# ---- bus_cycle_controller_flat ----
bus_cycle_controller_flat, clock routing:
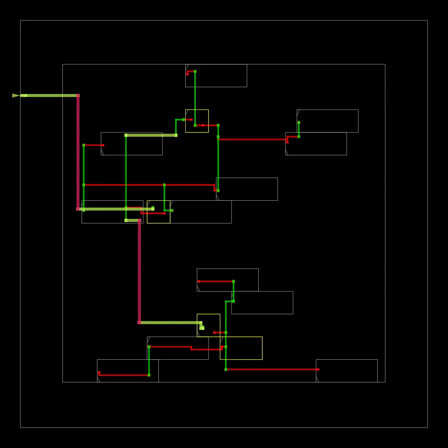

`src/rtl/bus_cycle_controller_if.sv`:
```
// CPU/decoder-side handshake bundle for bus_cycle_controller: strobes, region
// selects, external acknowledges and the CPU-facing termination outputs.
interface bus_cycle_controller_if;
  logic AS_L;
  logic UDS_L;
  logic LDS_L;
  logic OnChipRomSelect_H;
  logic OnChipRamSelect_H;
  logic IOSelect_H;
  logic DramSelect_H;
  logic CanBusSelect_H;
  logic DramDtack_L;
  logic CanBusDtack_L;
  logic DTACK_L;
  logic BERR_L;
  logic CycleActive_H;
  logic Timeout_H;

  modport master (
    output AS_L, UDS_L, LDS_L,
    output OnChipRomSelect_H, OnChipRamSelect_H, IOSelect_H, DramSelect_H, CanBusSelect_H,
    output DramDtack_L, CanBusDtack_L,
    input  DTACK_L, BERR_L, CycleActive_H, Timeout_H
  );

  modport slave (
    input  AS_L, UDS_L, LDS_L,
    input  OnChipRomSelect_H, OnChipRamSelect_H, IOSelect_H, DramSelect_H, CanBusSelect_H,
    input  DramDtack_L, CanBusDtack_L,
    output DTACK_L, BERR_L, CycleActive_H, Timeout_H
  );
endinterface

```
`src/rtl/bus_cycle_controller.sv`:
```
// 68000 bus cycle sequencer: terminates each cycle with DTACK_L after wait states
// or an external acknowledge. Bus-error timeout enabled by macro BUS_TIMEOUT_EN.
module bus_cycle_controller #(
  parameter int unsigned ROM_WAIT       = 1,
  parameter int unsigned RAM_WAIT       = 1,
  parameter int unsigned IO_WAIT        = 2,
  parameter int unsigned TIMEOUT_CYCLES = 255
) (
  input logic                    Clock,
  input logic                    Reset_L,
  bus_cycle_controller_if.slave  bus
);

  localparam int unsigned WAIT_W = 4;
  localparam int unsigned TMO_W  = 16;

  typedef enum logic [2:0] {S_IDLE, S_WAIT, S_EXT, S_ACK, S_BERR} state_t;
  typedef enum logic [2:0] {R_ROM, R_RAM, R_IO, R_DRAM, R_CAN, R_NONE} region_t;

  state_t              r_state;
  region_t             r_region;
  logic [WAIT_W-1:0]   r_wcnt;
  logic                r_ext_ack_l;
  logic                r_dtack_l;
  logic                r_cycle_active;

  logic                w_start;
  region_t             w_region;
  logic                w_ext_ack_l;

  assign w_start = !bus.AS_L && (!bus.UDS_L || !bus.LDS_L);

  // Fixed-priority region decode: ROM > RAM > IO > DRAM > CAN
  always_comb begin
    w_region = R_NONE;
    if (bus.OnChipRomSelect_H)      w_region = R_ROM;
    else if (bus.OnChipRamSelect_H) w_region = R_RAM;
    else if (bus.IOSelect_H)        w_region = R_IO;
    else if (bus.DramSelect_H)      w_region = R_DRAM;
    else if (bus.CanBusSelect_H)    w_region = R_CAN;
  end

  always_comb begin
    w_ext_ack_l = 1'b1;
    case (r_region)
      R_DRAM:  w_ext_ack_l = bus.DramDtack_L;
      R_CAN:   w_ext_ack_l = bus.CanBusDtack_L;
      default: w_ext_ack_l = 1'b1;
    endcase
  end

`ifdef BUS_TIMEOUT_EN
  logic [TMO_W-1:0] r_tcnt;
  logic             r_berr_l;
  logic             r_timeout;
  logic             w_tmo_hit;

  assign w_tmo_hit = (r_tcnt >= TMO_W'(TIMEOUT_CYCLES));
`else
  logic w_unused_timeout;
  assign w_unused_timeout = ^TMO_W'(TIMEOUT_CYCLES);
`endif

  always_ff @(posedge Clock) begin
    if (!Reset_L) begin
      r_state        <= S_IDLE;
      r_region       <= R_NONE;
      r_wcnt         <= '0;
      r_ext_ack_l    <= 1'b1;
      r_dtack_l      <= 1'b1;
      r_cycle_active <= 1'b0;
`ifdef BUS_TIMEOUT_EN
      r_tcnt         <= '0;
      r_berr_l       <= 1'b1;
      r_timeout      <= 1'b0;
`endif
    end else begin
      // External acknowledge is registered once before the FSM acts on it
      r_ext_ack_l <= (r_state == S_EXT) ? w_ext_ack_l : 1'b1;
`ifdef BUS_TIMEOUT_EN
      if ((r_state == S_WAIT || r_state == S_EXT) && (r_tcnt != '1))
        r_tcnt <= r_tcnt + TMO_W'(1);
`endif
      case (r_state)
        S_IDLE: begin
          if (w_start) begin
            r_region       <= w_region;
            r_cycle_active <= 1'b1;
`ifdef BUS_TIMEOUT_EN
            r_tcnt         <= '0;
`endif
            case (w_region)
              R_ROM: begin r_wcnt <= WAIT_W'(ROM_WAIT); r_state <= S_WAIT; end
              R_RAM: begin r_wcnt <= WAIT_W'(RAM_WAIT); r_state <= S_WAIT; end
              R_IO:  begin r_wcnt <= WAIT_W'(IO_WAIT);  r_state <= S_WAIT; end
              R_DRAM, R_CAN: r_state <= S_EXT;
              default: begin
`ifdef BUS_TIMEOUT_EN
                r_state <= S_EXT;
`else
                // Without a timeout an unmapped cycle is acknowledged immediately
                r_wcnt  <= '0;
                r_state <= S_WAIT;
`endif
              end
            endcase
          end
        end
        S_WAIT: begin
          if (bus.AS_L) begin
            r_state        <= S_IDLE;
            r_cycle_active <= 1'b0;
          end else if (r_wcnt == '0) begin
            r_state   <= S_ACK;
            r_dtack_l <= 1'b0;
          end else begin
            r_wcnt <= r_wcnt - WAIT_W'(1);
          end
        end
        S_EXT: begin
          if (bus.AS_L) begin
            r_state        <= S_IDLE;
            r_cycle_active <= 1'b0;
          end else if (!r_ext_ack_l) begin
            r_state   <= S_ACK;
            r_dtack_l <= 1'b0;
`ifdef BUS_TIMEOUT_EN
          end else if (w_tmo_hit) begin
            r_state   <= S_BERR;
            r_berr_l  <= 1'b0;
            r_timeout <= 1'b1;
`endif
          end
        end
        S_ACK: begin
          if (bus.AS_L) begin
            r_state        <= S_IDLE;
            r_dtack_l      <= 1'b1;
            r_cycle_active <= 1'b0;
          end
        end
`ifdef BUS_TIMEOUT_EN
        S_BERR: begin
          if (bus.AS_L) begin
            r_state        <= S_IDLE;
            r_berr_l       <= 1'b1;
            r_cycle_active <= 1'b0;
          end
        end
`endif
        default: begin
          r_state        <= S_IDLE;
          r_dtack_l      <= 1'b1;
          r_cycle_active <= 1'b0;
        end
      endcase
    end
  end

  assign bus.DTACK_L       = r_dtack_l;
  assign bus.CycleActive_H = r_cycle_active;
`ifdef BUS_TIMEOUT_EN
  assign bus.BERR_L        = r_berr_l;
  assign bus.Timeout_H     = r_timeout;
`else
  assign bus.BERR_L        = 1'b1;
  assign bus.Timeout_H     = 1'b0;
`endif

endmodule
```
`src/flat_wrapper.sv`:
```
// flat-port wrapper written by rule: the top's interface ports become plain ports
module bus_cycle_controller_flat 
#(
  parameter int unsigned ROM_WAIT       = 1,
  parameter int unsigned RAM_WAIT       = 1,
  parameter int unsigned IO_WAIT        = 2,
  parameter int unsigned TIMEOUT_CYCLES = 255
)
  (Clock, Reset_L, bus_AS_L, bus_UDS_L, bus_LDS_L, bus_OnChipRomSelect_H, bus_OnChipRamSelect_H, bus_IOSelect_H, bus_DramSelect_H, bus_CanBusSelect_H, bus_DramDtack_L, bus_CanBusDtack_L, bus_DTACK_L, bus_BERR_L, bus_CycleActive_H, bus_Timeout_H);
  bus_cycle_controller_if bus_i ();
  input logic Clock;
  input logic Reset_L;
  input wire logic [$bits(bus_i.AS_L)-1:0] bus_AS_L;
  input wire logic [$bits(bus_i.UDS_L)-1:0] bus_UDS_L;
  input wire logic [$bits(bus_i.LDS_L)-1:0] bus_LDS_L;
  input wire logic [$bits(bus_i.OnChipRomSelect_H)-1:0] bus_OnChipRomSelect_H;
  input wire logic [$bits(bus_i.OnChipRamSelect_H)-1:0] bus_OnChipRamSelect_H;
  input wire logic [$bits(bus_i.IOSelect_H)-1:0] bus_IOSelect_H;
  input wire logic [$bits(bus_i.DramSelect_H)-1:0] bus_DramSelect_H;
  input wire logic [$bits(bus_i.CanBusSelect_H)-1:0] bus_CanBusSelect_H;
  input wire logic [$bits(bus_i.DramDtack_L)-1:0] bus_DramDtack_L;
  input wire logic [$bits(bus_i.CanBusDtack_L)-1:0] bus_CanBusDtack_L;
  output wire logic [$bits(bus_i.DTACK_L)-1:0] bus_DTACK_L;
  output wire logic [$bits(bus_i.BERR_L)-1:0] bus_BERR_L;
  output wire logic [$bits(bus_i.CycleActive_H)-1:0] bus_CycleActive_H;
  output wire logic [$bits(bus_i.Timeout_H)-1:0] bus_Timeout_H;
  assign bus_i.AS_L = bus_AS_L;
  assign bus_i.UDS_L = bus_UDS_L;
  assign bus_i.LDS_L = bus_LDS_L;
  assign bus_i.OnChipRomSelect_H = bus_OnChipRomSelect_H;
  assign bus_i.OnChipRamSelect_H = bus_OnChipRamSelect_H;
  assign bus_i.IOSelect_H = bus_IOSelect_H;
  assign bus_i.DramSelect_H = bus_DramSelect_H;
  assign bus_i.CanBusSelect_H = bus_CanBusSelect_H;
  assign bus_i.DramDtack_L = bus_DramDtack_L;
  assign bus_i.CanBusDtack_L = bus_CanBusDtack_L;
  assign bus_DTACK_L = bus_i.DTACK_L;
  assign bus_BERR_L = bus_i.BERR_L;
  assign bus_CycleActive_H = bus_i.CycleActive_H;
  assign bus_Timeout_H = bus_i.Timeout_H;
  bus_cycle_controller #(.ROM_WAIT(ROM_WAIT), .RAM_WAIT(RAM_WAIT), .IO_WAIT(IO_WAIT), .TIMEOUT_CYCLES(TIMEOUT_CYCLES)) u_core (.Clock(Clock), .Reset_L(Reset_L), .bus(bus_i));
endmodule
```
`config.mk`:
```
export PLATFORM = sky130hd
export DESIGN_NAME = bus_cycle_controller_flat
export DESIGN_NICKNAME = d
export VERILOG_FILES = /design/src/rtl/bus_cycle_controller_if.sv /design/src/rtl/bus_cycle_controller.sv /design/src/flat_wrapper.sv
export SDC_FILE = /design/constraint.sdc
export NUM_CORES = 1
export LEC_CHECK = 0
export ABC_AREA = 0
export CORE_MARGIN = 5
export CORE_UTILIZATION = 53
export DETAILED_ROUTE_END_ITERATION = 7
export PLACE_DENSITY = 0.82
export REMOVE_ABC_BUFFERS = 1
export SKIP_CTS_REPAIR_TIMING = 1
export SLEW_MARGIN = 25
export SYNTH_ARGS = -nofsm -noshare
export SYNTH_HDL_FRONTEND = slang
export SYNTH_SLANG_ARGS = --single-unit
```
`constraint.sdc`:
```
create_clock -name Clock -period 4 [get_ports Clock]
set_input_delay 0.6 -clock Clock [delete_from_list [all_inputs] [get_ports Clock]]
set_output_delay 0.6 -clock Clock [all_outputs]
set_load 0.005 [all_outputs]
```
# ---- instr_dispatch ----
**src/rtl/dispatch_pkg.sv**
```systemverilog
// Shared definitions for the instruction dispatcher and the ALU FSM it drives:
// dispatcher states, instruction field layout and opcode constants.
package dispatch_pkg;

    localparam int OPCODE_W = 4;
    localparam int ADDR_W   = 6;
    localparam int INSTR_W  = OPCODE_W + 2 * ADDR_W;

    localparam logic [15:0] DEFAULT_LEGAL_MASK = 16'h00FF;

    // Opcodes understood by the ALU FSM
    localparam logic [OPCODE_W-1:0] OP_NOP = 4'd0;
    localparam logic [OPCODE_W-1:0] OP_ADD = 4'd1;
    localparam logic [OPCODE_W-1:0] OP_SUB = 4'd2;
    localparam logic [OPCODE_W-1:0] OP_AND = 4'd3;
    localparam logic [OPCODE_W-1:0] OP_OR  = 4'd4;
    localparam logic [OPCODE_W-1:0] OP_XOR = 4'd5;
    localparam logic [OPCODE_W-1:0] OP_SHL = 4'd6;
    localparam logic [OPCODE_W-1:0] OP_SHR = 4'd7;

    typedef enum logic [1:0] {
        ST_IDLE   = 2'd0,
        ST_ISSUE  = 2'd1,
        ST_WAIT   = 2'd2,
        ST_RETIRE = 2'd3
    } state_t;

endpackage

```
**src/rtl/instr_queue2.sv**
```systemverilog
// Two-entry instruction FIFO: valid/ready on the write side, pop/empty with a
// combinational head on the read side so the dispatcher can decode before popping.
module instr_queue2
    import dispatch_pkg::*;
#(
    parameter int W = INSTR_W
) (
    input  logic         clock,
    input  logic         reset,
    input  logic         in_valid,
    output logic         in_ready,
    input  logic [W-1:0] in_data,
    input  logic         pop,
    output logic         empty,
    output logic [W-1:0] head
);

    logic [W-1:0] mem [2];
    logic         wr_ptr_reg;
    logic         rd_ptr_reg;
    logic [1:0]   count_reg;
    logic         ready_en_reg;
    logic         push;
    logic         do_pop;

    // ready stays low until the first edge after reset is released
    assign in_ready = ready_en_reg && (count_reg != 2'd2);
    assign empty    = (count_reg == 2'd0);
    assign push     = in_valid && in_ready;
    assign do_pop   = pop && !empty;
    assign head     = mem[rd_ptr_reg];

    always_ff @(posedge clock or negedge reset) begin
        if (!reset) begin
            wr_ptr_reg   <= 1'b0;
            rd_ptr_reg   <= 1'b0;
            count_reg    <= 2'd0;
            ready_en_reg <= 1'b0;
        end else begin
            ready_en_reg <= 1'b1;
            if (push)   wr_ptr_reg <= ~wr_ptr_reg;
            if (do_pop) rd_ptr_reg <= ~rd_ptr_reg;
            count_reg <= count_reg + 2'(push) - 2'(do_pop);
        end
    end

    generate
        for (genvar gi = 0; gi < 2; gi++) begin : g_slot
            always_ff @(posedge clock) begin
                if (push && (wr_ptr_reg == 1'(gi)))
                    mem[gi] <= in_data;
            end
        end
    endgenerate

endmodule

```
**src/rtl/instr_dispatch.sv**
```systemverilog
// Initiator side of the ALU FSM start/done handshake: queues and decodes
// instructions, issues them one at a time, screens opcodes and times out hung ops.
module instr_dispatch
    import dispatch_pkg::*;
#(
    parameter int                  OPW        = OPCODE_W,
    parameter int                  ADDRW      = ADDR_W,
    parameter int                  TIMEOUT    = 32,
    parameter logic [2**OPW-1:0]   LEGAL_MASK = DEFAULT_LEGAL_MASK,
    parameter int                  CNTW       = 8
) (
    input  logic                   clock,
    input  logic                   reset,
    input  logic                   instr_valid,
    output logic                   instr_ready,
    input  logic [OPW+2*ADDRW-1:0] instr_word,
    output logic                   FSM_start,
    output logic [OPW-1:0]         opcode,
    output logic [ADDRW-1:0]       param1,
    output logic [ADDRW-1:0]       param2,
    input  logic                   done,
    output logic                   busy,
    output logic [CNTW-1:0]        retired_count,
    output logic                   err_illegal,
    output logic                   err_timeout,
    input  logic                   clear_err
);

    localparam int IW = OPW + 2 * ADDRW;
    localparam int TW = $clog2(TIMEOUT + 1);
    localparam logic [TW-1:0] TMO_LAST = TW'(TIMEOUT - 1);

    state_t            state_reg, state_next;
    logic [TW-1:0]     tmo_reg, tmo_next;
    logic [CNTW-1:0]   count_reg, count_next;
    logic [OPW-1:0]    op_reg;
    logic [ADDRW-1:0]  p1_reg, p2_reg;
    logic              ill_reg, tmo_err_reg;
    logic              ill_set, tmo_set;
    logic              q_empty, q_pop;
    logic [IW-1:0]     q_head;
    logic [OPW-1:0]    head_op;

    instr_queue2 #(.W(IW)) u_queue (
        .clock    (clock),
        .reset    (reset),
        .in_valid (instr_valid),
        .in_ready (instr_ready),
        .in_data  (instr_word),
        .pop      (q_pop),
        .empty    (q_empty),
        .head     (q_head)
    );

    assign head_op = q_head[IW-1 -: OPW];

    always_comb begin
        state_next = state_reg;
        tmo_next   = tmo_reg;
        count_next = count_reg;
        q_pop      = 1'b0;
        ill_set    = 1'b0;
        tmo_set    = 1'b0;
        case (state_reg)
            ST_IDLE: begin
                if (!q_empty) begin
                    q_pop = 1'b1;
                    if (LEGAL_MASK[head_op]) state_next = ST_ISSUE;
                    else                     ill_set    = 1'b1;
                end
            end
            ST_ISSUE: begin
                tmo_next   = '0;
                state_next = ST_WAIT;
            end
            ST_WAIT: begin
                // done takes priority over an expiring timeout on the same cycle
                if (done) begin
                    count_next = count_reg + CNTW'(1);
                    state_next = ST_RETIRE;
                end else if (tmo_reg == TMO_LAST) begin
                    tmo_set    = 1'b1;
                    state_next = ST_RETIRE;
                end else begin
                    tmo_next = tmo_reg + TW'(1);
                end
            end
            ST_RETIRE: state_next = ST_IDLE;
            default:   state_next = ST_IDLE;
        endcase
    end

    always_ff @(posedge clock or negedge reset) begin
        if (!reset) begin
            state_reg   <= ST_IDLE;
            tmo_reg     <= '0;
            count_reg   <= '0;
            op_reg      <= '0;
            p1_reg      <= '0;
            p2_reg      <= '0;
            ill_reg     <= 1'b0;
            tmo_err_reg <= 1'b0;
        end else begin
            state_reg <= state_next;
            tmo_reg   <= tmo_next;
            count_reg <= count_next;
            if (q_pop) begin
                op_reg <= q_head[IW-1 -: OPW];
                p1_reg <= q_head[2*ADDRW-1 -: ADDRW];
                p2_reg <= q_head[ADDRW-1:0];
            end
            ill_reg     <= ill_set || (ill_reg && !clear_err);
            tmo_err_reg <= tmo_set || (tmo_err_reg && !clear_err);
        end
    end

    assign FSM_start     = (state_reg == ST_ISSUE);
    assign busy          = (state_reg != ST_IDLE);
    assign opcode        = op_reg;
    assign param1        = p1_reg;
    assign param2        = p2_reg;
    assign retired_count = count_reg;
    assign err_illegal   = ill_reg;
    assign err_timeout   = tmo_err_reg;

endmodule

```
**config.mk**
```make
export PLATFORM = sky130hd
export DESIGN_NAME = instr_dispatch
export DESIGN_NICKNAME = d
export VERILOG_FILES = /design/src/rtl/dispatch_pkg.sv /design/src/rtl/instr_queue2.sv /design/src/rtl/instr_dispatch.sv
export SDC_FILE = /design/constraint.sdc
export NUM_CORES = 1
export LEC_CHECK = 0
export CAP_MARGIN = 20
export CORE_ASPECT_RATIO = 0.9
export CORE_MARGIN = 4
export CORE_UTILIZATION = 30
export DETAILED_ROUTE_END_ITERATION = 12
export PLACE_DENSITY = 0.49
export SETUP_SLACK_MARGIN = 0.15
export SLEW_MARGIN = 10
export SYNTH_ARGS = -nofsm -noshare
export SYNTH_HDL_FRONTEND = slang
export SYNTH_SLANG_ARGS = --single-unit
```
**constraint.sdc**
```tcl
create_clock -name clock -period 3 [get_ports clock]
set_clock_uncertainty 0.05 [all_clocks]
set_input_delay 0.6 -clock clock [delete_from_list [all_inputs] [get_ports clock]]
set_output_delay 0.6 -clock clock [all_outputs]
set_load 0.02 [all_outputs]
```
instr_dispatch, register map, names as in the netlist:
(3 px per um) Other sequential cells in the stronger gray, the rest of the logic in the fainter gray.
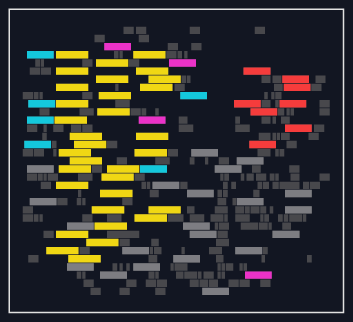
legend:
  magenta:
    signal: `opcode`
    placed_flops: 4
  yellow:
    signal: `u_queue.mem`
    placed_flops: 32
  red:
    signal: `retired_count`
    placed_flops: 8
  cyan:
    signal: `param1`
    placed_flops: 6
total sequential power: 1.42 mW
register share of the cell area: 0.526
area taken by flip-flops and latches: 0.00194 sq mm
post-layout util: 0.400

==> flow_summary.json, instr_dispatch <==
{
  "run_status": "finished clean",
  "cts.path.max_buffers": 2,
  "critical_path_top_delay_cell": "sky130_fd_sc_hd__clkdlybuf4s50_1",
  "worst_setup_path_startpoint": "state_reg[0]",
  "layout.clock_buffers": 11,
  "drt_pass1_iterations": 4,
  "port-buffer-count": 49,
  "required_ns": 2.35,
  "ff2ff_path_depth": 9,
  "cts.reportedPaths.clkPinSlew_ns": 0.08,
  "vdd_drop_max_mv": 0.417,
  "filler_cell_count": 868,
  "layout.area.top_class": "flip-flops and latches",
  "timing.final.crit_share": 0.781,
  "grt_pass1_wl_um": 9090,
  "remaining_drc_errors": 0,
  "dieWidth_um": 111,
  "critPathKind": "register to primary output",
  "die_h_um": 101,
  "gr-total-overflow": 0,
  "logic_gates": 123,
  "ys_cells": 212,
  "htreeDepth": 3,
  "cts_tree": "done",
  "clock-root-buffer": "sky130_fd_sc_hd__clkbuf_8",
  "tapcell.inserted": 122,
  "asyncSetResetFlopFracSynth": 0.549
}
instr_dispatch: logic make-up (layout without fill, tap and decap cells):
logic type,after synthesis,after routing,synth area share
DFF,71,71,0.677
muxes,19,19,0.0687
other,1,1,0.00131
xor gates and xnor gates,11,11,0.0337
AOI/OAI and AO/OA,34,34,0.0805
and+or+nand+nor,50,50,0.0757
adders and majority gates,8,8,0.0350
buffers and inverters,18,80,0.0276
instr_dispatch: cell usage in the layout, fill, tap and decap left out, drive strengths merged, types with 2 or more instances in the layout:
cell / count
clkdlybuf4s50: 48
dfrtp: 39
edfxtp: 32
nand2: 29
o21ai: 19
mux2i: 17
inv: 11
clkbuf: 11
xnor2: 9
ha: 8
nor2: 6
nand3: 5
buf: 5
a21oi: 3
clkinv: 3
and3: 2
nand2b: 2
nor3: 2
nand4: 2
o221ai: 2
xor2: 2
mux2: 2
instr_dispatch: per-layer routing:
metal  GRT usage  vias up  wire length [um]
li1            -      863                 -
met1       0.123      818              2490
met2       0.173       45              2490
met3      0.0432       11               325
met5           0        -                 0
met4      0.0436        0                76
instr_dispatch: power breakdown:
group,internal [mW],switching [mW]
Clock,0.386,0.349
Sequential,1.28,0.146
Combinational,0.618,0.761
Total,2.28,1.26
bus_cycle_controller_flat, M3 wires:
(10 px per um)
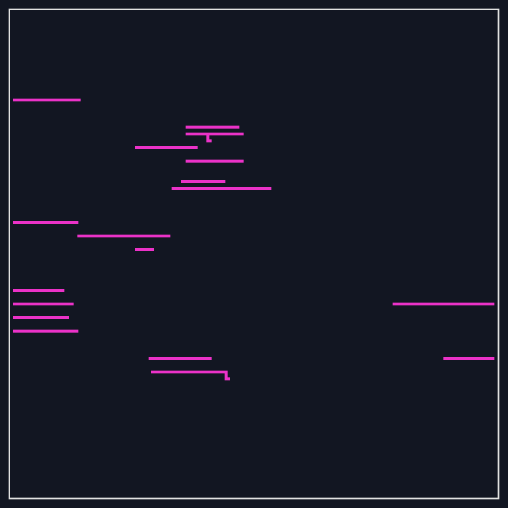
nets with wire on the layer: 14
longest straight run: 9.90 um
total number of vias: 769
Detailed Route WL: 1730 um
GR Layer Usage met3: 0.0306

## Picture notes: 'clock routing' of bus_cycle_controller_flat
Clk power: 99.0 uW
clk sinks: 12

==> flow_summary.json, bus_cycle_controller_flat <==
{
  "run_status": "finished clean",
  "timing.final.setup_violations": 0,
  "holdPathEnd": "u_core.r_region[1]",
  "placeableCoreArea_sq_mm": 0.00147,
  "grt.met1_usage": 0.204,
  "gpl.final_weighted_congestion": 0.868,
  "port-buffer-count": 13,
  "post_synth_ao_oa_area_fraction": 0.276,
  "grt_util_met2": 0.248,
  "ys_cells": 95,
  "avgRoutedWirePerCell_um": 14.1,
  "drt_pass1_iterations": 4,
  "layout_setup_ws_ns": 1.82,
  "final.min_clock_period_ns": 2.18,
  "synth-seq-area-share": 0.301,
  "cts_made_buffers": 3,
  "insertion_delay_late_pin_ns": 0.28
}
bus_cycle_controller_flat: cell type report:
class,instances,share of cell area
inverters,7,0.0275
repair buffers,13,0.136
well taps,16,0.0209
flip-flops and latches,12,0.251
clock buffers,4,0.0379
multi-input cells,71,0.527
bus_cycle_controller_flat: critical path: stages:
cell and delay [ns]:
sky130_fd_sc_hd__clkdlybuf4s50_1 0.51, sky130_fd_sc_hd__a21o_1 0.24, sky130_fd_sc_hd__a2111o_1 0.49, sky130_fd_sc_hd__or2_4 0.28, sky130_fd_sc_hd__o41ai_2 0.25
bus_cycle_controller_flat: sequential cells by signal (all words and copies together) (netlist names):
register and count:
u_core.r_ext_ack_l 1, u_core.bus.CycleActive_H 1, u_core.bus.DTACK_L 1, u_core.r_state 2, u_core.r_wcnt 4, u_core.r_region 3
bus_cycle_controller_flat: metal layers:
metal,share of wire,wire (um)
met5,0,0
met2,0.49,840
met1,0.44,753
met3,0.064,111
met4,0.014,25
bus_cycle_controller_flat: where the power goes:
| part | internal (mW) | switching [mW] |
|---|---|---|
| Sequential | 0.148 | 0.0224 |
| Clock | 0.0555 | 0.0435 |
| Combinational | 0.119 | 0.126 |

# ---- alu_z_stage ----
alu_z_stage, routed metal per tile:
(1 px per um) 30 x 30 tiles, from black (low) to pale yellow (high), scaled to the fullest tile. Values are wire area over tile area, all layers added.
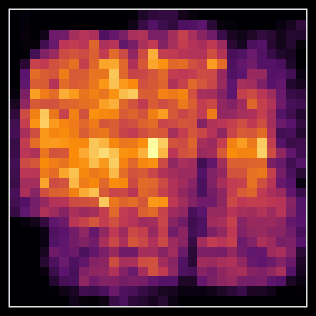

### config.mk
export PLATFORM = sky130hd
export DESIGN_NAME = alu_z_stage
export DESIGN_NICKNAME = d
export VERILOG_FILES = /design/src/rtl/alu_z_stage.sv
export SDC_FILE = /design/constraint.sdc
export NUM_CORES = 2
export LEC_CHECK = 0
export ABC_AREA = 1
export CORE_MARGIN = 1.5
export CORE_UTILIZATION = 35
export CTS_CLUSTER_SIZE = 14
export DETAILED_ROUTE_END_ITERATION = 6
export SLEW_MARGIN = 5
export SYNTH_ARGS = -nofsm -noshare
export SYNTH_HDL_FRONTEND = slang
export SYNTH_SLANG_ARGS = --single-unit
### constraint.sdc
create_clock -name clock -period 10.55 [get_ports clock]
set_input_delay 2.11 -clock clock [delete_from_list [all_inputs] [get_ports clock]]
set_output_delay 2.11 -clock clock [all_outputs]
set_load 0.05 [all_outputs]
### src/rtl/alu_z_stage.sv
// ALU stage driving the ZHigh:ZLow pair: single-cycle logic/add/shift ops plus
// iterative signed MUL (shift-add) and DIV (restoring) on operand magnitudes.
module alu_z_stage #(
  parameter int WIDTH  = 32,
  parameter int SAMT_W = 5
) (
  input  logic             clock,
  input  logic             clear,
  input  logic             start,
  input  logic [3:0]       op,
  input  logic [WIDTH-1:0] Ra,
  input  logic [WIDTH-1:0] Rb,
  output logic [WIDTH-1:0] ZHigh,
  output logic [WIDTH-1:0] ZLow,
  output logic             busy,
  output logic             done,
  output logic             div_zero,
  output logic             illegal
);

  typedef enum logic [3:0] {
    OP_AND  = 4'h0, OP_OR   = 4'h1, OP_ADD = 4'h2, OP_SUB = 4'h3,
    OP_NEG  = 4'h4, OP_NOT  = 4'h5, OP_SHR = 4'h6, OP_SHRA = 4'h7,
    OP_SHL  = 4'h8, OP_ROR  = 4'h9, OP_ROL = 4'hA, OP_MUL = 4'hB,
    OP_DIV  = 4'hC
  } op_e;

  // The start edge itself performs the operand load; RUN holds the WIDTH
  // iterations and FIX is the sign-correction/write-back cycle.
  typedef enum logic [1:0] {S_IDLE, S_RUN, S_FIX} state_t;

  state_t            state, state_nxt;
  op_e               op_sel;
  logic              accept, is_multi;
  logic [SAMT_W-1:0] cnt;
  logic              is_div, neg_res, neg_rem, dz;
  logic [WIDTH-1:0]  a_raw, mag_b, hi, lo;
  logic [WIDTH-1:0]  sc_lo;
  logic              sc_ill;
  logic [SAMT_W-1:0] sh;
  logic [WIDTH-1:0]  hi_nxt, lo_nxt;
  logic [WIDTH:0]    mul_sum, div_shift;
  logic              div_ge;
  logic [2*WIDTH-1:0] mul_mag, mul_res;
  logic [WIDTH-1:0]  fix_hi, fix_lo;

  function automatic logic [WIDTH-1:0] mag(input logic [WIDTH-1:0] v);
    return v[WIDTH-1] ? -v : v;
  endfunction

  assign op_sel   = op_e'(op);
  assign accept   = start && (state == S_IDLE);
  assign is_multi = (op_sel == OP_MUL) || (op_sel == OP_DIV);
  assign sh       = Rb[SAMT_W-1:0];
  assign busy     = (state != S_IDLE);

  // NOTE: sequential state uses non-blocking (<=) so every register samples
  // pre-edge values; blocking here would create order-dependent simulation.
  always_ff @(posedge clock or posedge clear) begin
    if (clear) state <= S_IDLE;
    else       state <= state_nxt;
  end

  // NOTE: every always_comb output gets a default first so no path leaves it
  // unassigned, which would otherwise infer a latch.
  always_comb begin
    state_nxt = state;
    unique case (state)
      S_IDLE:  if (accept && is_multi) state_nxt = S_RUN;
      S_RUN:   if (cnt == '0) state_nxt = S_FIX;
      S_FIX:   state_nxt = S_IDLE;
      default: state_nxt = S_IDLE;
    endcase
  end

  always_comb begin
    sc_lo  = '0;
    sc_ill = 1'b0;
    case (op_sel)
      OP_AND:  sc_lo = Ra & Rb;
      OP_OR:   sc_lo = Ra | Rb;
      OP_ADD:  sc_lo = Ra + Rb;
      OP_SUB:  sc_lo = Ra - Rb;
      OP_NEG:  sc_lo = -Rb;
      OP_NOT:  sc_lo = ~Rb;
      OP_SHR:  sc_lo = Ra >> sh;
      OP_SHRA: sc_lo = $unsigned($signed(Ra) >>> sh);
      OP_SHL:  sc_lo = Ra << sh;
      // A shift by WIDTH yields zero, so sh==0 returns Ra unchanged.
      OP_ROR:  sc_lo = (Ra >> sh) | (Ra << (WIDTH - int'(sh)));
      OP_ROL:  sc_lo = (Ra << sh) | (Ra >> (WIDTH - int'(sh)));
      OP_MUL, OP_DIV: sc_lo = '0;
      default: sc_ill = 1'b1;
    endcase
  end

  // One iteration: MUL adds the multiplicand when the multiplier LSB is set and
  // shifts right; DIV shifts the dividend into the remainder and trial-subtracts.
  always_comb begin
    mul_sum   = {1'b0, hi} + (lo[0] ? {1'b0, mag_b} : '0);
    div_shift = {hi, lo[WIDTH-1]};
    div_ge    = div_shift >= {1'b0, mag_b};
    if (is_div) begin
      hi_nxt = div_ge ? (div_shift[WIDTH-1:0] - mag_b) : div_shift[WIDTH-1:0];
      lo_nxt = {lo[WIDTH-2:0], div_ge};
    end else begin
      hi_nxt = mul_sum[WIDTH:1];
      lo_nxt = {mul_sum[0], lo[WIDTH-1:1]};
    end
  end

  always_comb begin
    mul_mag = {hi, lo};
    mul_res = neg_res ? -mul_mag : mul_mag;
    if (!is_div) begin
      fix_hi = mul_res[2*WIDTH-1:WIDTH];
      fix_lo = mul_res[WIDTH-1:0];
    end else if (dz) begin
      fix_hi = a_raw;
      fix_lo = '1;
    end else begin
      fix_hi = neg_rem ? -hi : hi;
      fix_lo = neg_res ? -lo : lo;
    end
  end

  always_ff @(posedge clock or posedge clear) begin
    if (clear) begin
      ZHigh    <= '0;
      ZLow     <= '0;
      done     <= 1'b0;
      div_zero <= 1'b0;
      illegal  <= 1'b0;
      cnt      <= '0;
      is_div   <= 1'b0;
      neg_res  <= 1'b0;
      neg_rem  <= 1'b0;
      dz       <= 1'b0;
      a_raw    <= '0;
      mag_b    <= '0;
      hi       <= '0;
      lo       <= '0;
    end else begin
      done <= 1'b0;
      unique case (state)
        S_IDLE: begin
          if (accept) begin
            div_zero <= 1'b0;
            illegal  <= 1'b0;
            if (is_multi) begin
              a_raw   <= Ra;
              mag_b   <= mag(Rb);
              lo      <= mag(Ra);
              hi      <= '0;
              is_div  <= (op_sel == OP_DIV);
              neg_res <= Ra[WIDTH-1] ^ Rb[WIDTH-1];
              neg_rem <= Ra[WIDTH-1];
              dz      <= (op_sel == OP_DIV) && (Rb == '0);
              cnt     <= SAMT_W'(WIDTH - 1);
            end else begin
              ZHigh   <= '0;
              ZLow    <= sc_lo;
              illegal <= sc_ill;
              done    <= 1'b1;
            end
          end
        end
        S_RUN: begin
          hi  <= hi_nxt;
          lo  <= lo_nxt;
          cnt <= cnt - 1'b1;
        end
        S_FIX: begin
          ZHigh    <= fix_hi;
          ZLow     <= fix_lo;
          div_zero <= dz;
          done     <= 1'b1;
        end
        default: ;
      endcase
    end
  end

endmodule

# ---- spi_master_apb ----
### src/rtl/spi_master_apb.sv
// APB-slave SPI master (mode 0): six-register map, one chip-select framed
// transaction of command, optional 24-bit address and up to four data bytes.
module spi_master_apb (
  input  logic        pclk_i,
  input  logic        rst_i,
  input  logic        psel_i,
  input  logic        penable_i,
  input  logic        pwrite_i,
  input  logic [3:0]  paddr_i,
  input  logic [31:0] pwdata_i,
  output logic [31:0] prdata_o,
  output logic        pready_o,
  output logic        spi_clk_o,
  output logic        spi_sdo_o,
  output logic        spi_cs_n_o,
  input  logic        spi_sdi_i
);

  typedef enum logic [1:0] {IDLE, SHIFT, HOLD} state_t;

  state_t      state, state_nxt;
  logic [31:0] cmd_r, addr_r, len_r, wdata_r, rdata_r;
  logic        dir_r, addr_en_r;
  logic [7:0]  clkdiv_r;
  logic [63:0] shreg;
  logic [31:0] rx;
  logic [5:0]  bit_cnt;
  logic [7:0]  div_cnt;
  logic        sclk;

  logic        busy, wr_en, start, phase_end;
  logic [2:0]  n_bytes;
  logic [5:0]  data_bits, start_bits;
  logic [31:0] data_left, rx_mask;
  logic [63:0] hdr, frame;

  // Handshake: a write commits at a rising edge with psel & penable & pwrite
  // high; pready is constant 1 so every access completes in its access phase.
  assign busy      = (state != IDLE);
  assign wr_en     = psel_i && penable_i && pwrite_i && !busy;
  assign start     = wr_en && (paddr_i == 4'd5) && pwdata_i[0];
  assign phase_end = (div_cnt == clkdiv_r);

  assign n_bytes    = (len_r[2:0] > 3'd4) ? 3'd4 : len_r[2:0];
  assign data_bits  = {n_bytes, 3'b000};
  assign start_bits = 6'd7 + (pwdata_i[3] ? 6'd24 : 6'd0) + data_bits;
  assign rx_mask    = (data_bits == 6'd32) ? 32'hFFFF_FFFF
                                           : ((32'd1 << data_bits) - 32'd1);

  // Frame is left-justified so the shift register MSB is always the current bit;
  // the CTRL fields come from pwdata because they commit on the same edge.
  assign data_left = pwdata_i[2] ? 32'h0 : (wdata_r << (6'd32 - data_bits));
  assign hdr       = pwdata_i[3] ? {cmd_r[7:0], addr_r[23:0], 32'h0}
                                 : {cmd_r[7:0], 56'h0};
  assign frame     = hdr | ({data_left, 32'h0} >> (pwdata_i[3] ? 7'd32 : 7'd8));

  always_ff @(posedge pclk_i or posedge rst_i) begin
    if (rst_i) state <= IDLE;
    else       state <= state_nxt;
  end

  always_comb begin
    state_nxt = state;
    case (state)
      IDLE:    if (start) state_nxt = SHIFT;
      SHIFT:   if (phase_end && sclk && (bit_cnt == 6'd0)) state_nxt = HOLD;
      HOLD:    if (phase_end) state_nxt = IDLE;
      default: state_nxt = IDLE;
    endcase
  end

  always_ff @(posedge pclk_i or posedge rst_i) begin
    if (rst_i) begin
      cmd_r     <= '0;
      addr_r    <= '0;
      len_r     <= '0;
      wdata_r   <= '0;
      rdata_r   <= '0;
      dir_r     <= 1'b0;
      addr_en_r <= 1'b0;
      clkdiv_r  <= '0;
      shreg     <= '0;
      rx        <= '0;
      bit_cnt   <= '0;
      div_cnt   <= '0;
      sclk      <= 1'b0;
    end else begin
      if (wr_en) begin
        case (paddr_i)
          4'd0: cmd_r   <= pwdata_i;
          4'd1: addr_r  <= pwdata_i;
          4'd2: len_r   <= pwdata_i;
          4'd3: wdata_r <= pwdata_i;
          4'd5: begin
            dir_r     <= pwdata_i[2];
            addr_en_r <= pwdata_i[3];
            clkdiv_r  <= pwdata_i[15:8];
          end
          default: ;
        endcase
      end
      case (state)
        IDLE: if (start) begin
          shreg   <= frame;
          bit_cnt <= start_bits;
          div_cnt <= '0;
          sclk    <= 1'b0;
          rx      <= '0;
        end
        SHIFT: if (phase_end) begin
          div_cnt <= '0;
          if (!sclk) begin
            sclk <= 1'b1;
            rx   <= {rx[30:0], spi_sdi_i};
          end else begin
            sclk  <= 1'b0;
            shreg <= {shreg[62:0], 1'b0};
            if (bit_cnt != 6'd0) bit_cnt <= bit_cnt - 6'd1;
          end
        end else begin
          div_cnt <= div_cnt + 8'd1;
        end
        HOLD: if (phase_end) begin
          div_cnt <= '0;
          if (dir_r && (data_bits != 6'd0)) rdata_r <= rx & rx_mask;
        end else begin
          div_cnt <= div_cnt + 8'd1;
        end
        default: ;
      endcase
    end
  end

  always_comb begin
    prdata_o = '0;
    if (psel_i && !pwrite_i) begin
      case (paddr_i)
        4'd0:    prdata_o = cmd_r;
        4'd1:    prdata_o = addr_r;
        4'd2:    prdata_o = len_r;
        4'd3:    prdata_o = wdata_r;
        4'd4:    prdata_o = rdata_r;
        4'd5:    prdata_o = {16'h0, clkdiv_r, 4'h0, addr_en_r, dir_r, busy, 1'b0};
        default: prdata_o = '0;
      endcase
    end
  end

  assign pready_o   = 1'b1;
  assign spi_clk_o  = sclk;
  assign spi_cs_n_o = !busy;
  assign spi_sdo_o  = (state == SHIFT) && shreg[63];

endmodule

### config.mk
export PLATFORM = sky130hd
export DESIGN_NAME = spi_master_apb
export DESIGN_NICKNAME = d
export VERILOG_FILES = /design/src/rtl/spi_master_apb.sv
export SDC_FILE = /design/constraint.sdc
export NUM_CORES = 1
export LEC_CHECK = 0
export CORE_ASPECT_RATIO = 1.25
export CORE_UTILIZATION = 40
export DETAILED_ROUTE_END_ITERATION = 10
export PLACE_DENSITY = 0.69
export SLEW_MARGIN = 30
export SYNTH_ARGS = -nofsm -noshare
export SYNTH_HDL_FRONTEND = slang
export SYNTH_SLANG_ARGS = --single-unit
### constraint.sdc
create_clock -name pclk_i -period 14.6 [get_ports pclk_i]
set_clock_uncertainty 0.2 [all_clocks]
set_input_delay 1.46 -clock pclk_i [delete_from_list [all_inputs] [get_ports pclk_i]]
set_output_delay 1.46 -clock pclk_i [all_outputs]
set_load 0.05 [all_outputs]
spi_master_apb, M3 wires:
(2 px per um)
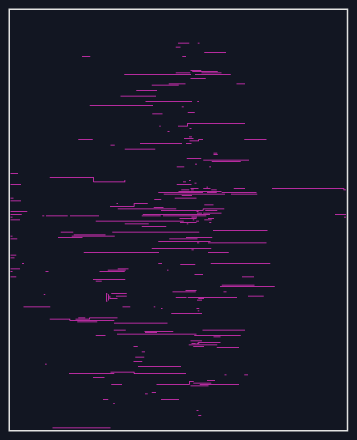
wire length on this layer: 1980 um
share of all routed wire: 5.3%
nets with wire on the layer: 114
main direction: horizontal
longest straight run: 43.7 um
Detailed Route WL: 37400 um
total number of vias: 10200

==> flow_summary.json, spi_master_apb <==
{
  "power_report.internal_total_mw": 1.58,
  "syn2layout_area_growth_pct": 14.8,
  "grt_max_degree": 149,
  "max_cap_viol_count": 0,
  "slew_headroom": 0.345,
  "pg_comb_uw": 575,
  "tns_setup_ns": 0,
  "ordered_list_of_cells_on_the_worst_path": "clkdlybuf4s50_1 > and4bb_1 > a22oi_1 > a31oi_1 > clkdlybuf4s50_1",
  "synthesis.area_sq_mm": 0.0138,
  "clock-root-buffer": "sky130_fd_sc_hd__clkbuf_16",
  "run_status": "finished clean",
  "tool_warnings": 36,
  "enable_flop_cells": 0,
  "dieWidth_um": 168,
  "cts.reportedPaths.clkPinSlew_ns": 0.06,
  "ports_placed_on_the_boundary": 78,
  "worst_setup_path_end_kind": "primary output",
  "yosys_warnings": 0,
  "max_freq_mhz": 170,
  "gpl.final_weighted_congestion": 0.868,
  "post_synth_most_frequent_cells": "sky130_fd_sc_hd__dfrtp_1 (283), sky130_fd_sc_hd__mux2_2 (139), sky130_fd_sc_hd__o21ai_0 (108), sky130_fd_sc_hd__nand2_1 (97), sky130_fd_sc_hd__clkbuf_1 (68)",
  "cts.repair_timing.setup_buffer_count": 0,
  "global_route.peak_usage_layer": "met2"
}
==> spi_master_apb: per-stage QoR <==
stage	cells	util	instance area [sq um]
2_1_floorplan	1228	-	13800
3_3_place_gp	1651	0.443	15000
6_report	1701	0.470	15900
3_5_place_dp	1651	0.443	15000
4_1_cts	1701	0.470	15900
5_1_grt	1701	0.470	15900
==> spi_master_apb: cell type report <==
type / instances / area (sq um) / share of cell area
Sequential cell: 283 / 7080 / 0.446
Multi-Input combinational cell: 782 / 6170 / 0.388
Timing Repair Buffer: 96 / 923 / 0.0581
Clock buffer: 34 / 785 / 0.0494
Tap cell: 423 / 529 / 0.0333
Inverter: 67 / 264 / 0.0166
Clock inverter: 16 / 140 / 0.00882
==> spi_master_apb: path summary, 6_finish.rpt <==
kind	end	cells after the start	start	slack (ns)
hold / removal	shreg[34]	1	shreg[34]	0.29
min in group asynchronous	wdata_r[6]	2	rst_i	1.18
max in group asynchronous	len_r[29]	3	rst_i	11.73
hold reg to reg	shreg[34]	1	shreg[34]	0.29
setup / recovery	prdata_o[12]	5	paddr_i[1]	8.73
setup reg to reg	shreg[29]	8	len_r[2]	10.50
alu_z_stage, clock routing:
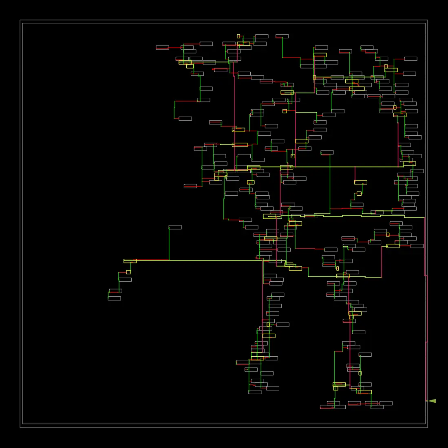
number of clock-tree buffers in the layout: 29
Insertion Delay late pin: 0.59 ns
Clk power: 933 uW
clk sinks: 205

About 'routed metal per tile' of alu_z_stage:
nearly empty tiles: 12%
mean over tiles: 0.36
fullest tile: 0.94
total number of vias: 40400
Total GRT Usage: 0.392

==> flow_summary.json, alu_z_stage <==
{
  "numSynthFlops": 205,
  "netlist_top_cells_area": "sky130_fd_sc_hd__nand2_1 (22%), sky130_fd_sc_hd__dfrtp_1 (17%), sky130_fd_sc_hd__nand3_1 (15%), sky130_fd_sc_hd__nor2_1 (6.5%), sky130_fd_sc_hd__o21ai_0 (6.3%)",
  "detail_route.wirelength.met1_um": 67400,
  "final-max-slew-violation-count": 1,
  "layout_setup_ws_ns": 3.94,
  "drt_pass1_iterations": 7,
  "critical_path_buf_inv_count": 4,
  "drive_gt1_frac": 0.0401,
  "met3_length_um": 22200,
  "clock-root-buffer": "sky130_fd_sc_hd__clkbuf_16",
  "worstReg2RegStart": "state[0]",
  "run_status": "complete, but fails checks",
  "placeableCoreArea_sq_mm": 0.0851,
  "failed_checks": "max-capacitance violations, max-slew violations",
  "sequentialPower_mw": 1.73,
  "p_seq_frac": 0.197,
  "xor_share": 0.0160,
  "asyncSetResetFlopFracSynth": 1.00,
  "max_cap_viol_count": 1,
  "cts_made_buffers": 26,
  "avgRoutedWirePerCell_um": 26.5,
  "seq_cell_count": 205
}
==> alu_z_stage: cells in the final DEF (no fill, tap or decap), types with 39 or more instances in the layout <==
| master | instances |
|---|---|
| sky130_fd_sc_hd__ha_1 | 106 |
| sky130_fd_sc_hd__a31oi_1 | 40 |
| sky130_fd_sc_hd__nand3b_1 | 39 |
| sky130_fd_sc_hd__nor2_1 | 517 |
| sky130_fd_sc_hd__clkdlybuf4s50_1 | 131 |
| sky130_fd_sc_hd__dfrtp_1 | 203 |
| sky130_fd_sc_hd__a21oi_1 | 350 |
| sky130_fd_sc_hd__o21ai_0 | 381 |
| sky130_fd_sc_hd__nand3_1 | 909 |
| sky130_fd_sc_hd__nand2_1 | 1762 |
| sky130_fd_sc_hd__o211ai_1 | 42 |
| sky130_fd_sc_hd__nor3_1 | 47 |
| sky130_fd_sc_hd__nand4_1 | 85 |
| sky130_fd_sc_hd__buf_4 | 77 |
| sky130_fd_sc_hd__inv_1 | 470 |
==> alu_z_stage: registers in the layout, summed over array words and instances, names as in the netlist <==
register	flops
is_div	1
div_zero	1
lo	32
a_raw	31
state	2
neg_res	1
neg_rem	1
ZLow	32
illegal	1
hi	32
done	1
mag_b	32
ZHigh	32
dz	1
cnt	5

# ---- cache_fill_ctrl_flat ----
cache_fill_ctrl_flat, drive-strength map:
(4 px per um)
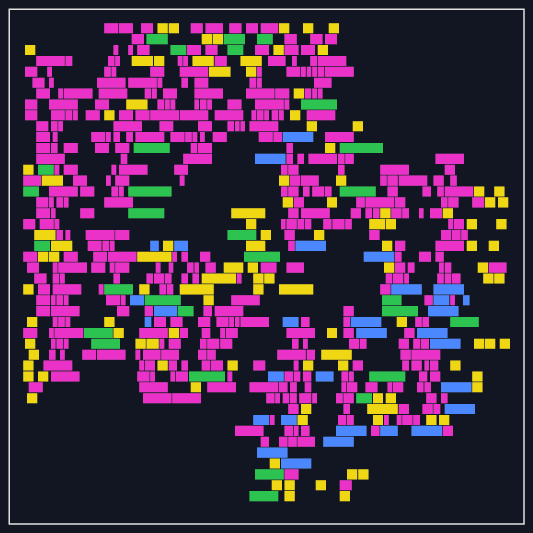

[src/rtl/cache_fill_ctrl_if.sv]
// Bus bundle between the miss controller, the CPU core, the cache and main memory.
// master = controller side, slave = surrounding core/cache/memory side.
interface cache_fill_ctrl_if;
    logic        cpu_req;
    logic        cpu_we;
    logic [15:0] cpu_addr;
    logic [7:0]  cpu_wdata;
    logic [7:0]  cpu_rdata;
    logic        cpu_ready;
    logic        cpu_err;

    logic [15:0] cache_addr;
    logic        cache_w_rd;
    logic [7:0]  cache_wdata;
    logic        cache_data_oe;
    logic [7:0]  cache_rdata;
    logic        cache_hit;

    logic        mem_req;
    logic        mem_we;
    logic [15:0] mem_addr;
    logic [7:0]  mem_wdata;
    logic [7:0]  mem_rdata;
    logic        mem_ack;

    modport master (
        input  cpu_req, cpu_we, cpu_addr, cpu_wdata,
        output cpu_rdata, cpu_ready, cpu_err,
        output cache_addr, cache_w_rd, cache_wdata, cache_data_oe,
        input  cache_rdata, cache_hit,
        output mem_req, mem_we, mem_addr, mem_wdata,
        input  mem_rdata, mem_ack
    );

    modport slave (
        output cpu_req, cpu_we, cpu_addr, cpu_wdata,
        input  cpu_rdata, cpu_ready, cpu_err,
        input  cache_addr, cache_w_rd, cache_wdata, cache_data_oe,
        output cache_rdata, cache_hit,
        input  mem_req, mem_we, mem_addr, mem_wdata,
        output mem_rdata, mem_ack
    );
endinterface

[src/rtl/cache_fill_ctrl.sv]
// Miss-handling controller: serialises CPU byte requests, fills on read miss,
// write-through with allocate on write, saturating hit/miss counters.
module cache_fill_ctrl #(
    parameter int unsigned TIMEOUT = 255
) (
    input  logic                 clk_1,
    input  logic                 rst,
    cache_fill_ctrl_if.master    bus,
    output logic [15:0]          hit_cnt,
    output logic [15:0]          miss_cnt
);

    typedef enum logic [2:0] {
        IDLE, LOOKUP, CHECK, MEM_RD, FILL, WR_CACHE, MEM_WR, DONE
    } state_t;

    localparam logic [7:0]  TMO_LAST = 8'(TIMEOUT - 1);
    localparam logic [15:0] CNT_MAX  = 16'hFFFF;

    state_t      state;
    state_t      state_nx;
    logic [15:0] addr_q;
    logic [7:0]  wdata_q;
    logic [7:0]  data_q;
    logic        err_q;
    logic [7:0]  tmo_q;
    logic [15:0] hit_q;
    logic [15:0] miss_q;
    logic        in_mem;
    logic        tmo_fire;

    assign in_mem   = (state == MEM_RD) || (state == MEM_WR);
    // an ack arriving on the last allowed cycle still counts as success
    assign tmo_fire = (tmo_q == TMO_LAST) && !bus.mem_ack;

    assign bus.cache_addr = addr_q;
    assign bus.mem_addr   = addr_q;
    assign bus.mem_wdata  = wdata_q;
    assign bus.cpu_rdata  = data_q;
    assign bus.cpu_err    = err_q;
    assign hit_cnt        = hit_q;
    assign miss_cnt       = miss_q;

    always_comb begin
        state_nx          = state;
        bus.cache_w_rd    = 1'b0;
        bus.cache_data_oe = 1'b0;
        bus.cache_wdata   = wdata_q;
        bus.mem_req       = 1'b0;
        bus.mem_we        = 1'b0;
        bus.cpu_ready     = 1'b0;
        unique case (state)
            IDLE: begin
                if (bus.cpu_req)
                    state_nx = bus.cpu_we ? WR_CACHE : LOOKUP;
            end
            LOOKUP: state_nx = CHECK;
            CHECK:  state_nx = bus.cache_hit ? DONE : MEM_RD;
            MEM_RD: begin
                bus.mem_req = 1'b1;
                if (bus.mem_ack)
                    state_nx = FILL;
                else if (tmo_fire)
                    state_nx = DONE;
            end
            FILL: begin
                bus.cache_w_rd    = 1'b1;
                bus.cache_data_oe = 1'b1;
                bus.cache_wdata   = data_q;
                state_nx          = DONE;
            end
            WR_CACHE: begin
                bus.cache_w_rd    = 1'b1;
                bus.cache_data_oe = 1'b1;
                state_nx          = MEM_WR;
            end
            MEM_WR: begin
                bus.mem_req = 1'b1;
                bus.mem_we  = 1'b1;
                if (bus.mem_ack || tmo_fire)
                    state_nx = DONE;
            end
            DONE: begin
                bus.cpu_ready = 1'b1;
                state_nx      = IDLE;
            end
            default: state_nx = IDLE;
        endcase
    end

    always_ff @(posedge clk_1) begin
        if (rst) begin
            state   <= IDLE;
            addr_q  <= '0;
            wdata_q <= '0;
            data_q  <= '0;
            err_q   <= 1'b0;
            tmo_q   <= '0;
            hit_q   <= '0;
            miss_q  <= '0;
        end else begin
            state <= state_nx;
            if (state == IDLE && bus.cpu_req) begin
                addr_q  <= bus.cpu_addr;
                wdata_q <= bus.cpu_wdata;
                data_q  <= '0;
                err_q   <= 1'b0;
            end
            if (state == CHECK) begin
                if (bus.cache_hit) begin
                    data_q <= bus.cache_rdata;
                    if (hit_q != CNT_MAX)
                        hit_q <= hit_q + 16'd1;
                end else if (miss_q != CNT_MAX) begin
                    miss_q <= miss_q + 16'd1;
                end
            end
            if (state == MEM_RD && bus.mem_ack)
                data_q <= bus.mem_rdata;
            if (in_mem && tmo_fire)
                err_q <= 1'b1;
            if (state_nx != state &&
                (state_nx == MEM_RD || state_nx == MEM_WR))
                tmo_q <= '0;
            else if (in_mem)
                tmo_q <= tmo_q + 8'd1;
        end
    end

endmodule

[src/flat_wrapper.sv]
// flat-port wrapper written by rule: the top's interface ports become plain ports
module cache_fill_ctrl_flat 
#(
    parameter int unsigned TIMEOUT = 255
)
  (clk_1, rst, hit_cnt, miss_cnt, bus_cpu_req, bus_cpu_we, bus_cpu_addr, bus_cpu_wdata, bus_cpu_rdata, bus_cpu_ready, bus_cpu_err, bus_cache_addr, bus_cache_w_rd, bus_cache_wdata, bus_cache_data_oe, bus_cache_rdata, bus_cache_hit, bus_mem_req, bus_mem_we, bus_mem_addr, bus_mem_wdata, bus_mem_rdata, bus_mem_ack);
  cache_fill_ctrl_if bus_i ();
  input  logic clk_1;
  input  logic rst;
  output logic [15:0] hit_cnt;
  output logic [15:0] miss_cnt;
  input wire logic [$bits(bus_i.cpu_req)-1:0] bus_cpu_req;
  input wire logic [$bits(bus_i.cpu_we)-1:0] bus_cpu_we;
  input wire logic [$bits(bus_i.cpu_addr)-1:0] bus_cpu_addr;
  input wire logic [$bits(bus_i.cpu_wdata)-1:0] bus_cpu_wdata;
  output wire logic [$bits(bus_i.cpu_rdata)-1:0] bus_cpu_rdata;
  output wire logic [$bits(bus_i.cpu_ready)-1:0] bus_cpu_ready;
  output wire logic [$bits(bus_i.cpu_err)-1:0] bus_cpu_err;
  output wire logic [$bits(bus_i.cache_addr)-1:0] bus_cache_addr;
  output wire logic [$bits(bus_i.cache_w_rd)-1:0] bus_cache_w_rd;
  output wire logic [$bits(bus_i.cache_wdata)-1:0] bus_cache_wdata;
  output wire logic [$bits(bus_i.cache_data_oe)-1:0] bus_cache_data_oe;
  input wire logic [$bits(bus_i.cache_rdata)-1:0] bus_cache_rdata;
  input wire logic [$bits(bus_i.cache_hit)-1:0] bus_cache_hit;
  output wire logic [$bits(bus_i.mem_req)-1:0] bus_mem_req;
  output wire logic [$bits(bus_i.mem_we)-1:0] bus_mem_we;
  output wire logic [$bits(bus_i.mem_addr)-1:0] bus_mem_addr;
  output wire logic [$bits(bus_i.mem_wdata)-1:0] bus_mem_wdata;
  input wire logic [$bits(bus_i.mem_rdata)-1:0] bus_mem_rdata;
  input wire logic [$bits(bus_i.mem_ack)-1:0] bus_mem_ack;
  assign bus_i.cpu_req = bus_cpu_req;
  assign bus_i.cpu_we = bus_cpu_we;
  assign bus_i.cpu_addr = bus_cpu_addr;
  assign bus_i.cpu_wdata = bus_cpu_wdata;
  assign bus_cpu_rdata = bus_i.cpu_rdata;
  assign bus_cpu_ready = bus_i.cpu_ready;
  assign bus_cpu_err = bus_i.cpu_err;
  assign bus_cache_addr = bus_i.cache_addr;
  assign bus_cache_w_rd = bus_i.cache_w_rd;
  assign bus_cache_wdata = bus_i.cache_wdata;
  assign bus_cache_data_oe = bus_i.cache_data_oe;
  assign bus_i.cache_rdata = bus_cache_rdata;
  assign bus_i.cache_hit = bus_cache_hit;
  assign bus_mem_req = bus_i.mem_req;
  assign bus_mem_we = bus_i.mem_we;
  assign bus_mem_addr = bus_i.mem_addr;
  assign bus_mem_wdata = bus_i.mem_wdata;
  assign bus_i.mem_rdata = bus_mem_rdata;
  assign bus_i.mem_ack = bus_mem_ack;
  cache_fill_ctrl #(.TIMEOUT(TIMEOUT)) u_core (.clk_1(clk_1), .rst(rst), .bus(bus_i), .hit_cnt(hit_cnt), .miss_cnt(miss_cnt));
endmodule
[config.mk]
export PLATFORM = sky130hd
export DESIGN_NAME = cache_fill_ctrl_flat
export DESIGN_NICKNAME = d
export VERILOG_FILES = /design/src/rtl/cache_fill_ctrl_if.sv /design/src/rtl/cache_fill_ctrl.sv /design/src/flat_wrapper.sv
export SDC_FILE = /design/constraint.sdc
export NUM_CORES = 1
export LEC_CHECK = 0
export CAP_MARGIN = 20
export CORE_MARGIN = 3
export CORE_UTILIZATION = 25
export DETAILED_ROUTE_END_ITERATION = 8
export PLACE_DENSITY = 0.59
export SLEW_MARGIN = 20
export SYNTH_ARGS = -nofsm -noshare
export SYNTH_HDL_FRONTEND = slang
export SYNTH_SLANG_ARGS = --single-unit
[constraint.sdc]
create_clock -name clk_1 -period 1.9 [get_ports clk_1]
set_input_delay 0.38 -clock clk_1 [delete_from_list [all_inputs] [get_ports clk_1]]
set_output_delay 0.38 -clock clk_1 [all_outputs]
set_load 0.05 [all_outputs]
# ---- pattern_sequencer ----
$ cat src/rtl/pattern_sequencer.sv
// Pattern playback: 4-entry segment table, tick-enabled beat pointer, 1-cycle RAM fetch -> note/gate.
// Beat decided at T, mem_rd at T+1, note/gate/beat_strobe at T+3; no backpressure (RAM always ready).
module pattern_sequencer #(
  parameter logic [31:0] MAIN_CLK_SPEED = 32'd12_288_000,
  parameter logic [31:0] BEAT_RATE      = 32'd4
) (
  input  logic       clk,
  input  logic       reset,
  input  logic       play,
  input  logic       restart,
  input  logic       cfg_we,
  input  logic [1:0] cfg_sel,
  input  logic [9:0] cfg_start,
  input  logic [9:0] cfg_end,
  input  logic [3:0] cfg_reps,
  input  logic [1:0] seg_last,
  output logic [9:0] mem_addr,
  output logic       mem_rd,
  input  logic [7:0] mem_data,
  output logic [7:0] note,
  output logic       gate,
  output logic       beat_strobe,
  output logic [1:0] cur_seg
);
  localparam logic [31:0] PERIOD    = MAIN_CLK_SPEED / BEAT_RATE;
  localparam logic [31:0] TICK_LAST = PERIOD - 32'd1;
  localparam logic [31:0] GATE_OFF  = (PERIOD >> 1) - 32'd1;

  typedef enum logic [1:0] {STOPPED, RUNNING, PAUSED} state_t;

  state_t      state_q, state_d;
  logic [31:0] tick_q, tick_d;
  logic [9:0]  pos_q, pos_d;
  logic [1:0]  seg_q, seg_d;
  logic [3:0]  rep_q, rep_d;
  logic        rd_q, rd_d;
  logic        pend_q, pend_d;
  logic [7:0]  note_q, note_d;
  logic        gate_q, gate_d;
  logic        strobe_q, strobe_d;

  logic [9:0]  start_q [4];
  logic [9:0]  end_q   [4];
  logic [3:0]  reps_q  [4];

  logic [9:0]  nxt_pos;
  logic [1:0]  nxt_seg;
  logic [3:0]  nxt_rep;

  always_ff @(posedge clk or posedge reset) begin
    if (reset) begin
      for (int i = 0; i < 4; i++) begin
        start_q[i] <= 10'd0;
        end_q[i]   <= 10'd0;
        reps_q[i]  <= 4'd0;
      end
      end_q[0] <= 10'd1023;
    end else if (cfg_we) begin
      start_q[cfg_sel] <= cfg_start;
      end_q[cfg_sel]   <= cfg_end;
      reps_q[cfg_sel]  <= cfg_reps;
    end
  end

  // seg_last may have shrunk below the current segment: treat that as "last".
  always_comb begin
    nxt_pos = pos_q + 10'd1;
    nxt_seg = seg_q;
    nxt_rep = rep_q;
    if (pos_q == end_q[seg_q]) begin
      if (rep_q < reps_q[seg_q]) begin
        nxt_rep = rep_q + 4'd1;
        nxt_pos = start_q[seg_q];
      end else begin
        nxt_rep = 4'd0;
        nxt_seg = (seg_q >= seg_last) ? 2'd0 : seg_q + 2'd1;
        nxt_pos = start_q[nxt_seg];
      end
    end
  end

  always_comb begin
    state_d  = state_q;
    tick_d   = tick_q;
    pos_d    = pos_q;
    seg_d    = seg_q;
    rep_d    = rep_q;
    rd_d     = 1'b0;
    pend_d   = rd_q;
    note_d   = note_q;
    gate_d   = gate_q;
    strobe_d = 1'b0;

    if (pend_q) begin
      note_d   = mem_data;
      gate_d   = (mem_data != 8'd0) && (state_q == RUNNING) && play;
      strobe_d = 1'b1;
      pos_d    = nxt_pos;
      seg_d    = nxt_seg;
      rep_d    = nxt_rep;
    end

    case (state_q)
      STOPPED: begin
        if (play) begin
          state_d = RUNNING;
          tick_d  = TICK_LAST;
        end
      end
      RUNNING: begin
        if (tick_q == TICK_LAST) begin
          tick_d = 32'd0;
          rd_d   = 1'b1;
        end else begin
          tick_d = tick_q + 32'd1;
        end
        if (tick_q == GATE_OFF) gate_d = 1'b0;
        if (!play) begin
          state_d = PAUSED;
          gate_d  = 1'b0;
        end
      end
      PAUSED: begin
        if (play) state_d = RUNNING;
      end
      default: state_d = STOPPED;
    endcase

    // Restart wins over everything, including a fetch already in flight.
    if (restart) begin
      state_d  = STOPPED;
      tick_d   = 32'd0;
      pos_d    = start_q[0];
      seg_d    = 2'd0;
      rep_d    = 4'd0;
      rd_d     = 1'b0;
      pend_d   = 1'b0;
      note_d   = 8'd0;
      gate_d   = 1'b0;
      strobe_d = 1'b0;
    end
  end

  always_ff @(posedge clk or posedge reset) begin
    if (reset) begin
      state_q  <= STOPPED;
      tick_q   <= 32'd0;
      pos_q    <= 10'd0;
      seg_q    <= 2'd0;
      rep_q    <= 4'd0;
      rd_q     <= 1'b0;
      pend_q   <= 1'b0;
      note_q   <= 8'd0;
      gate_q   <= 1'b0;
      strobe_q <= 1'b0;
    end else begin
      state_q  <= state_d;
      tick_q   <= tick_d;
      pos_q    <= pos_d;
      seg_q    <= seg_d;
      rep_q    <= rep_d;
      rd_q     <= rd_d;
      pend_q   <= pend_d;
      note_q   <= note_d;
      gate_q   <= gate_d;
      strobe_q <= strobe_d;
    end
  end

  assign mem_addr    = pos_q;
  assign mem_rd      = rd_q;
  assign note        = note_q;
  assign gate        = gate_q;
  assign beat_strobe = strobe_q;
  assign cur_seg     = seg_q;

endmodule

$ cat config.mk
export PLATFORM = sky130hd
export DESIGN_NAME = pattern_sequencer
export DESIGN_NICKNAME = d
export VERILOG_FILES = /design/src/rtl/pattern_sequencer.sv
export SDC_FILE = /design/constraint.sdc
export NUM_CORES = 1
export LEC_CHECK = 0
export CAP_MARGIN = 20
export CORE_MARGIN = 2
export CORE_UTILIZATION = 59
export CTS_CLUSTER_DIAMETER = 200
export DETAILED_ROUTE_END_ITERATION = 10
export MAX_ROUTING_LAYER = met4
export PLACE_DENSITY = 0.81
export SYNTH_ARGS = -nofsm -noshare
export SYNTH_HDL_FRONTEND = slang
export SYNTH_SLANG_ARGS = --single-unit
export TNS_END_PERCENT = 50
$ cat constraint.sdc
create_clock -name clk -period 5.67 [get_ports clk]
set_clock_uncertainty 0.1 [all_clocks]
set_input_delay 0.567 -clock clk [delete_from_list [all_inputs] [get_ports clk]]
set_output_delay 0.567 -clock clk [all_outputs]
set_load 0.1 [all_outputs]
# ---- brew_sequencer ----
==> config.mk <==
export PLATFORM = sky130hd
export DESIGN_NAME = brew_sequencer
export DESIGN_NICKNAME = d
export VERILOG_FILES = /design/src/rtl/brew_sequencer.sv
export SDC_FILE = /design/constraint.sdc
export NUM_CORES = 1
export LEC_CHECK = 0
export ABC_AREA = 1
export CAP_MARGIN = 20
export CORE_MARGIN = 5
export CORE_UTILIZATION = 45
export CTS_BUF_LIST = sky130_fd_sc_hd__clkbuf_8
export DETAILED_ROUTE_END_ITERATION = 10
export PLACE_DENSITY = 0.84
export SLEW_MARGIN = 25
export SYNTH_ARGS = -nofsm -noshare
export SYNTH_HDL_FRONTEND = slang
export SYNTH_SLANG_ARGS = --single-unit
==> constraint.sdc <==
create_clock -name clk_100MHz -period 2.4 [get_ports clk_100MHz]
set_input_delay 0.24 -clock clk_100MHz [delete_from_list [all_inputs] [get_ports clk_100MHz]]
set_output_delay 0.24 -clock clk_100MHz [all_outputs]
set_load 0.05 [all_outputs]
==> src/rtl/brew_sequencer.sv <==
// brew_sequencer: controls one coffee brew. The sequence is water check, heat,
// brew and dispense. Each timed stage starts the external timer once and waits
// for its expiry flag.
//
// state | meaning
// ------+-------------------------------------------------------------
// IDLE  | waiting for a start_btn rising edge
// CHECK | one cycle; samples water_ok
// HEAT  | heater on, timer loaded with T_HEAT
// BREW  | heater and pump on, timer loaded with the strength-dependent load
// DISP  | valve on, timer loaded with T_DISP
// ERROR | no water; stays here until cancel_btn is pressed
//
// All outputs come straight from flops. Their next values are derived from the
// next state, so each output changes on the same edge as the state it reflects.
module brew_sequencer #(
    parameter int VAL_W  = 8,
    parameter int T_HEAT = 20,
    parameter int T_DISP = 10
) (
    input  logic             clk_100MHz,
    input  logic             rst_n,
    input  logic             start_btn,
    input  logic             cancel_btn,
    input  logic [1:0]       coffee_sel,
    input  logic             water_ok,
    input  logic             texpired,
    output logic             start_timer,
    output logic [VAL_W-1:0] value,
    output logic             heater_on,
    output logic             pump_on,
    output logic             valve_on,
    output logic             busy,
    output logic             done,
    output logic             error
);

    typedef enum logic [2:0] {
        ST_IDLE  = 3'd0,
        ST_CHECK = 3'd1,
        ST_HEAT  = 3'd2,
        ST_BREW  = 3'd3,
        ST_DISP  = 3'd4,
        ST_ERROR = 3'd5
    } state_t;

    // A timed state may not react to texpired until this guard has counted down to 0.
    localparam logic [1:0] GUARD_LOAD = 2'd2;

    state_t           state_q, state_d;
    logic [1:0]       sel_q, sel_d;
    logic             start_prev_q, start_prev_d;
    logic [1:0]       guard_q, guard_d;
    logic             start_timer_q, start_timer_d;
    logic [VAL_W-1:0] value_q, value_d;
    logic             heater_q, heater_d;
    logic             pump_q, pump_d;
    logic             valve_q, valve_d;
    logic             busy_q, busy_d;
    logic             done_q, done_d;
    logic             error_q, error_d;

    logic             start_rise;
    logic             expiry_ok;
    logic [VAL_W-1:0] brew_load;

    assign start_rise = start_btn & ~start_prev_q;
    assign expiry_ok  = texpired && (guard_q == 2'd0);

    // Translate the latched strength selection into the brew timer load.
    always_comb begin
        brew_load = VAL_W'(30);
        case (sel_q)
            2'd0: brew_load = VAL_W'(30);
            2'd1: brew_load = VAL_W'(45);
            2'd2: brew_load = VAL_W'(60);
            2'd3: brew_load = VAL_W'(90);
            default: brew_load = VAL_W'(30);
        endcase
    end

    // Next-state logic and the registered values of all outputs.
    always_comb begin
        state_d       = state_q;
        sel_d         = sel_q;
        start_prev_d  = start_btn;
        guard_d       = (guard_q != 2'd0) ? guard_q - 2'd1 : 2'd0;
        start_timer_d = 1'b0;
        value_d       = value_q;
        done_d        = 1'b0;

        case (state_q)
            ST_IDLE: begin
                if (start_rise) begin
                    state_d = ST_CHECK;
                    sel_d   = coffee_sel;
                end
            end
            ST_CHECK: begin
                if (cancel_btn)    state_d = ST_IDLE;
                else if (water_ok) state_d = ST_HEAT;
                else               state_d = ST_ERROR;
            end
            ST_HEAT: begin
                if (cancel_btn)     state_d = ST_IDLE;
                else if (expiry_ok) state_d = ST_BREW;
            end
            ST_BREW: begin
                if (cancel_btn)     state_d = ST_IDLE;
                else if (expiry_ok) state_d = ST_DISP;
            end
            ST_DISP: begin
                if (cancel_btn) begin
                    state_d = ST_IDLE;
                end else if (expiry_ok) begin
                    state_d = ST_IDLE;
                    done_d  = 1'b1;
                end
            end
            ST_ERROR: begin
                if (cancel_btn) state_d = ST_IDLE;
            end
            default: state_d = ST_IDLE;
        endcase

        // On entry to a timed stage: load the timer, pulse start and rearm the guard.
        // value stays constant while the stage lasts and reads 0 outside the timed stages.
        if (state_d != state_q) begin
            case (state_d)
                ST_HEAT: begin
                    value_d       = VAL_W'(T_HEAT);
                    start_timer_d = 1'b1;
                    guard_d       = GUARD_LOAD;
                end
                ST_BREW: begin
                    value_d       = brew_load;
                    start_timer_d = 1'b1;
                    guard_d       = GUARD_LOAD;
                end
                ST_DISP: begin
                    value_d       = VAL_W'(T_DISP);
                    start_timer_d = 1'b1;
                    guard_d       = GUARD_LOAD;
                end
                default: value_d = '0;
            endcase
        end

        heater_d = (state_d == ST_HEAT) || (state_d == ST_BREW);
        pump_d   = (state_d == ST_BREW);
        valve_d  = (state_d == ST_DISP);
        busy_d   = (state_d == ST_CHECK) || (state_d == ST_HEAT) ||
                   (state_d == ST_BREW)  || (state_d == ST_DISP);
        error_d  = (state_d == ST_ERROR);
    end

    // State and output registers, cleared asynchronously.
    always_ff @(posedge clk_100MHz or negedge rst_n) begin
        if (!rst_n) begin
            state_q       <= ST_IDLE;
            sel_q         <= 2'd0;
            start_prev_q  <= 1'b0;
            guard_q       <= 2'd0;
            start_timer_q <= 1'b0;
            value_q       <= '0;
            heater_q      <= 1'b0;
            pump_q        <= 1'b0;
            valve_q       <= 1'b0;
            busy_q        <= 1'b0;
            done_q        <= 1'b0;
            error_q       <= 1'b0;
        end else begin
            state_q       <= state_d;
            sel_q         <= sel_d;
            start_prev_q  <= start_prev_d;
            guard_q       <= guard_d;
            start_timer_q <= start_timer_d;
            value_q       <= value_d;
            heater_q      <= heater_d;
            pump_q        <= pump_d;
            valve_q       <= valve_d;
            busy_q        <= busy_d;
            done_q        <= done_d;
            error_q       <= error_d;
        end
    end

    assign start_timer = start_timer_q;
    assign value       = value_q;
    assign heater_on   = heater_q;
    assign pump_on     = pump_q;
    assign valve_on    = valve_q;
    assign busy        = busy_q;
    assign done        = done_q;
    assign error       = error_q;

endmodule

# ---- multi_alarm_core ----
### config.mk
export PLATFORM = sky130hd
export DESIGN_NAME = multi_alarm_core
export DESIGN_NICKNAME = d
export VERILOG_FILES = /design/src/rtl/multi_alarm_core.sv
export SDC_FILE = /design/constraint.sdc
export NUM_CORES = 1
export LEC_CHECK = 0
export CAP_MARGIN = 20
export CORE_UTILIZATION = 59
export DETAILED_ROUTE_END_ITERATION = 7
export PLACE_DENSITY = 0.81
export SYNTH_ARGS = -nofsm -noshare
export SYNTH_HDL_FRONTEND = slang
export SYNTH_SLANG_ARGS = --single-unit
### constraint.sdc
create_clock -name MCLK -period 7.6 [get_ports MCLK]
set_input_delay 1.52 -clock MCLK [delete_from_list [all_inputs] [get_ports MCLK]]
set_output_delay 1.52 -clock MCLK [all_outputs]
set_load 0.05 [all_outputs]
### src/rtl/multi_alarm_core.sv
// rtl/multi_alarm_core.sv - BCD time-of-day counter with NUM_ALARMS ring/snooze/timeout alarm channels
module multi_alarm_core #(
    parameter int NUM_ALARMS       = 4,
    parameter int SNOOZE_MIN       = 9,
    parameter int RING_TIMEOUT_MIN = 60,
    parameter int SEL_W            = (NUM_ALARMS > 1) ? $clog2(NUM_ALARMS) : 1
) (
    input  logic                  MCLK,
    input  logic                  reset,
    input  logic                  one_minute,
    input  logic                  load_time,
    input  logic [15:0]           time_in,
    input  logic                  load_alarm,
    input  logic [SEL_W-1:0]      alarm_sel,
    input  logic [15:0]           alarm_in,
    input  logic                  alarm_en_in,
    input  logic                  do_snooze,
    input  logic                  stop_alarm,
    input  logic                  show_alarm,
    input  logic [SEL_W-1:0]      show_sel,
    output logic [15:0]           current_time,
    output logic [15:0]           display,
    output logic [NUM_ALARMS-1:0] ringing,
    output logic                  sound_alarm,
    output logic [SEL_W-1:0]      active_alarm
);

    typedef enum logic [1:0] {ST_IDLE, ST_RING, ST_SNOOZE} ch_state_t;

    localparam logic [5:0] SNZ_LOAD = 6'(SNOOZE_MIN);
    localparam logic [7:0] RT       = 8'(RING_TIMEOUT_MIN);

    logic [15:0] alarm_time [NUM_ALARMS];
    logic [NUM_ALARMS-1:0] alarm_en;
    ch_state_t   state      [NUM_ALARMS];
    logic [7:0]  ring_cnt   [NUM_ALARMS];
    logic [5:0]  snz_cnt    [NUM_ALARMS];

    logic [15:0] next_time;
    logic [15:0] shown_alarm;
    logic        time_load_ok;
    logic        alarm_load_ok;

    function automatic logic bcd_ok(input logic [15:0] t);
        bcd_ok = (t[3:0] <= 4'd9) && (t[7:4] <= 4'd5) && (t[11:8] <= 4'd9) &&
                 ((t[15:12] < 4'd2) || ((t[15:12] == 4'd2) && (t[11:8] <= 4'd3)));
    endfunction

    function automatic logic [15:0] bcd_inc(input logic [15:0] t);
        logic [3:0] h1, h0, m1, m0;
        {h1, h0, m1, m0} = t;
        if (m0 != 4'd9) begin
            m0 = m0 + 4'd1;
        end else begin
            m0 = 4'd0;
            if (m1 != 4'd5) begin
                m1 = m1 + 4'd1;
            end else begin
                m1 = 4'd0;
                if (h1 == 4'd2 && h0 == 4'd3) begin
                    h1 = 4'd0;
                    h0 = 4'd0;
                end else if (h0 == 4'd9) begin
                    h0 = 4'd0;
                    h1 = h1 + 4'd1;
                end else begin
                    h0 = h0 + 4'd1;
                end
            end
        end
        bcd_inc = {h1, h0, m1, m0};
    endfunction

    assign next_time     = bcd_inc(current_time);
    assign time_load_ok  = load_time && bcd_ok(time_in);
    assign alarm_load_ok = load_alarm && bcd_ok(alarm_in) && (32'(alarm_sel) < NUM_ALARMS);

    always_comb begin
        shown_alarm = 16'h0000;
        if (32'(show_sel) < NUM_ALARMS)
            shown_alarm = alarm_time[show_sel];
    end

    always_ff @(posedge MCLK or posedge reset) begin
        if (reset) begin
            current_time <= 16'h0000;
            display      <= 16'h0000;
            alarm_en     <= '0;
            for (int c = 0; c < NUM_ALARMS; c++) begin
                alarm_time[c] <= 16'h0000;
                state[c]      <= ST_IDLE;
                ring_cnt[c]   <= 8'd0;
                snz_cnt[c]    <= 6'd0;
            end
        end else begin
            if (time_load_ok)
                current_time <= time_in;
            else if (one_minute)
                current_time <= next_time;

            display <= show_alarm ? shown_alarm : current_time;

            for (int c = 0; c < NUM_ALARMS; c++) begin
                if (alarm_load_ok && (32'(alarm_sel) == c)) begin
                    alarm_time[c] <= alarm_in;
                    alarm_en[c]   <= alarm_en_in;
                    state[c]      <= ST_IDLE;
                    ring_cnt[c]   <= 8'd0;
                    snz_cnt[c]    <= 6'd0;
                end else if (stop_alarm) begin
                    // stop also masks a trigger that would land in the same cycle
                    state[c] <= ST_IDLE;
                end else if (do_snooze && state[c] == ST_RING) begin
                    state[c]   <= ST_SNOOZE;
                    snz_cnt[c] <= SNZ_LOAD;
                end else if (one_minute) begin
                    case (state[c])
                        ST_IDLE: begin
                            if (alarm_en[c] && !time_load_ok && alarm_time[c] == next_time) begin
                                state[c]    <= ST_RING;
                                ring_cnt[c] <= 8'd0;
                            end
                        end
                        ST_RING: begin
                            ring_cnt[c] <= ring_cnt[c] + 8'd1;
                            if (RT != 8'd0 && (ring_cnt[c] + 8'd1) == RT)
                                state[c] <= ST_IDLE;
                        end
                        ST_SNOOZE: begin
                            if (snz_cnt[c] == 6'd1) begin
                                state[c]    <= ST_RING;
                                ring_cnt[c] <= 8'd0;
                                snz_cnt[c]  <= 6'd0;
                            end else begin
                                snz_cnt[c] <= snz_cnt[c] - 6'd1;
                            end
                        end
                        default: state[c] <= ST_IDLE;
                    endcase
                end
            end
        end
    end

    always_comb begin
        ringing      = '0;
        active_alarm = '0;
        for (int c = 0; c < NUM_ALARMS; c++)
            ringing[c] = (state[c] == ST_RING);
        for (int c = NUM_ALARMS - 1; c >= 0; c--)
            if (ringing[c])
                active_alarm = SEL_W'(c);
    end

    assign sound_alarm = |ringing;

endmodule

multi_alarm_core, routed metal per tile:
(3 px per um) 27 x 27 tiles, from black (low) to pale yellow (high), scaled to the fullest tile. Values are wire area over tile area, all layers added.
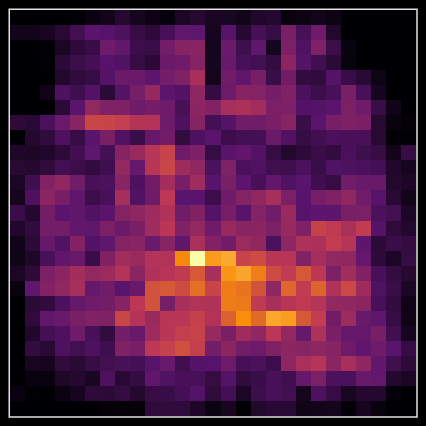
nearly empty tiles: 9.6%
densest ninth of the die: center
fullest tile: 1.1
emptiest ninth of the die: upper right
tiles over half the peak: 7.4%
Detailed Route WL: 29700 um
Total GRT Usage: 0.338
average wire length per cell after detail routing: 20.5 um

==> flow_summary.json, multi_alarm_core <==
{
  "ports_placed_on_the_boundary": 84,
  "rsz_0062_raised_after_global_routing": "no",
  "commonest_cells_after_routing_fill_and_taps_aside": "sky130_fd_sc_hd__nand2_1 (167), sky130_fd_sc_hd__dfrtp_1 (164), sky130_fd_sc_hd__o21ai_0 (87), sky130_fd_sc_hd__clkdlybuf4s50_1 (83), sky130_fd_sc_hd__nor2_1 (80)",
  "worst-endpoint-arrival_ns": 5.01,
  "slew_headroom": 0.245,
  "layout_setup_ws_ns": 2.94,
  "numPlacedInstances": 1418,
  "enable_flop_cells": 0,
  "gr-total-overflow": 0,
  "setup.worst_path.start_class": "primary input",
  "synth-area-yosys_sq_mm": 0.0105,
  "syn2layout_area_growth_pct": 14.0,
  "layout.nets": 1276,
  "post_cts_hold_buffer_count": 0,
  "dieArea_sq_mm": 0.0183,
  "port-buffer-count": 83,
  "number_of_antenna_violations_at_the_first_check_in_global_routing": 2,
  "die_h_um": 135,
  "syn-num-nets": 1230,
  "synthesis.area_per_instance_sq_um": 9.00,
  "worst-r2r-setup-slack_ns": 3.01,
  "post_synth_ao_oa_area_fraction": 0.192,
  "cts_made_buffers": 17,
  "final-max-slew-violation-count": 0,
  "dieWidth_um": 135,
  "run_status": "finished clean",
  "max_freq_mhz": 214,
  "post_synthesis_share_of_cell_area_spent_on_and_or_nand_and_nor_gates": 0.219,
  "worst-path-max-fanout": 32,
  "seq_cell_count": 164,
  "filler_cell_count": 1365,
  "netlist_top_cells_area": "sky130_fd_sc_hd__dfrtp_1 (39%), sky130_fd_sc_hd__nand2_1 (6.0%), sky130_fd_sc_hd__mux2_2 (4.6%), sky130_fd_sc_hd__o21ai_0 (4.1%), sky130_fd_sc_hd__xnor2_1 (3.7%)",
  "hold-path-cell-count": 1,
  "xor_share": 0.0521
}
## multi_alarm_core: worst max-delay path: cells and delay by family
kind,cells,cell delay [ns]
AND-OR/OR-AND,4,1.06
buffers and inverters,1,0.39
AND/OR/NAND/NOR,4,2.04
## multi_alarm_core: sequential cells by signal (all words and copies together), names as in the netlist
name,cells
snz_cnt,24
state,8
alarm_en,4
alarm_time,64
ring_cnt,32
display,16
current_time,16
## multi_alarm_core: metrics by stage
| stage | power, mW | utilization | area (sq um) | hold WS [ns] |
|---|---|---|---|---|
| after detailed placement | 2.09 | 0.658 | 11400 | 0.475 |
| after floorplan | 1.79 | - | 10500 | 0.439 |
| after global routing | 3.06 | 0.690 | 12000 | 0.505 |
| final | 2.94 | 0.690 | 12000 | 0.481 |
| after CTS | 2.92 | 0.689 | 12000 | 0.486 |
| after global placement | 2.07 | 0.657 | 11400 | 0.467 |
## multi_alarm_core: routing by layer
metal	wire (um)	track usage
met1	12600	0.471
met2	13500	0.511
met3	2660	0.0797
met4	909	0.127
met5	13	0
## multi_alarm_core: power by group
group          total (mW)  switching (mW)  internal (mW)
sequential           1.09           0.147          0.945
clock               0.835           0.375          0.460
combinational        1.01           0.622          0.392
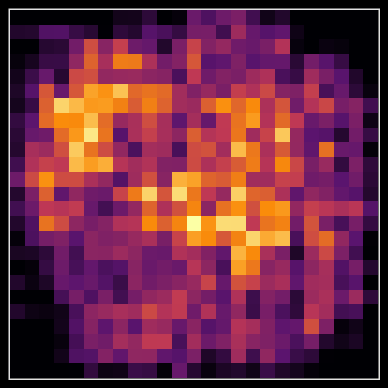
pattern_sequencer: routed metal per tile
(3 px per um) 25 x 25 tiles, from black (low) to pale yellow (high), scaled to the fullest tile. Values are wire area over tile area, all layers added.
nearly empty tiles: 11%
tiles over half the peak: 24%
densest ninth of the die: center
Detailed Route WL: 19700 um
Total GRT Usage: 0.289
average wire length per cell after detail routing: 20.2 um
total number of vias: 6220

==> flow_summary.json, pattern_sequencer <==
{
  "place_hpwl_um": 12900,
  "synthesis.area_sq_mm": 0.00833,
  "final-seq-area_sq_mm": 0.00397,
  "max_freq_mhz": 266,
  "post_synthesis_share_of_cell_area_spent_on_and_or_nand_and_nor_gates": 0.122,
  "yosys.cell_types.count": 63,
  "sh_seq_area": 0.404,
  "post_synth_ao_oa_area_fraction": 0.118,
  "highest_routed_metal_layer": "met4",
  "run_status": "finished clean",
  "worst_setup_path_end_kind": "register",
  "comb_power_share": 0.182,
  "cts_made_buffers": 17,
  "tapcell.inserted": 180,
  "cts.path.max_buffers": 2,
  "cts.reportedPaths.clkPinSlew_ns": 0.06,
  "critical_path_buf_inv_count": 2,
  "critical_path_top_delay_cell": "sky130_fd_sc_hd__dfrtp_1"
}
-- pattern_sequencer: power groups by stage --
| stage | clock (mW) | combinational [mW] | sequential (mW) |
|---|---|---|---|
| 2_1_floorplan | 0 | 0.369 | 1.49 |
| 3_3_place_gp | 0 | 0.579 | 1.44 |
| 3_5_place_dp | 0 | 0.602 | 1.45 |
| 4_1_cts | 1.31 | 0.607 | 1.43 |
| 5_1_grt | 1.36 | 0.656 | 1.45 |
| 6_report | 1.31 | 0.609 | 1.43 |
-- pattern_sequencer: cell usage after synthesis (all sizes together) (8+ instances only) --
cell type / instances / area [sq um]
dfrtp: 148 / 3700
mux2: 97 / 1090
nor2: 37 / 139
nand2: 35 / 139
nand3: 31 / 155
a21oi: 27 / 135
o21ai: 27 / 135
mux2i: 26 / 260
clkbuf: 23 / 86.3
inv: 18 / 67.6
xor2: 17 / 149
buf: 16 / 101
mux4: 16 / 379
o211ai: 15 / 113
xnor2: 15 / 131
and3: 11 / 68.8
a211oi: 10 / 75.1
dfstp: 10 / 263
nor3b: 10 / 75.1
nor2b: 9 / 56.3
nor3: 9 / 45.0
or3: 9 / 56.3
ha: 8 / 100
nand4: 8 / 50.1
o2111ai: 8 / 70.1
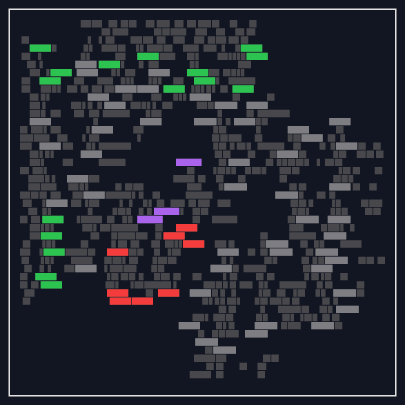
cache_fill_ctrl_flat: register map, names as in the netlist
(3 px per um) Other sequential cells in the stronger gray, the rest of the logic in the fainter gray.
legend:
  red:
    signal: `u_core.tmo_q`
    placed_flops: 8
  green:
    signal: `u_core.bus.cache_addr`
    placed_flops: 16
  purple:
    signal: `u_core.state`
    placed_flops: 3
not colored: 49
area taken by flip-flops and latches: 0.00156 sq mm
total sequential power: 1.83 mW
post-layout util: 0.397
register share of the cell area: 0.269

About 'drive-strength map' of cache_fill_ctrl_flat:
legend:
  green:
    size: x6 and larger
    cells: 29
    share: 4.9%
  magenta:
    size: x1 and smaller
    cells: 419
    share: 71%
  yellow:
    size: x3 and x4
    cells: 110
    share: 19%
  blue:
    size: x2
    cells: 31
    share: 5.3%
bufs w/o clock: 177
final design area excluding fillers: 0.00579 sq mm
area grow syn2layout: 54.6%
Worst Setup Slack, final: -0.104 ns

==> flow_summary.json, cache_fill_ctrl_flat <==
{
  "cts_made_buffers": 9,
  "power.share.switching": 0.347,
  "layout_setup_ws_ns": -0.104,
  "routed-via-count": 3790,
  "tool_warnings": 30,
  "p_seq_frac": 0.331,
  "final-comb-area_sq_mm": 0.00202,
  "cts.reportedPaths.clkPinSlew_ns": 0.06,
  "post_synth_fa_ha_maj_area_fraction": 0.0134,
  "slowest_delay_ns": 0.35,
  "postSynthCellCount": 442,
  "timing.final.crit_share": 1.05,
  "synth-area-yosys_sq_mm": 0.00374,
  "numPlacedInstances": 749,
  "final_hold_viol_count": 0,
  "yosys_most_used_dff": "sky130_fd_sc_hd__dfxtp_1",
  "failed_checks": "negative setup slack",
  "placeableCoreArea_sq_mm": 0.0146,
  "run_status": "complete, but fails checks",
  "grt_pass1_wl_um": 17900,
  "timing.final.setup_violations": 8,
  "grt_util_met2": 0.218,
  "critical_path_buf_inv_count": 2,
  "clock-skew-final_ns": 0.00864,
  "setup.worst_path.start_class": "register",
  "drtIter0Drc": 235,
  "worstSetupPathDepth": 5,
  "ports_placed_on_the_boundary": 140,
  "max_freq_mhz": 499,
  "tns_setup_ns": -0.757,
  "yosys.cell_types.count": 44,
  "post_synth_ao_oa_area_fraction": 0.166,
  "xor_share": 0.0211,
  "fin_hold_ws_ns": 0.475,
  "die_h_um": 128,
  "comb_power_share": 0.329,
  "insertion_delay_late_pin_ns": 0.34,
  "detail-route-antenna-nets": 0,
  "report.power.total_mw": 5.51,
  "worst_setup_path_startpoint": "u_core.state[2]",
  "avgViaCountPerCell": 4.90,
  "path_common_cell": "sky130_fd_sc_hd__nor2b_4",
  "hp_start": "u_core.bus.cache_addr[2]",
  "gr-total-overflow": 0,
  "net-switching-power_mw": 1.91,
  "insertedDiodeCount": 0
}
## cache_fill_ctrl_flat: worst paths after layout
path	slack [ns]	to
worst max-delay path	-0.10	bus_cache_wdata[1]
worst min-delay path	0.47	u_core.bus.cache_addr[2]
worst max register to register	0.05	u_core.miss_cnt[8]
worst min register to register	0.47	u_core.bus.cache_addr[2]
## cache_fill_ctrl_flat: sequential cells by signal, indices dropped and copies added, names as in the netlist
register and cells:
u_core.hit_cnt 16, u_core.tmo_q 8, u_core.state 3, u_core.miss_cnt 16, u_core.bus.cpu_rdata 8, u_core.bus.cache_addr 16
u_core.bus.mem_wdata 8, u_core.bus.cpu_err 1
## cache_fill_ctrl_flat: power groups by stage
stage	Sequential, mW	Combinational (mW)	Clock, mW
2_1_floorplan	2.12	0.922	0
3_3_place_gp	1.86	1.75	0
3_5_place_dp	1.87	1.76	0
4_1_cts	1.83	1.79	1.94
5_1_grt	1.85	1.93	2.01
6_report	1.83	1.81	1.87
## cache_fill_ctrl_flat: cell type report
cell class,count,area share
clock inverter,6,0.0151
multi-input combinational,313,0.350
tap,184,0.0398
sequential,76,0.269
clock buffer,10,0.0413
inverter,7,0.00454
timing repair buffer,177,0.281
brew_sequencer, register map, names as in the netlist:
(6 px per um) Other sequential cells in the stronger gray, the rest of the logic in the fainter gray.
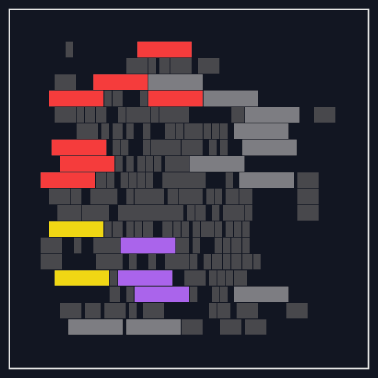
legend:
  purple:
    signal: `state_q`
    placed_flops: 3
  yellow:
    signal: `sel_q`
    placed_flops: 2
  red:
    signal: `value`
    placed_flops: 7
    where: upper left
total sequential power: 460 uW
area taken by flip-flops and latches: 551 sq um
register share of the cell area: 0.386
post-layout util: 0.592

brew_sequencer, routed metal per tile:
(6 px per um) 12 x 12 tiles, from black (low) to pale yellow (high), scaled to the fullest tile. Values are wire area over tile area, all layers added.
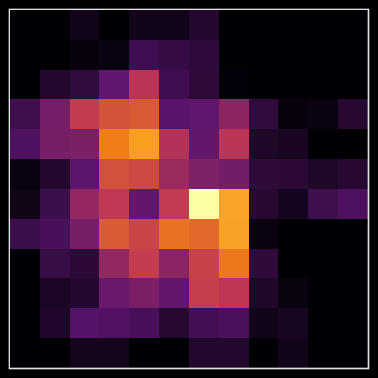
emptiest ninth of the die: upper right
fullest tile: 0.54
nearly empty tiles: 31%
densest ninth of the die: center
average wire length per cell after detail routing: 12.2 um
Detailed Route WL: 2250 um
Total GRT Usage: 0.144
total number of vias: 927

==> flow_summary.json, brew_sequencer <==
{
  "core_util_floorplan": 0.460,
  "cts_made_buffers": 3,
  "filler_cell_count": 197,
  "clock_sink_count": 22,
  "pre_cts_ws_ns": 0.482,
  "port-buffer-count": 21,
  "gr-total-overflow": 0,
  "run_status": "finished clean",
  "synth-area-yosys_sq_mm": 0.00111,
  "number_of_antenna_violations_at_the_first_check_in_global_routing": 0,
  "final.min_clock_period_ns": 1.76,
  "clock-skew-final_ns": 0.00335,
  "placement.cell_area_sq_mm": 0.00136,
  "numPlacedInstances": 180,
  "worstMarginPinSlew_ns": 0.508,
  "drtIter0Drc": 15,
  "critPathKind": "register to register",
  "report.power.total_mw": 1.22,
  "cts.path.max_buffers": 2,
  "remaining_drc_errors": 0,
  "ordered_list_of_cells_on_the_worst_path": "nor2_1 > nand2_1 > nor3_2 > nor2_2 > nand2_4 > nand2_1 > nand2_4 > nand2_4 > nand2_1 > nand2_1",
  "timing.final.crit_share": 0.732,
  "numSynthFlops": 22,
  "post_cts_hold_buffer_count": 0
}
==> brew_sequencer: cells by family after synthesis <==
| group | count (synthesis) | synth area share |
|---|---|---|
| buffers and inverters | 18 | 0.0643 |
| multiplexers | 1 | 0.0102 |
| other | 1 | 0.00338 |
| flip-flops | 22 | 0.497 |
| AND/OR/NAND/NOR | 74 | 0.331 |
| AND-OR/OR-AND | 9 | 0.0497 |
| adder cells (fa/ha/maj) | 4 | 0.0451 |
==> brew_sequencer: per-layer routing <==
metal | wire length (um) | vias up | GRT usage
li1 | - | 452 | -
met1 | 896 | 436 | 0.163
met2 | 1150 | 31 | 0.259
met3 | 132 | 8 | 0.0283
met4 | 68 | 0 | 0.0665
met5 | 0 | - | 0
==> brew_sequencer: cell type report <==
type                            instances  area (sq um)  area share
Tap cell                               30          37.5      0.0263
Clock inverter                          1          30.0      0.0210
Inverter                               17          63.8      0.0447
Clock buffer                            3          41.3      0.0289
Timing Repair Buffer                   22           218       0.152
Sequential cell                        22           551       0.386
Multi-Input combinational cell         89           487       0.341
==> brew_sequencer: power by group <==
part	internal (mW)	switching, mW
sequential	0.422	0.0381
clock	0.222	0.116
combinational	0.138	0.289

==> layout pictures side by side <==
Drive-strength map.
shot_01.png
(4 px per um)
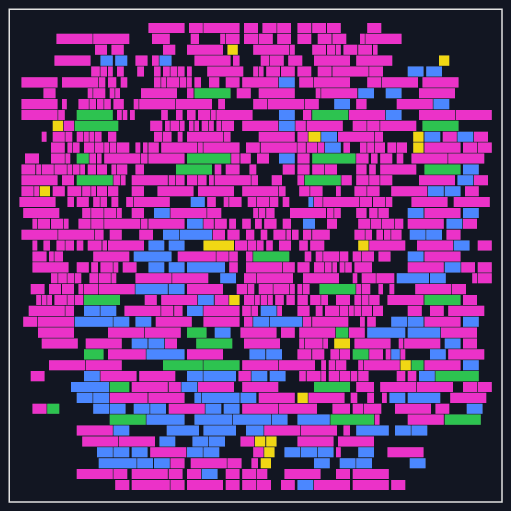
shot_02.png
(8 px per um)
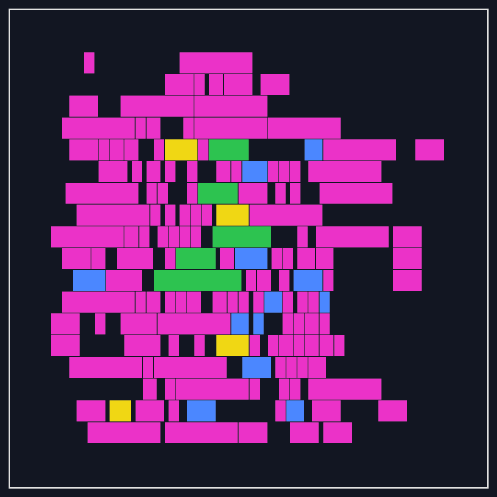
shot_03.png
(3 px per um)
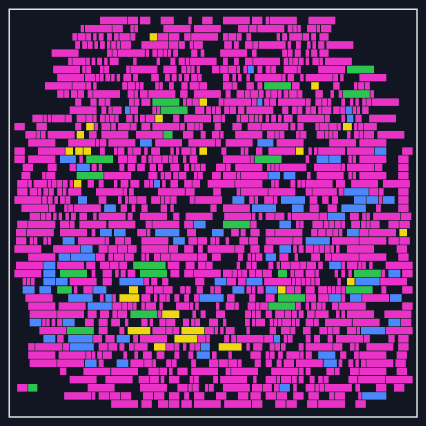
- shot_03.png = multi_alarm_core
- shot_01.png = pattern_sequencer
- shot_02.png = brew_sequencer
Of these, largest die: shot_03.png

Key to shot_01.png:
legend:
  magenta:
    size: x1 and smaller
    cells: 617
    share: 78%
  yellow:
    size: x3 and x4
    cells: 17
    share: 2.1%
  green:
    size: x6 and larger
    cells: 31
    share: 3.9%
  blue:
    size: x2
    cells: 128
    share: 16%



==> gallery <==
M3 wires.
picture 1
(8 px per um)
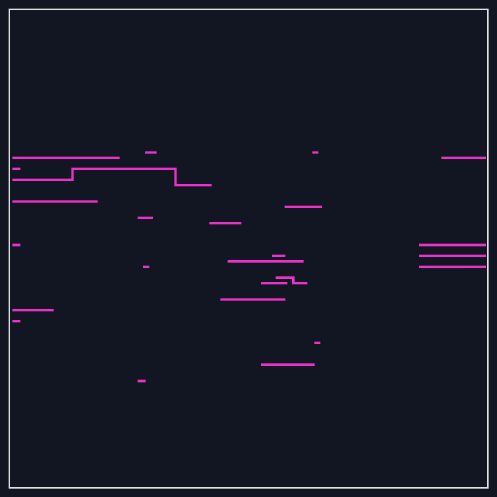
picture 2
(4 px per um)
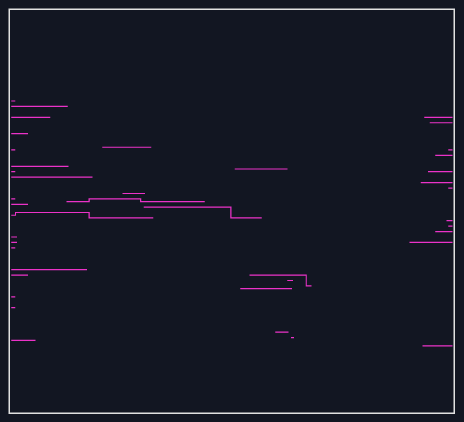
picture 3
(4 px per um)
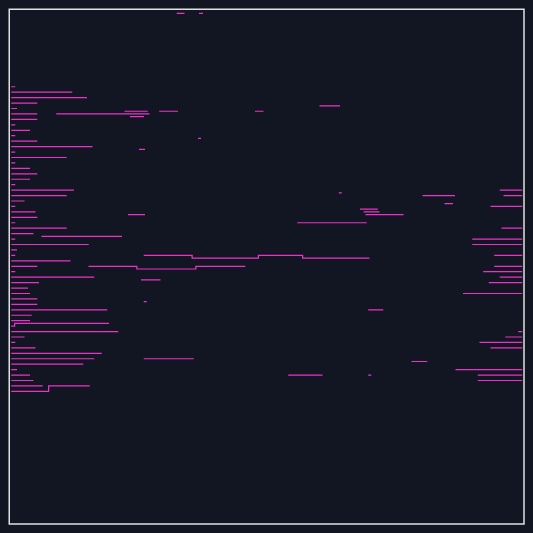
picture 4
(3 px per um)
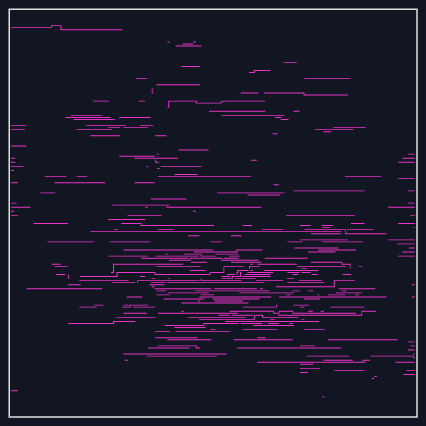
picture 5
(1.5 px per um)
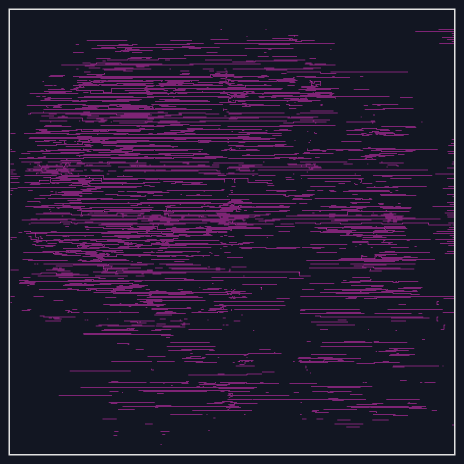
picture 6
(4 px per um)
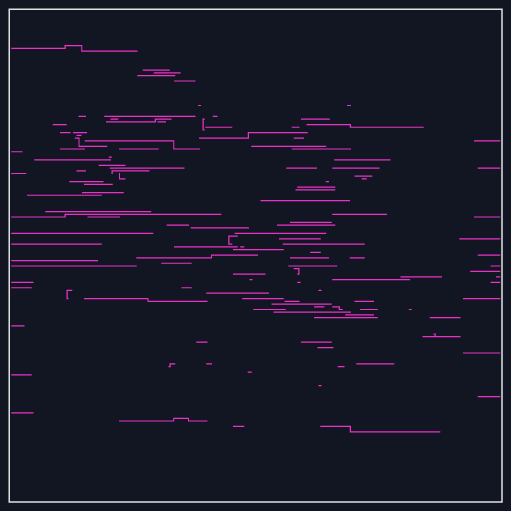
picture 4: multi_alarm_core
picture 2: instr_dispatch
picture 1: brew_sequencer
picture 5: alu_z_stage
picture 6: pattern_sequencer
picture 3: cache_fill_ctrl_flat
Of these, smallest die: picture 1
Of these, largest die: picture 5


==> gallery <==
Routed metal per tile.
Plate I
(3 px per um) 26 x 26 tiles, from black (low) to pale yellow (high), scaled to the fullest tile. Values are wire area over tile area, all layers added.
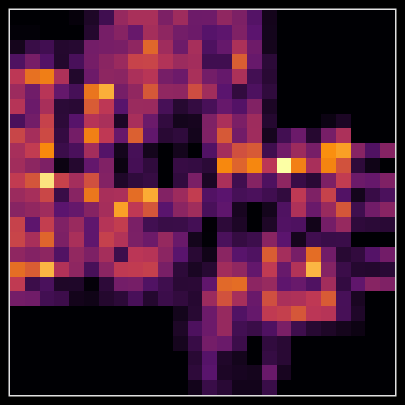
Plate II
(8 px per um) 10 x 10 tiles, from black (low) to pale yellow (high), scaled to the fullest tile. Values are wire area over tile area, all layers added.
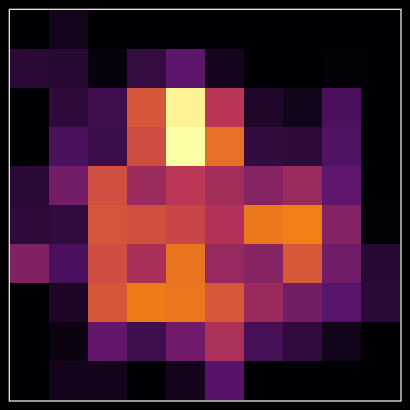
Plate III
(3 px per um) 22 x 20 tiles, from black (low) to pale yellow (high), scaled to the fullest tile. Values are wire area over tile area, all layers added.
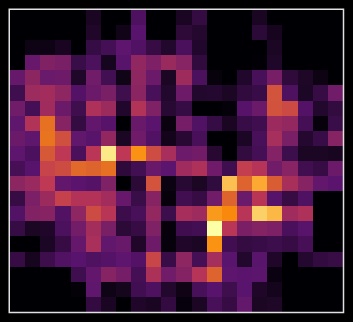
Plate IV
(2 px per um) 17 x 21 tiles, from black (low) to pale yellow (high), scaled to the fullest tile. Values are wire area over tile area, all layers added.
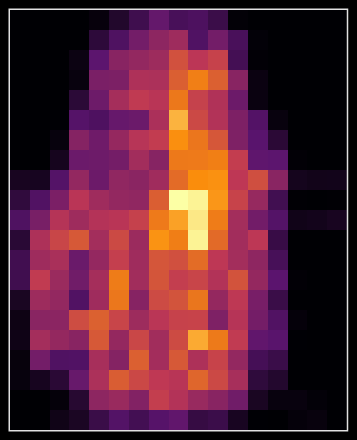
Plate III is instr_dispatch.
Plate I is cache_fill_ctrl_flat.
Plate IV is spi_master_apb.
Plate II is bus_cycle_controller_flat.

Power and IR drop assume default switching activity.
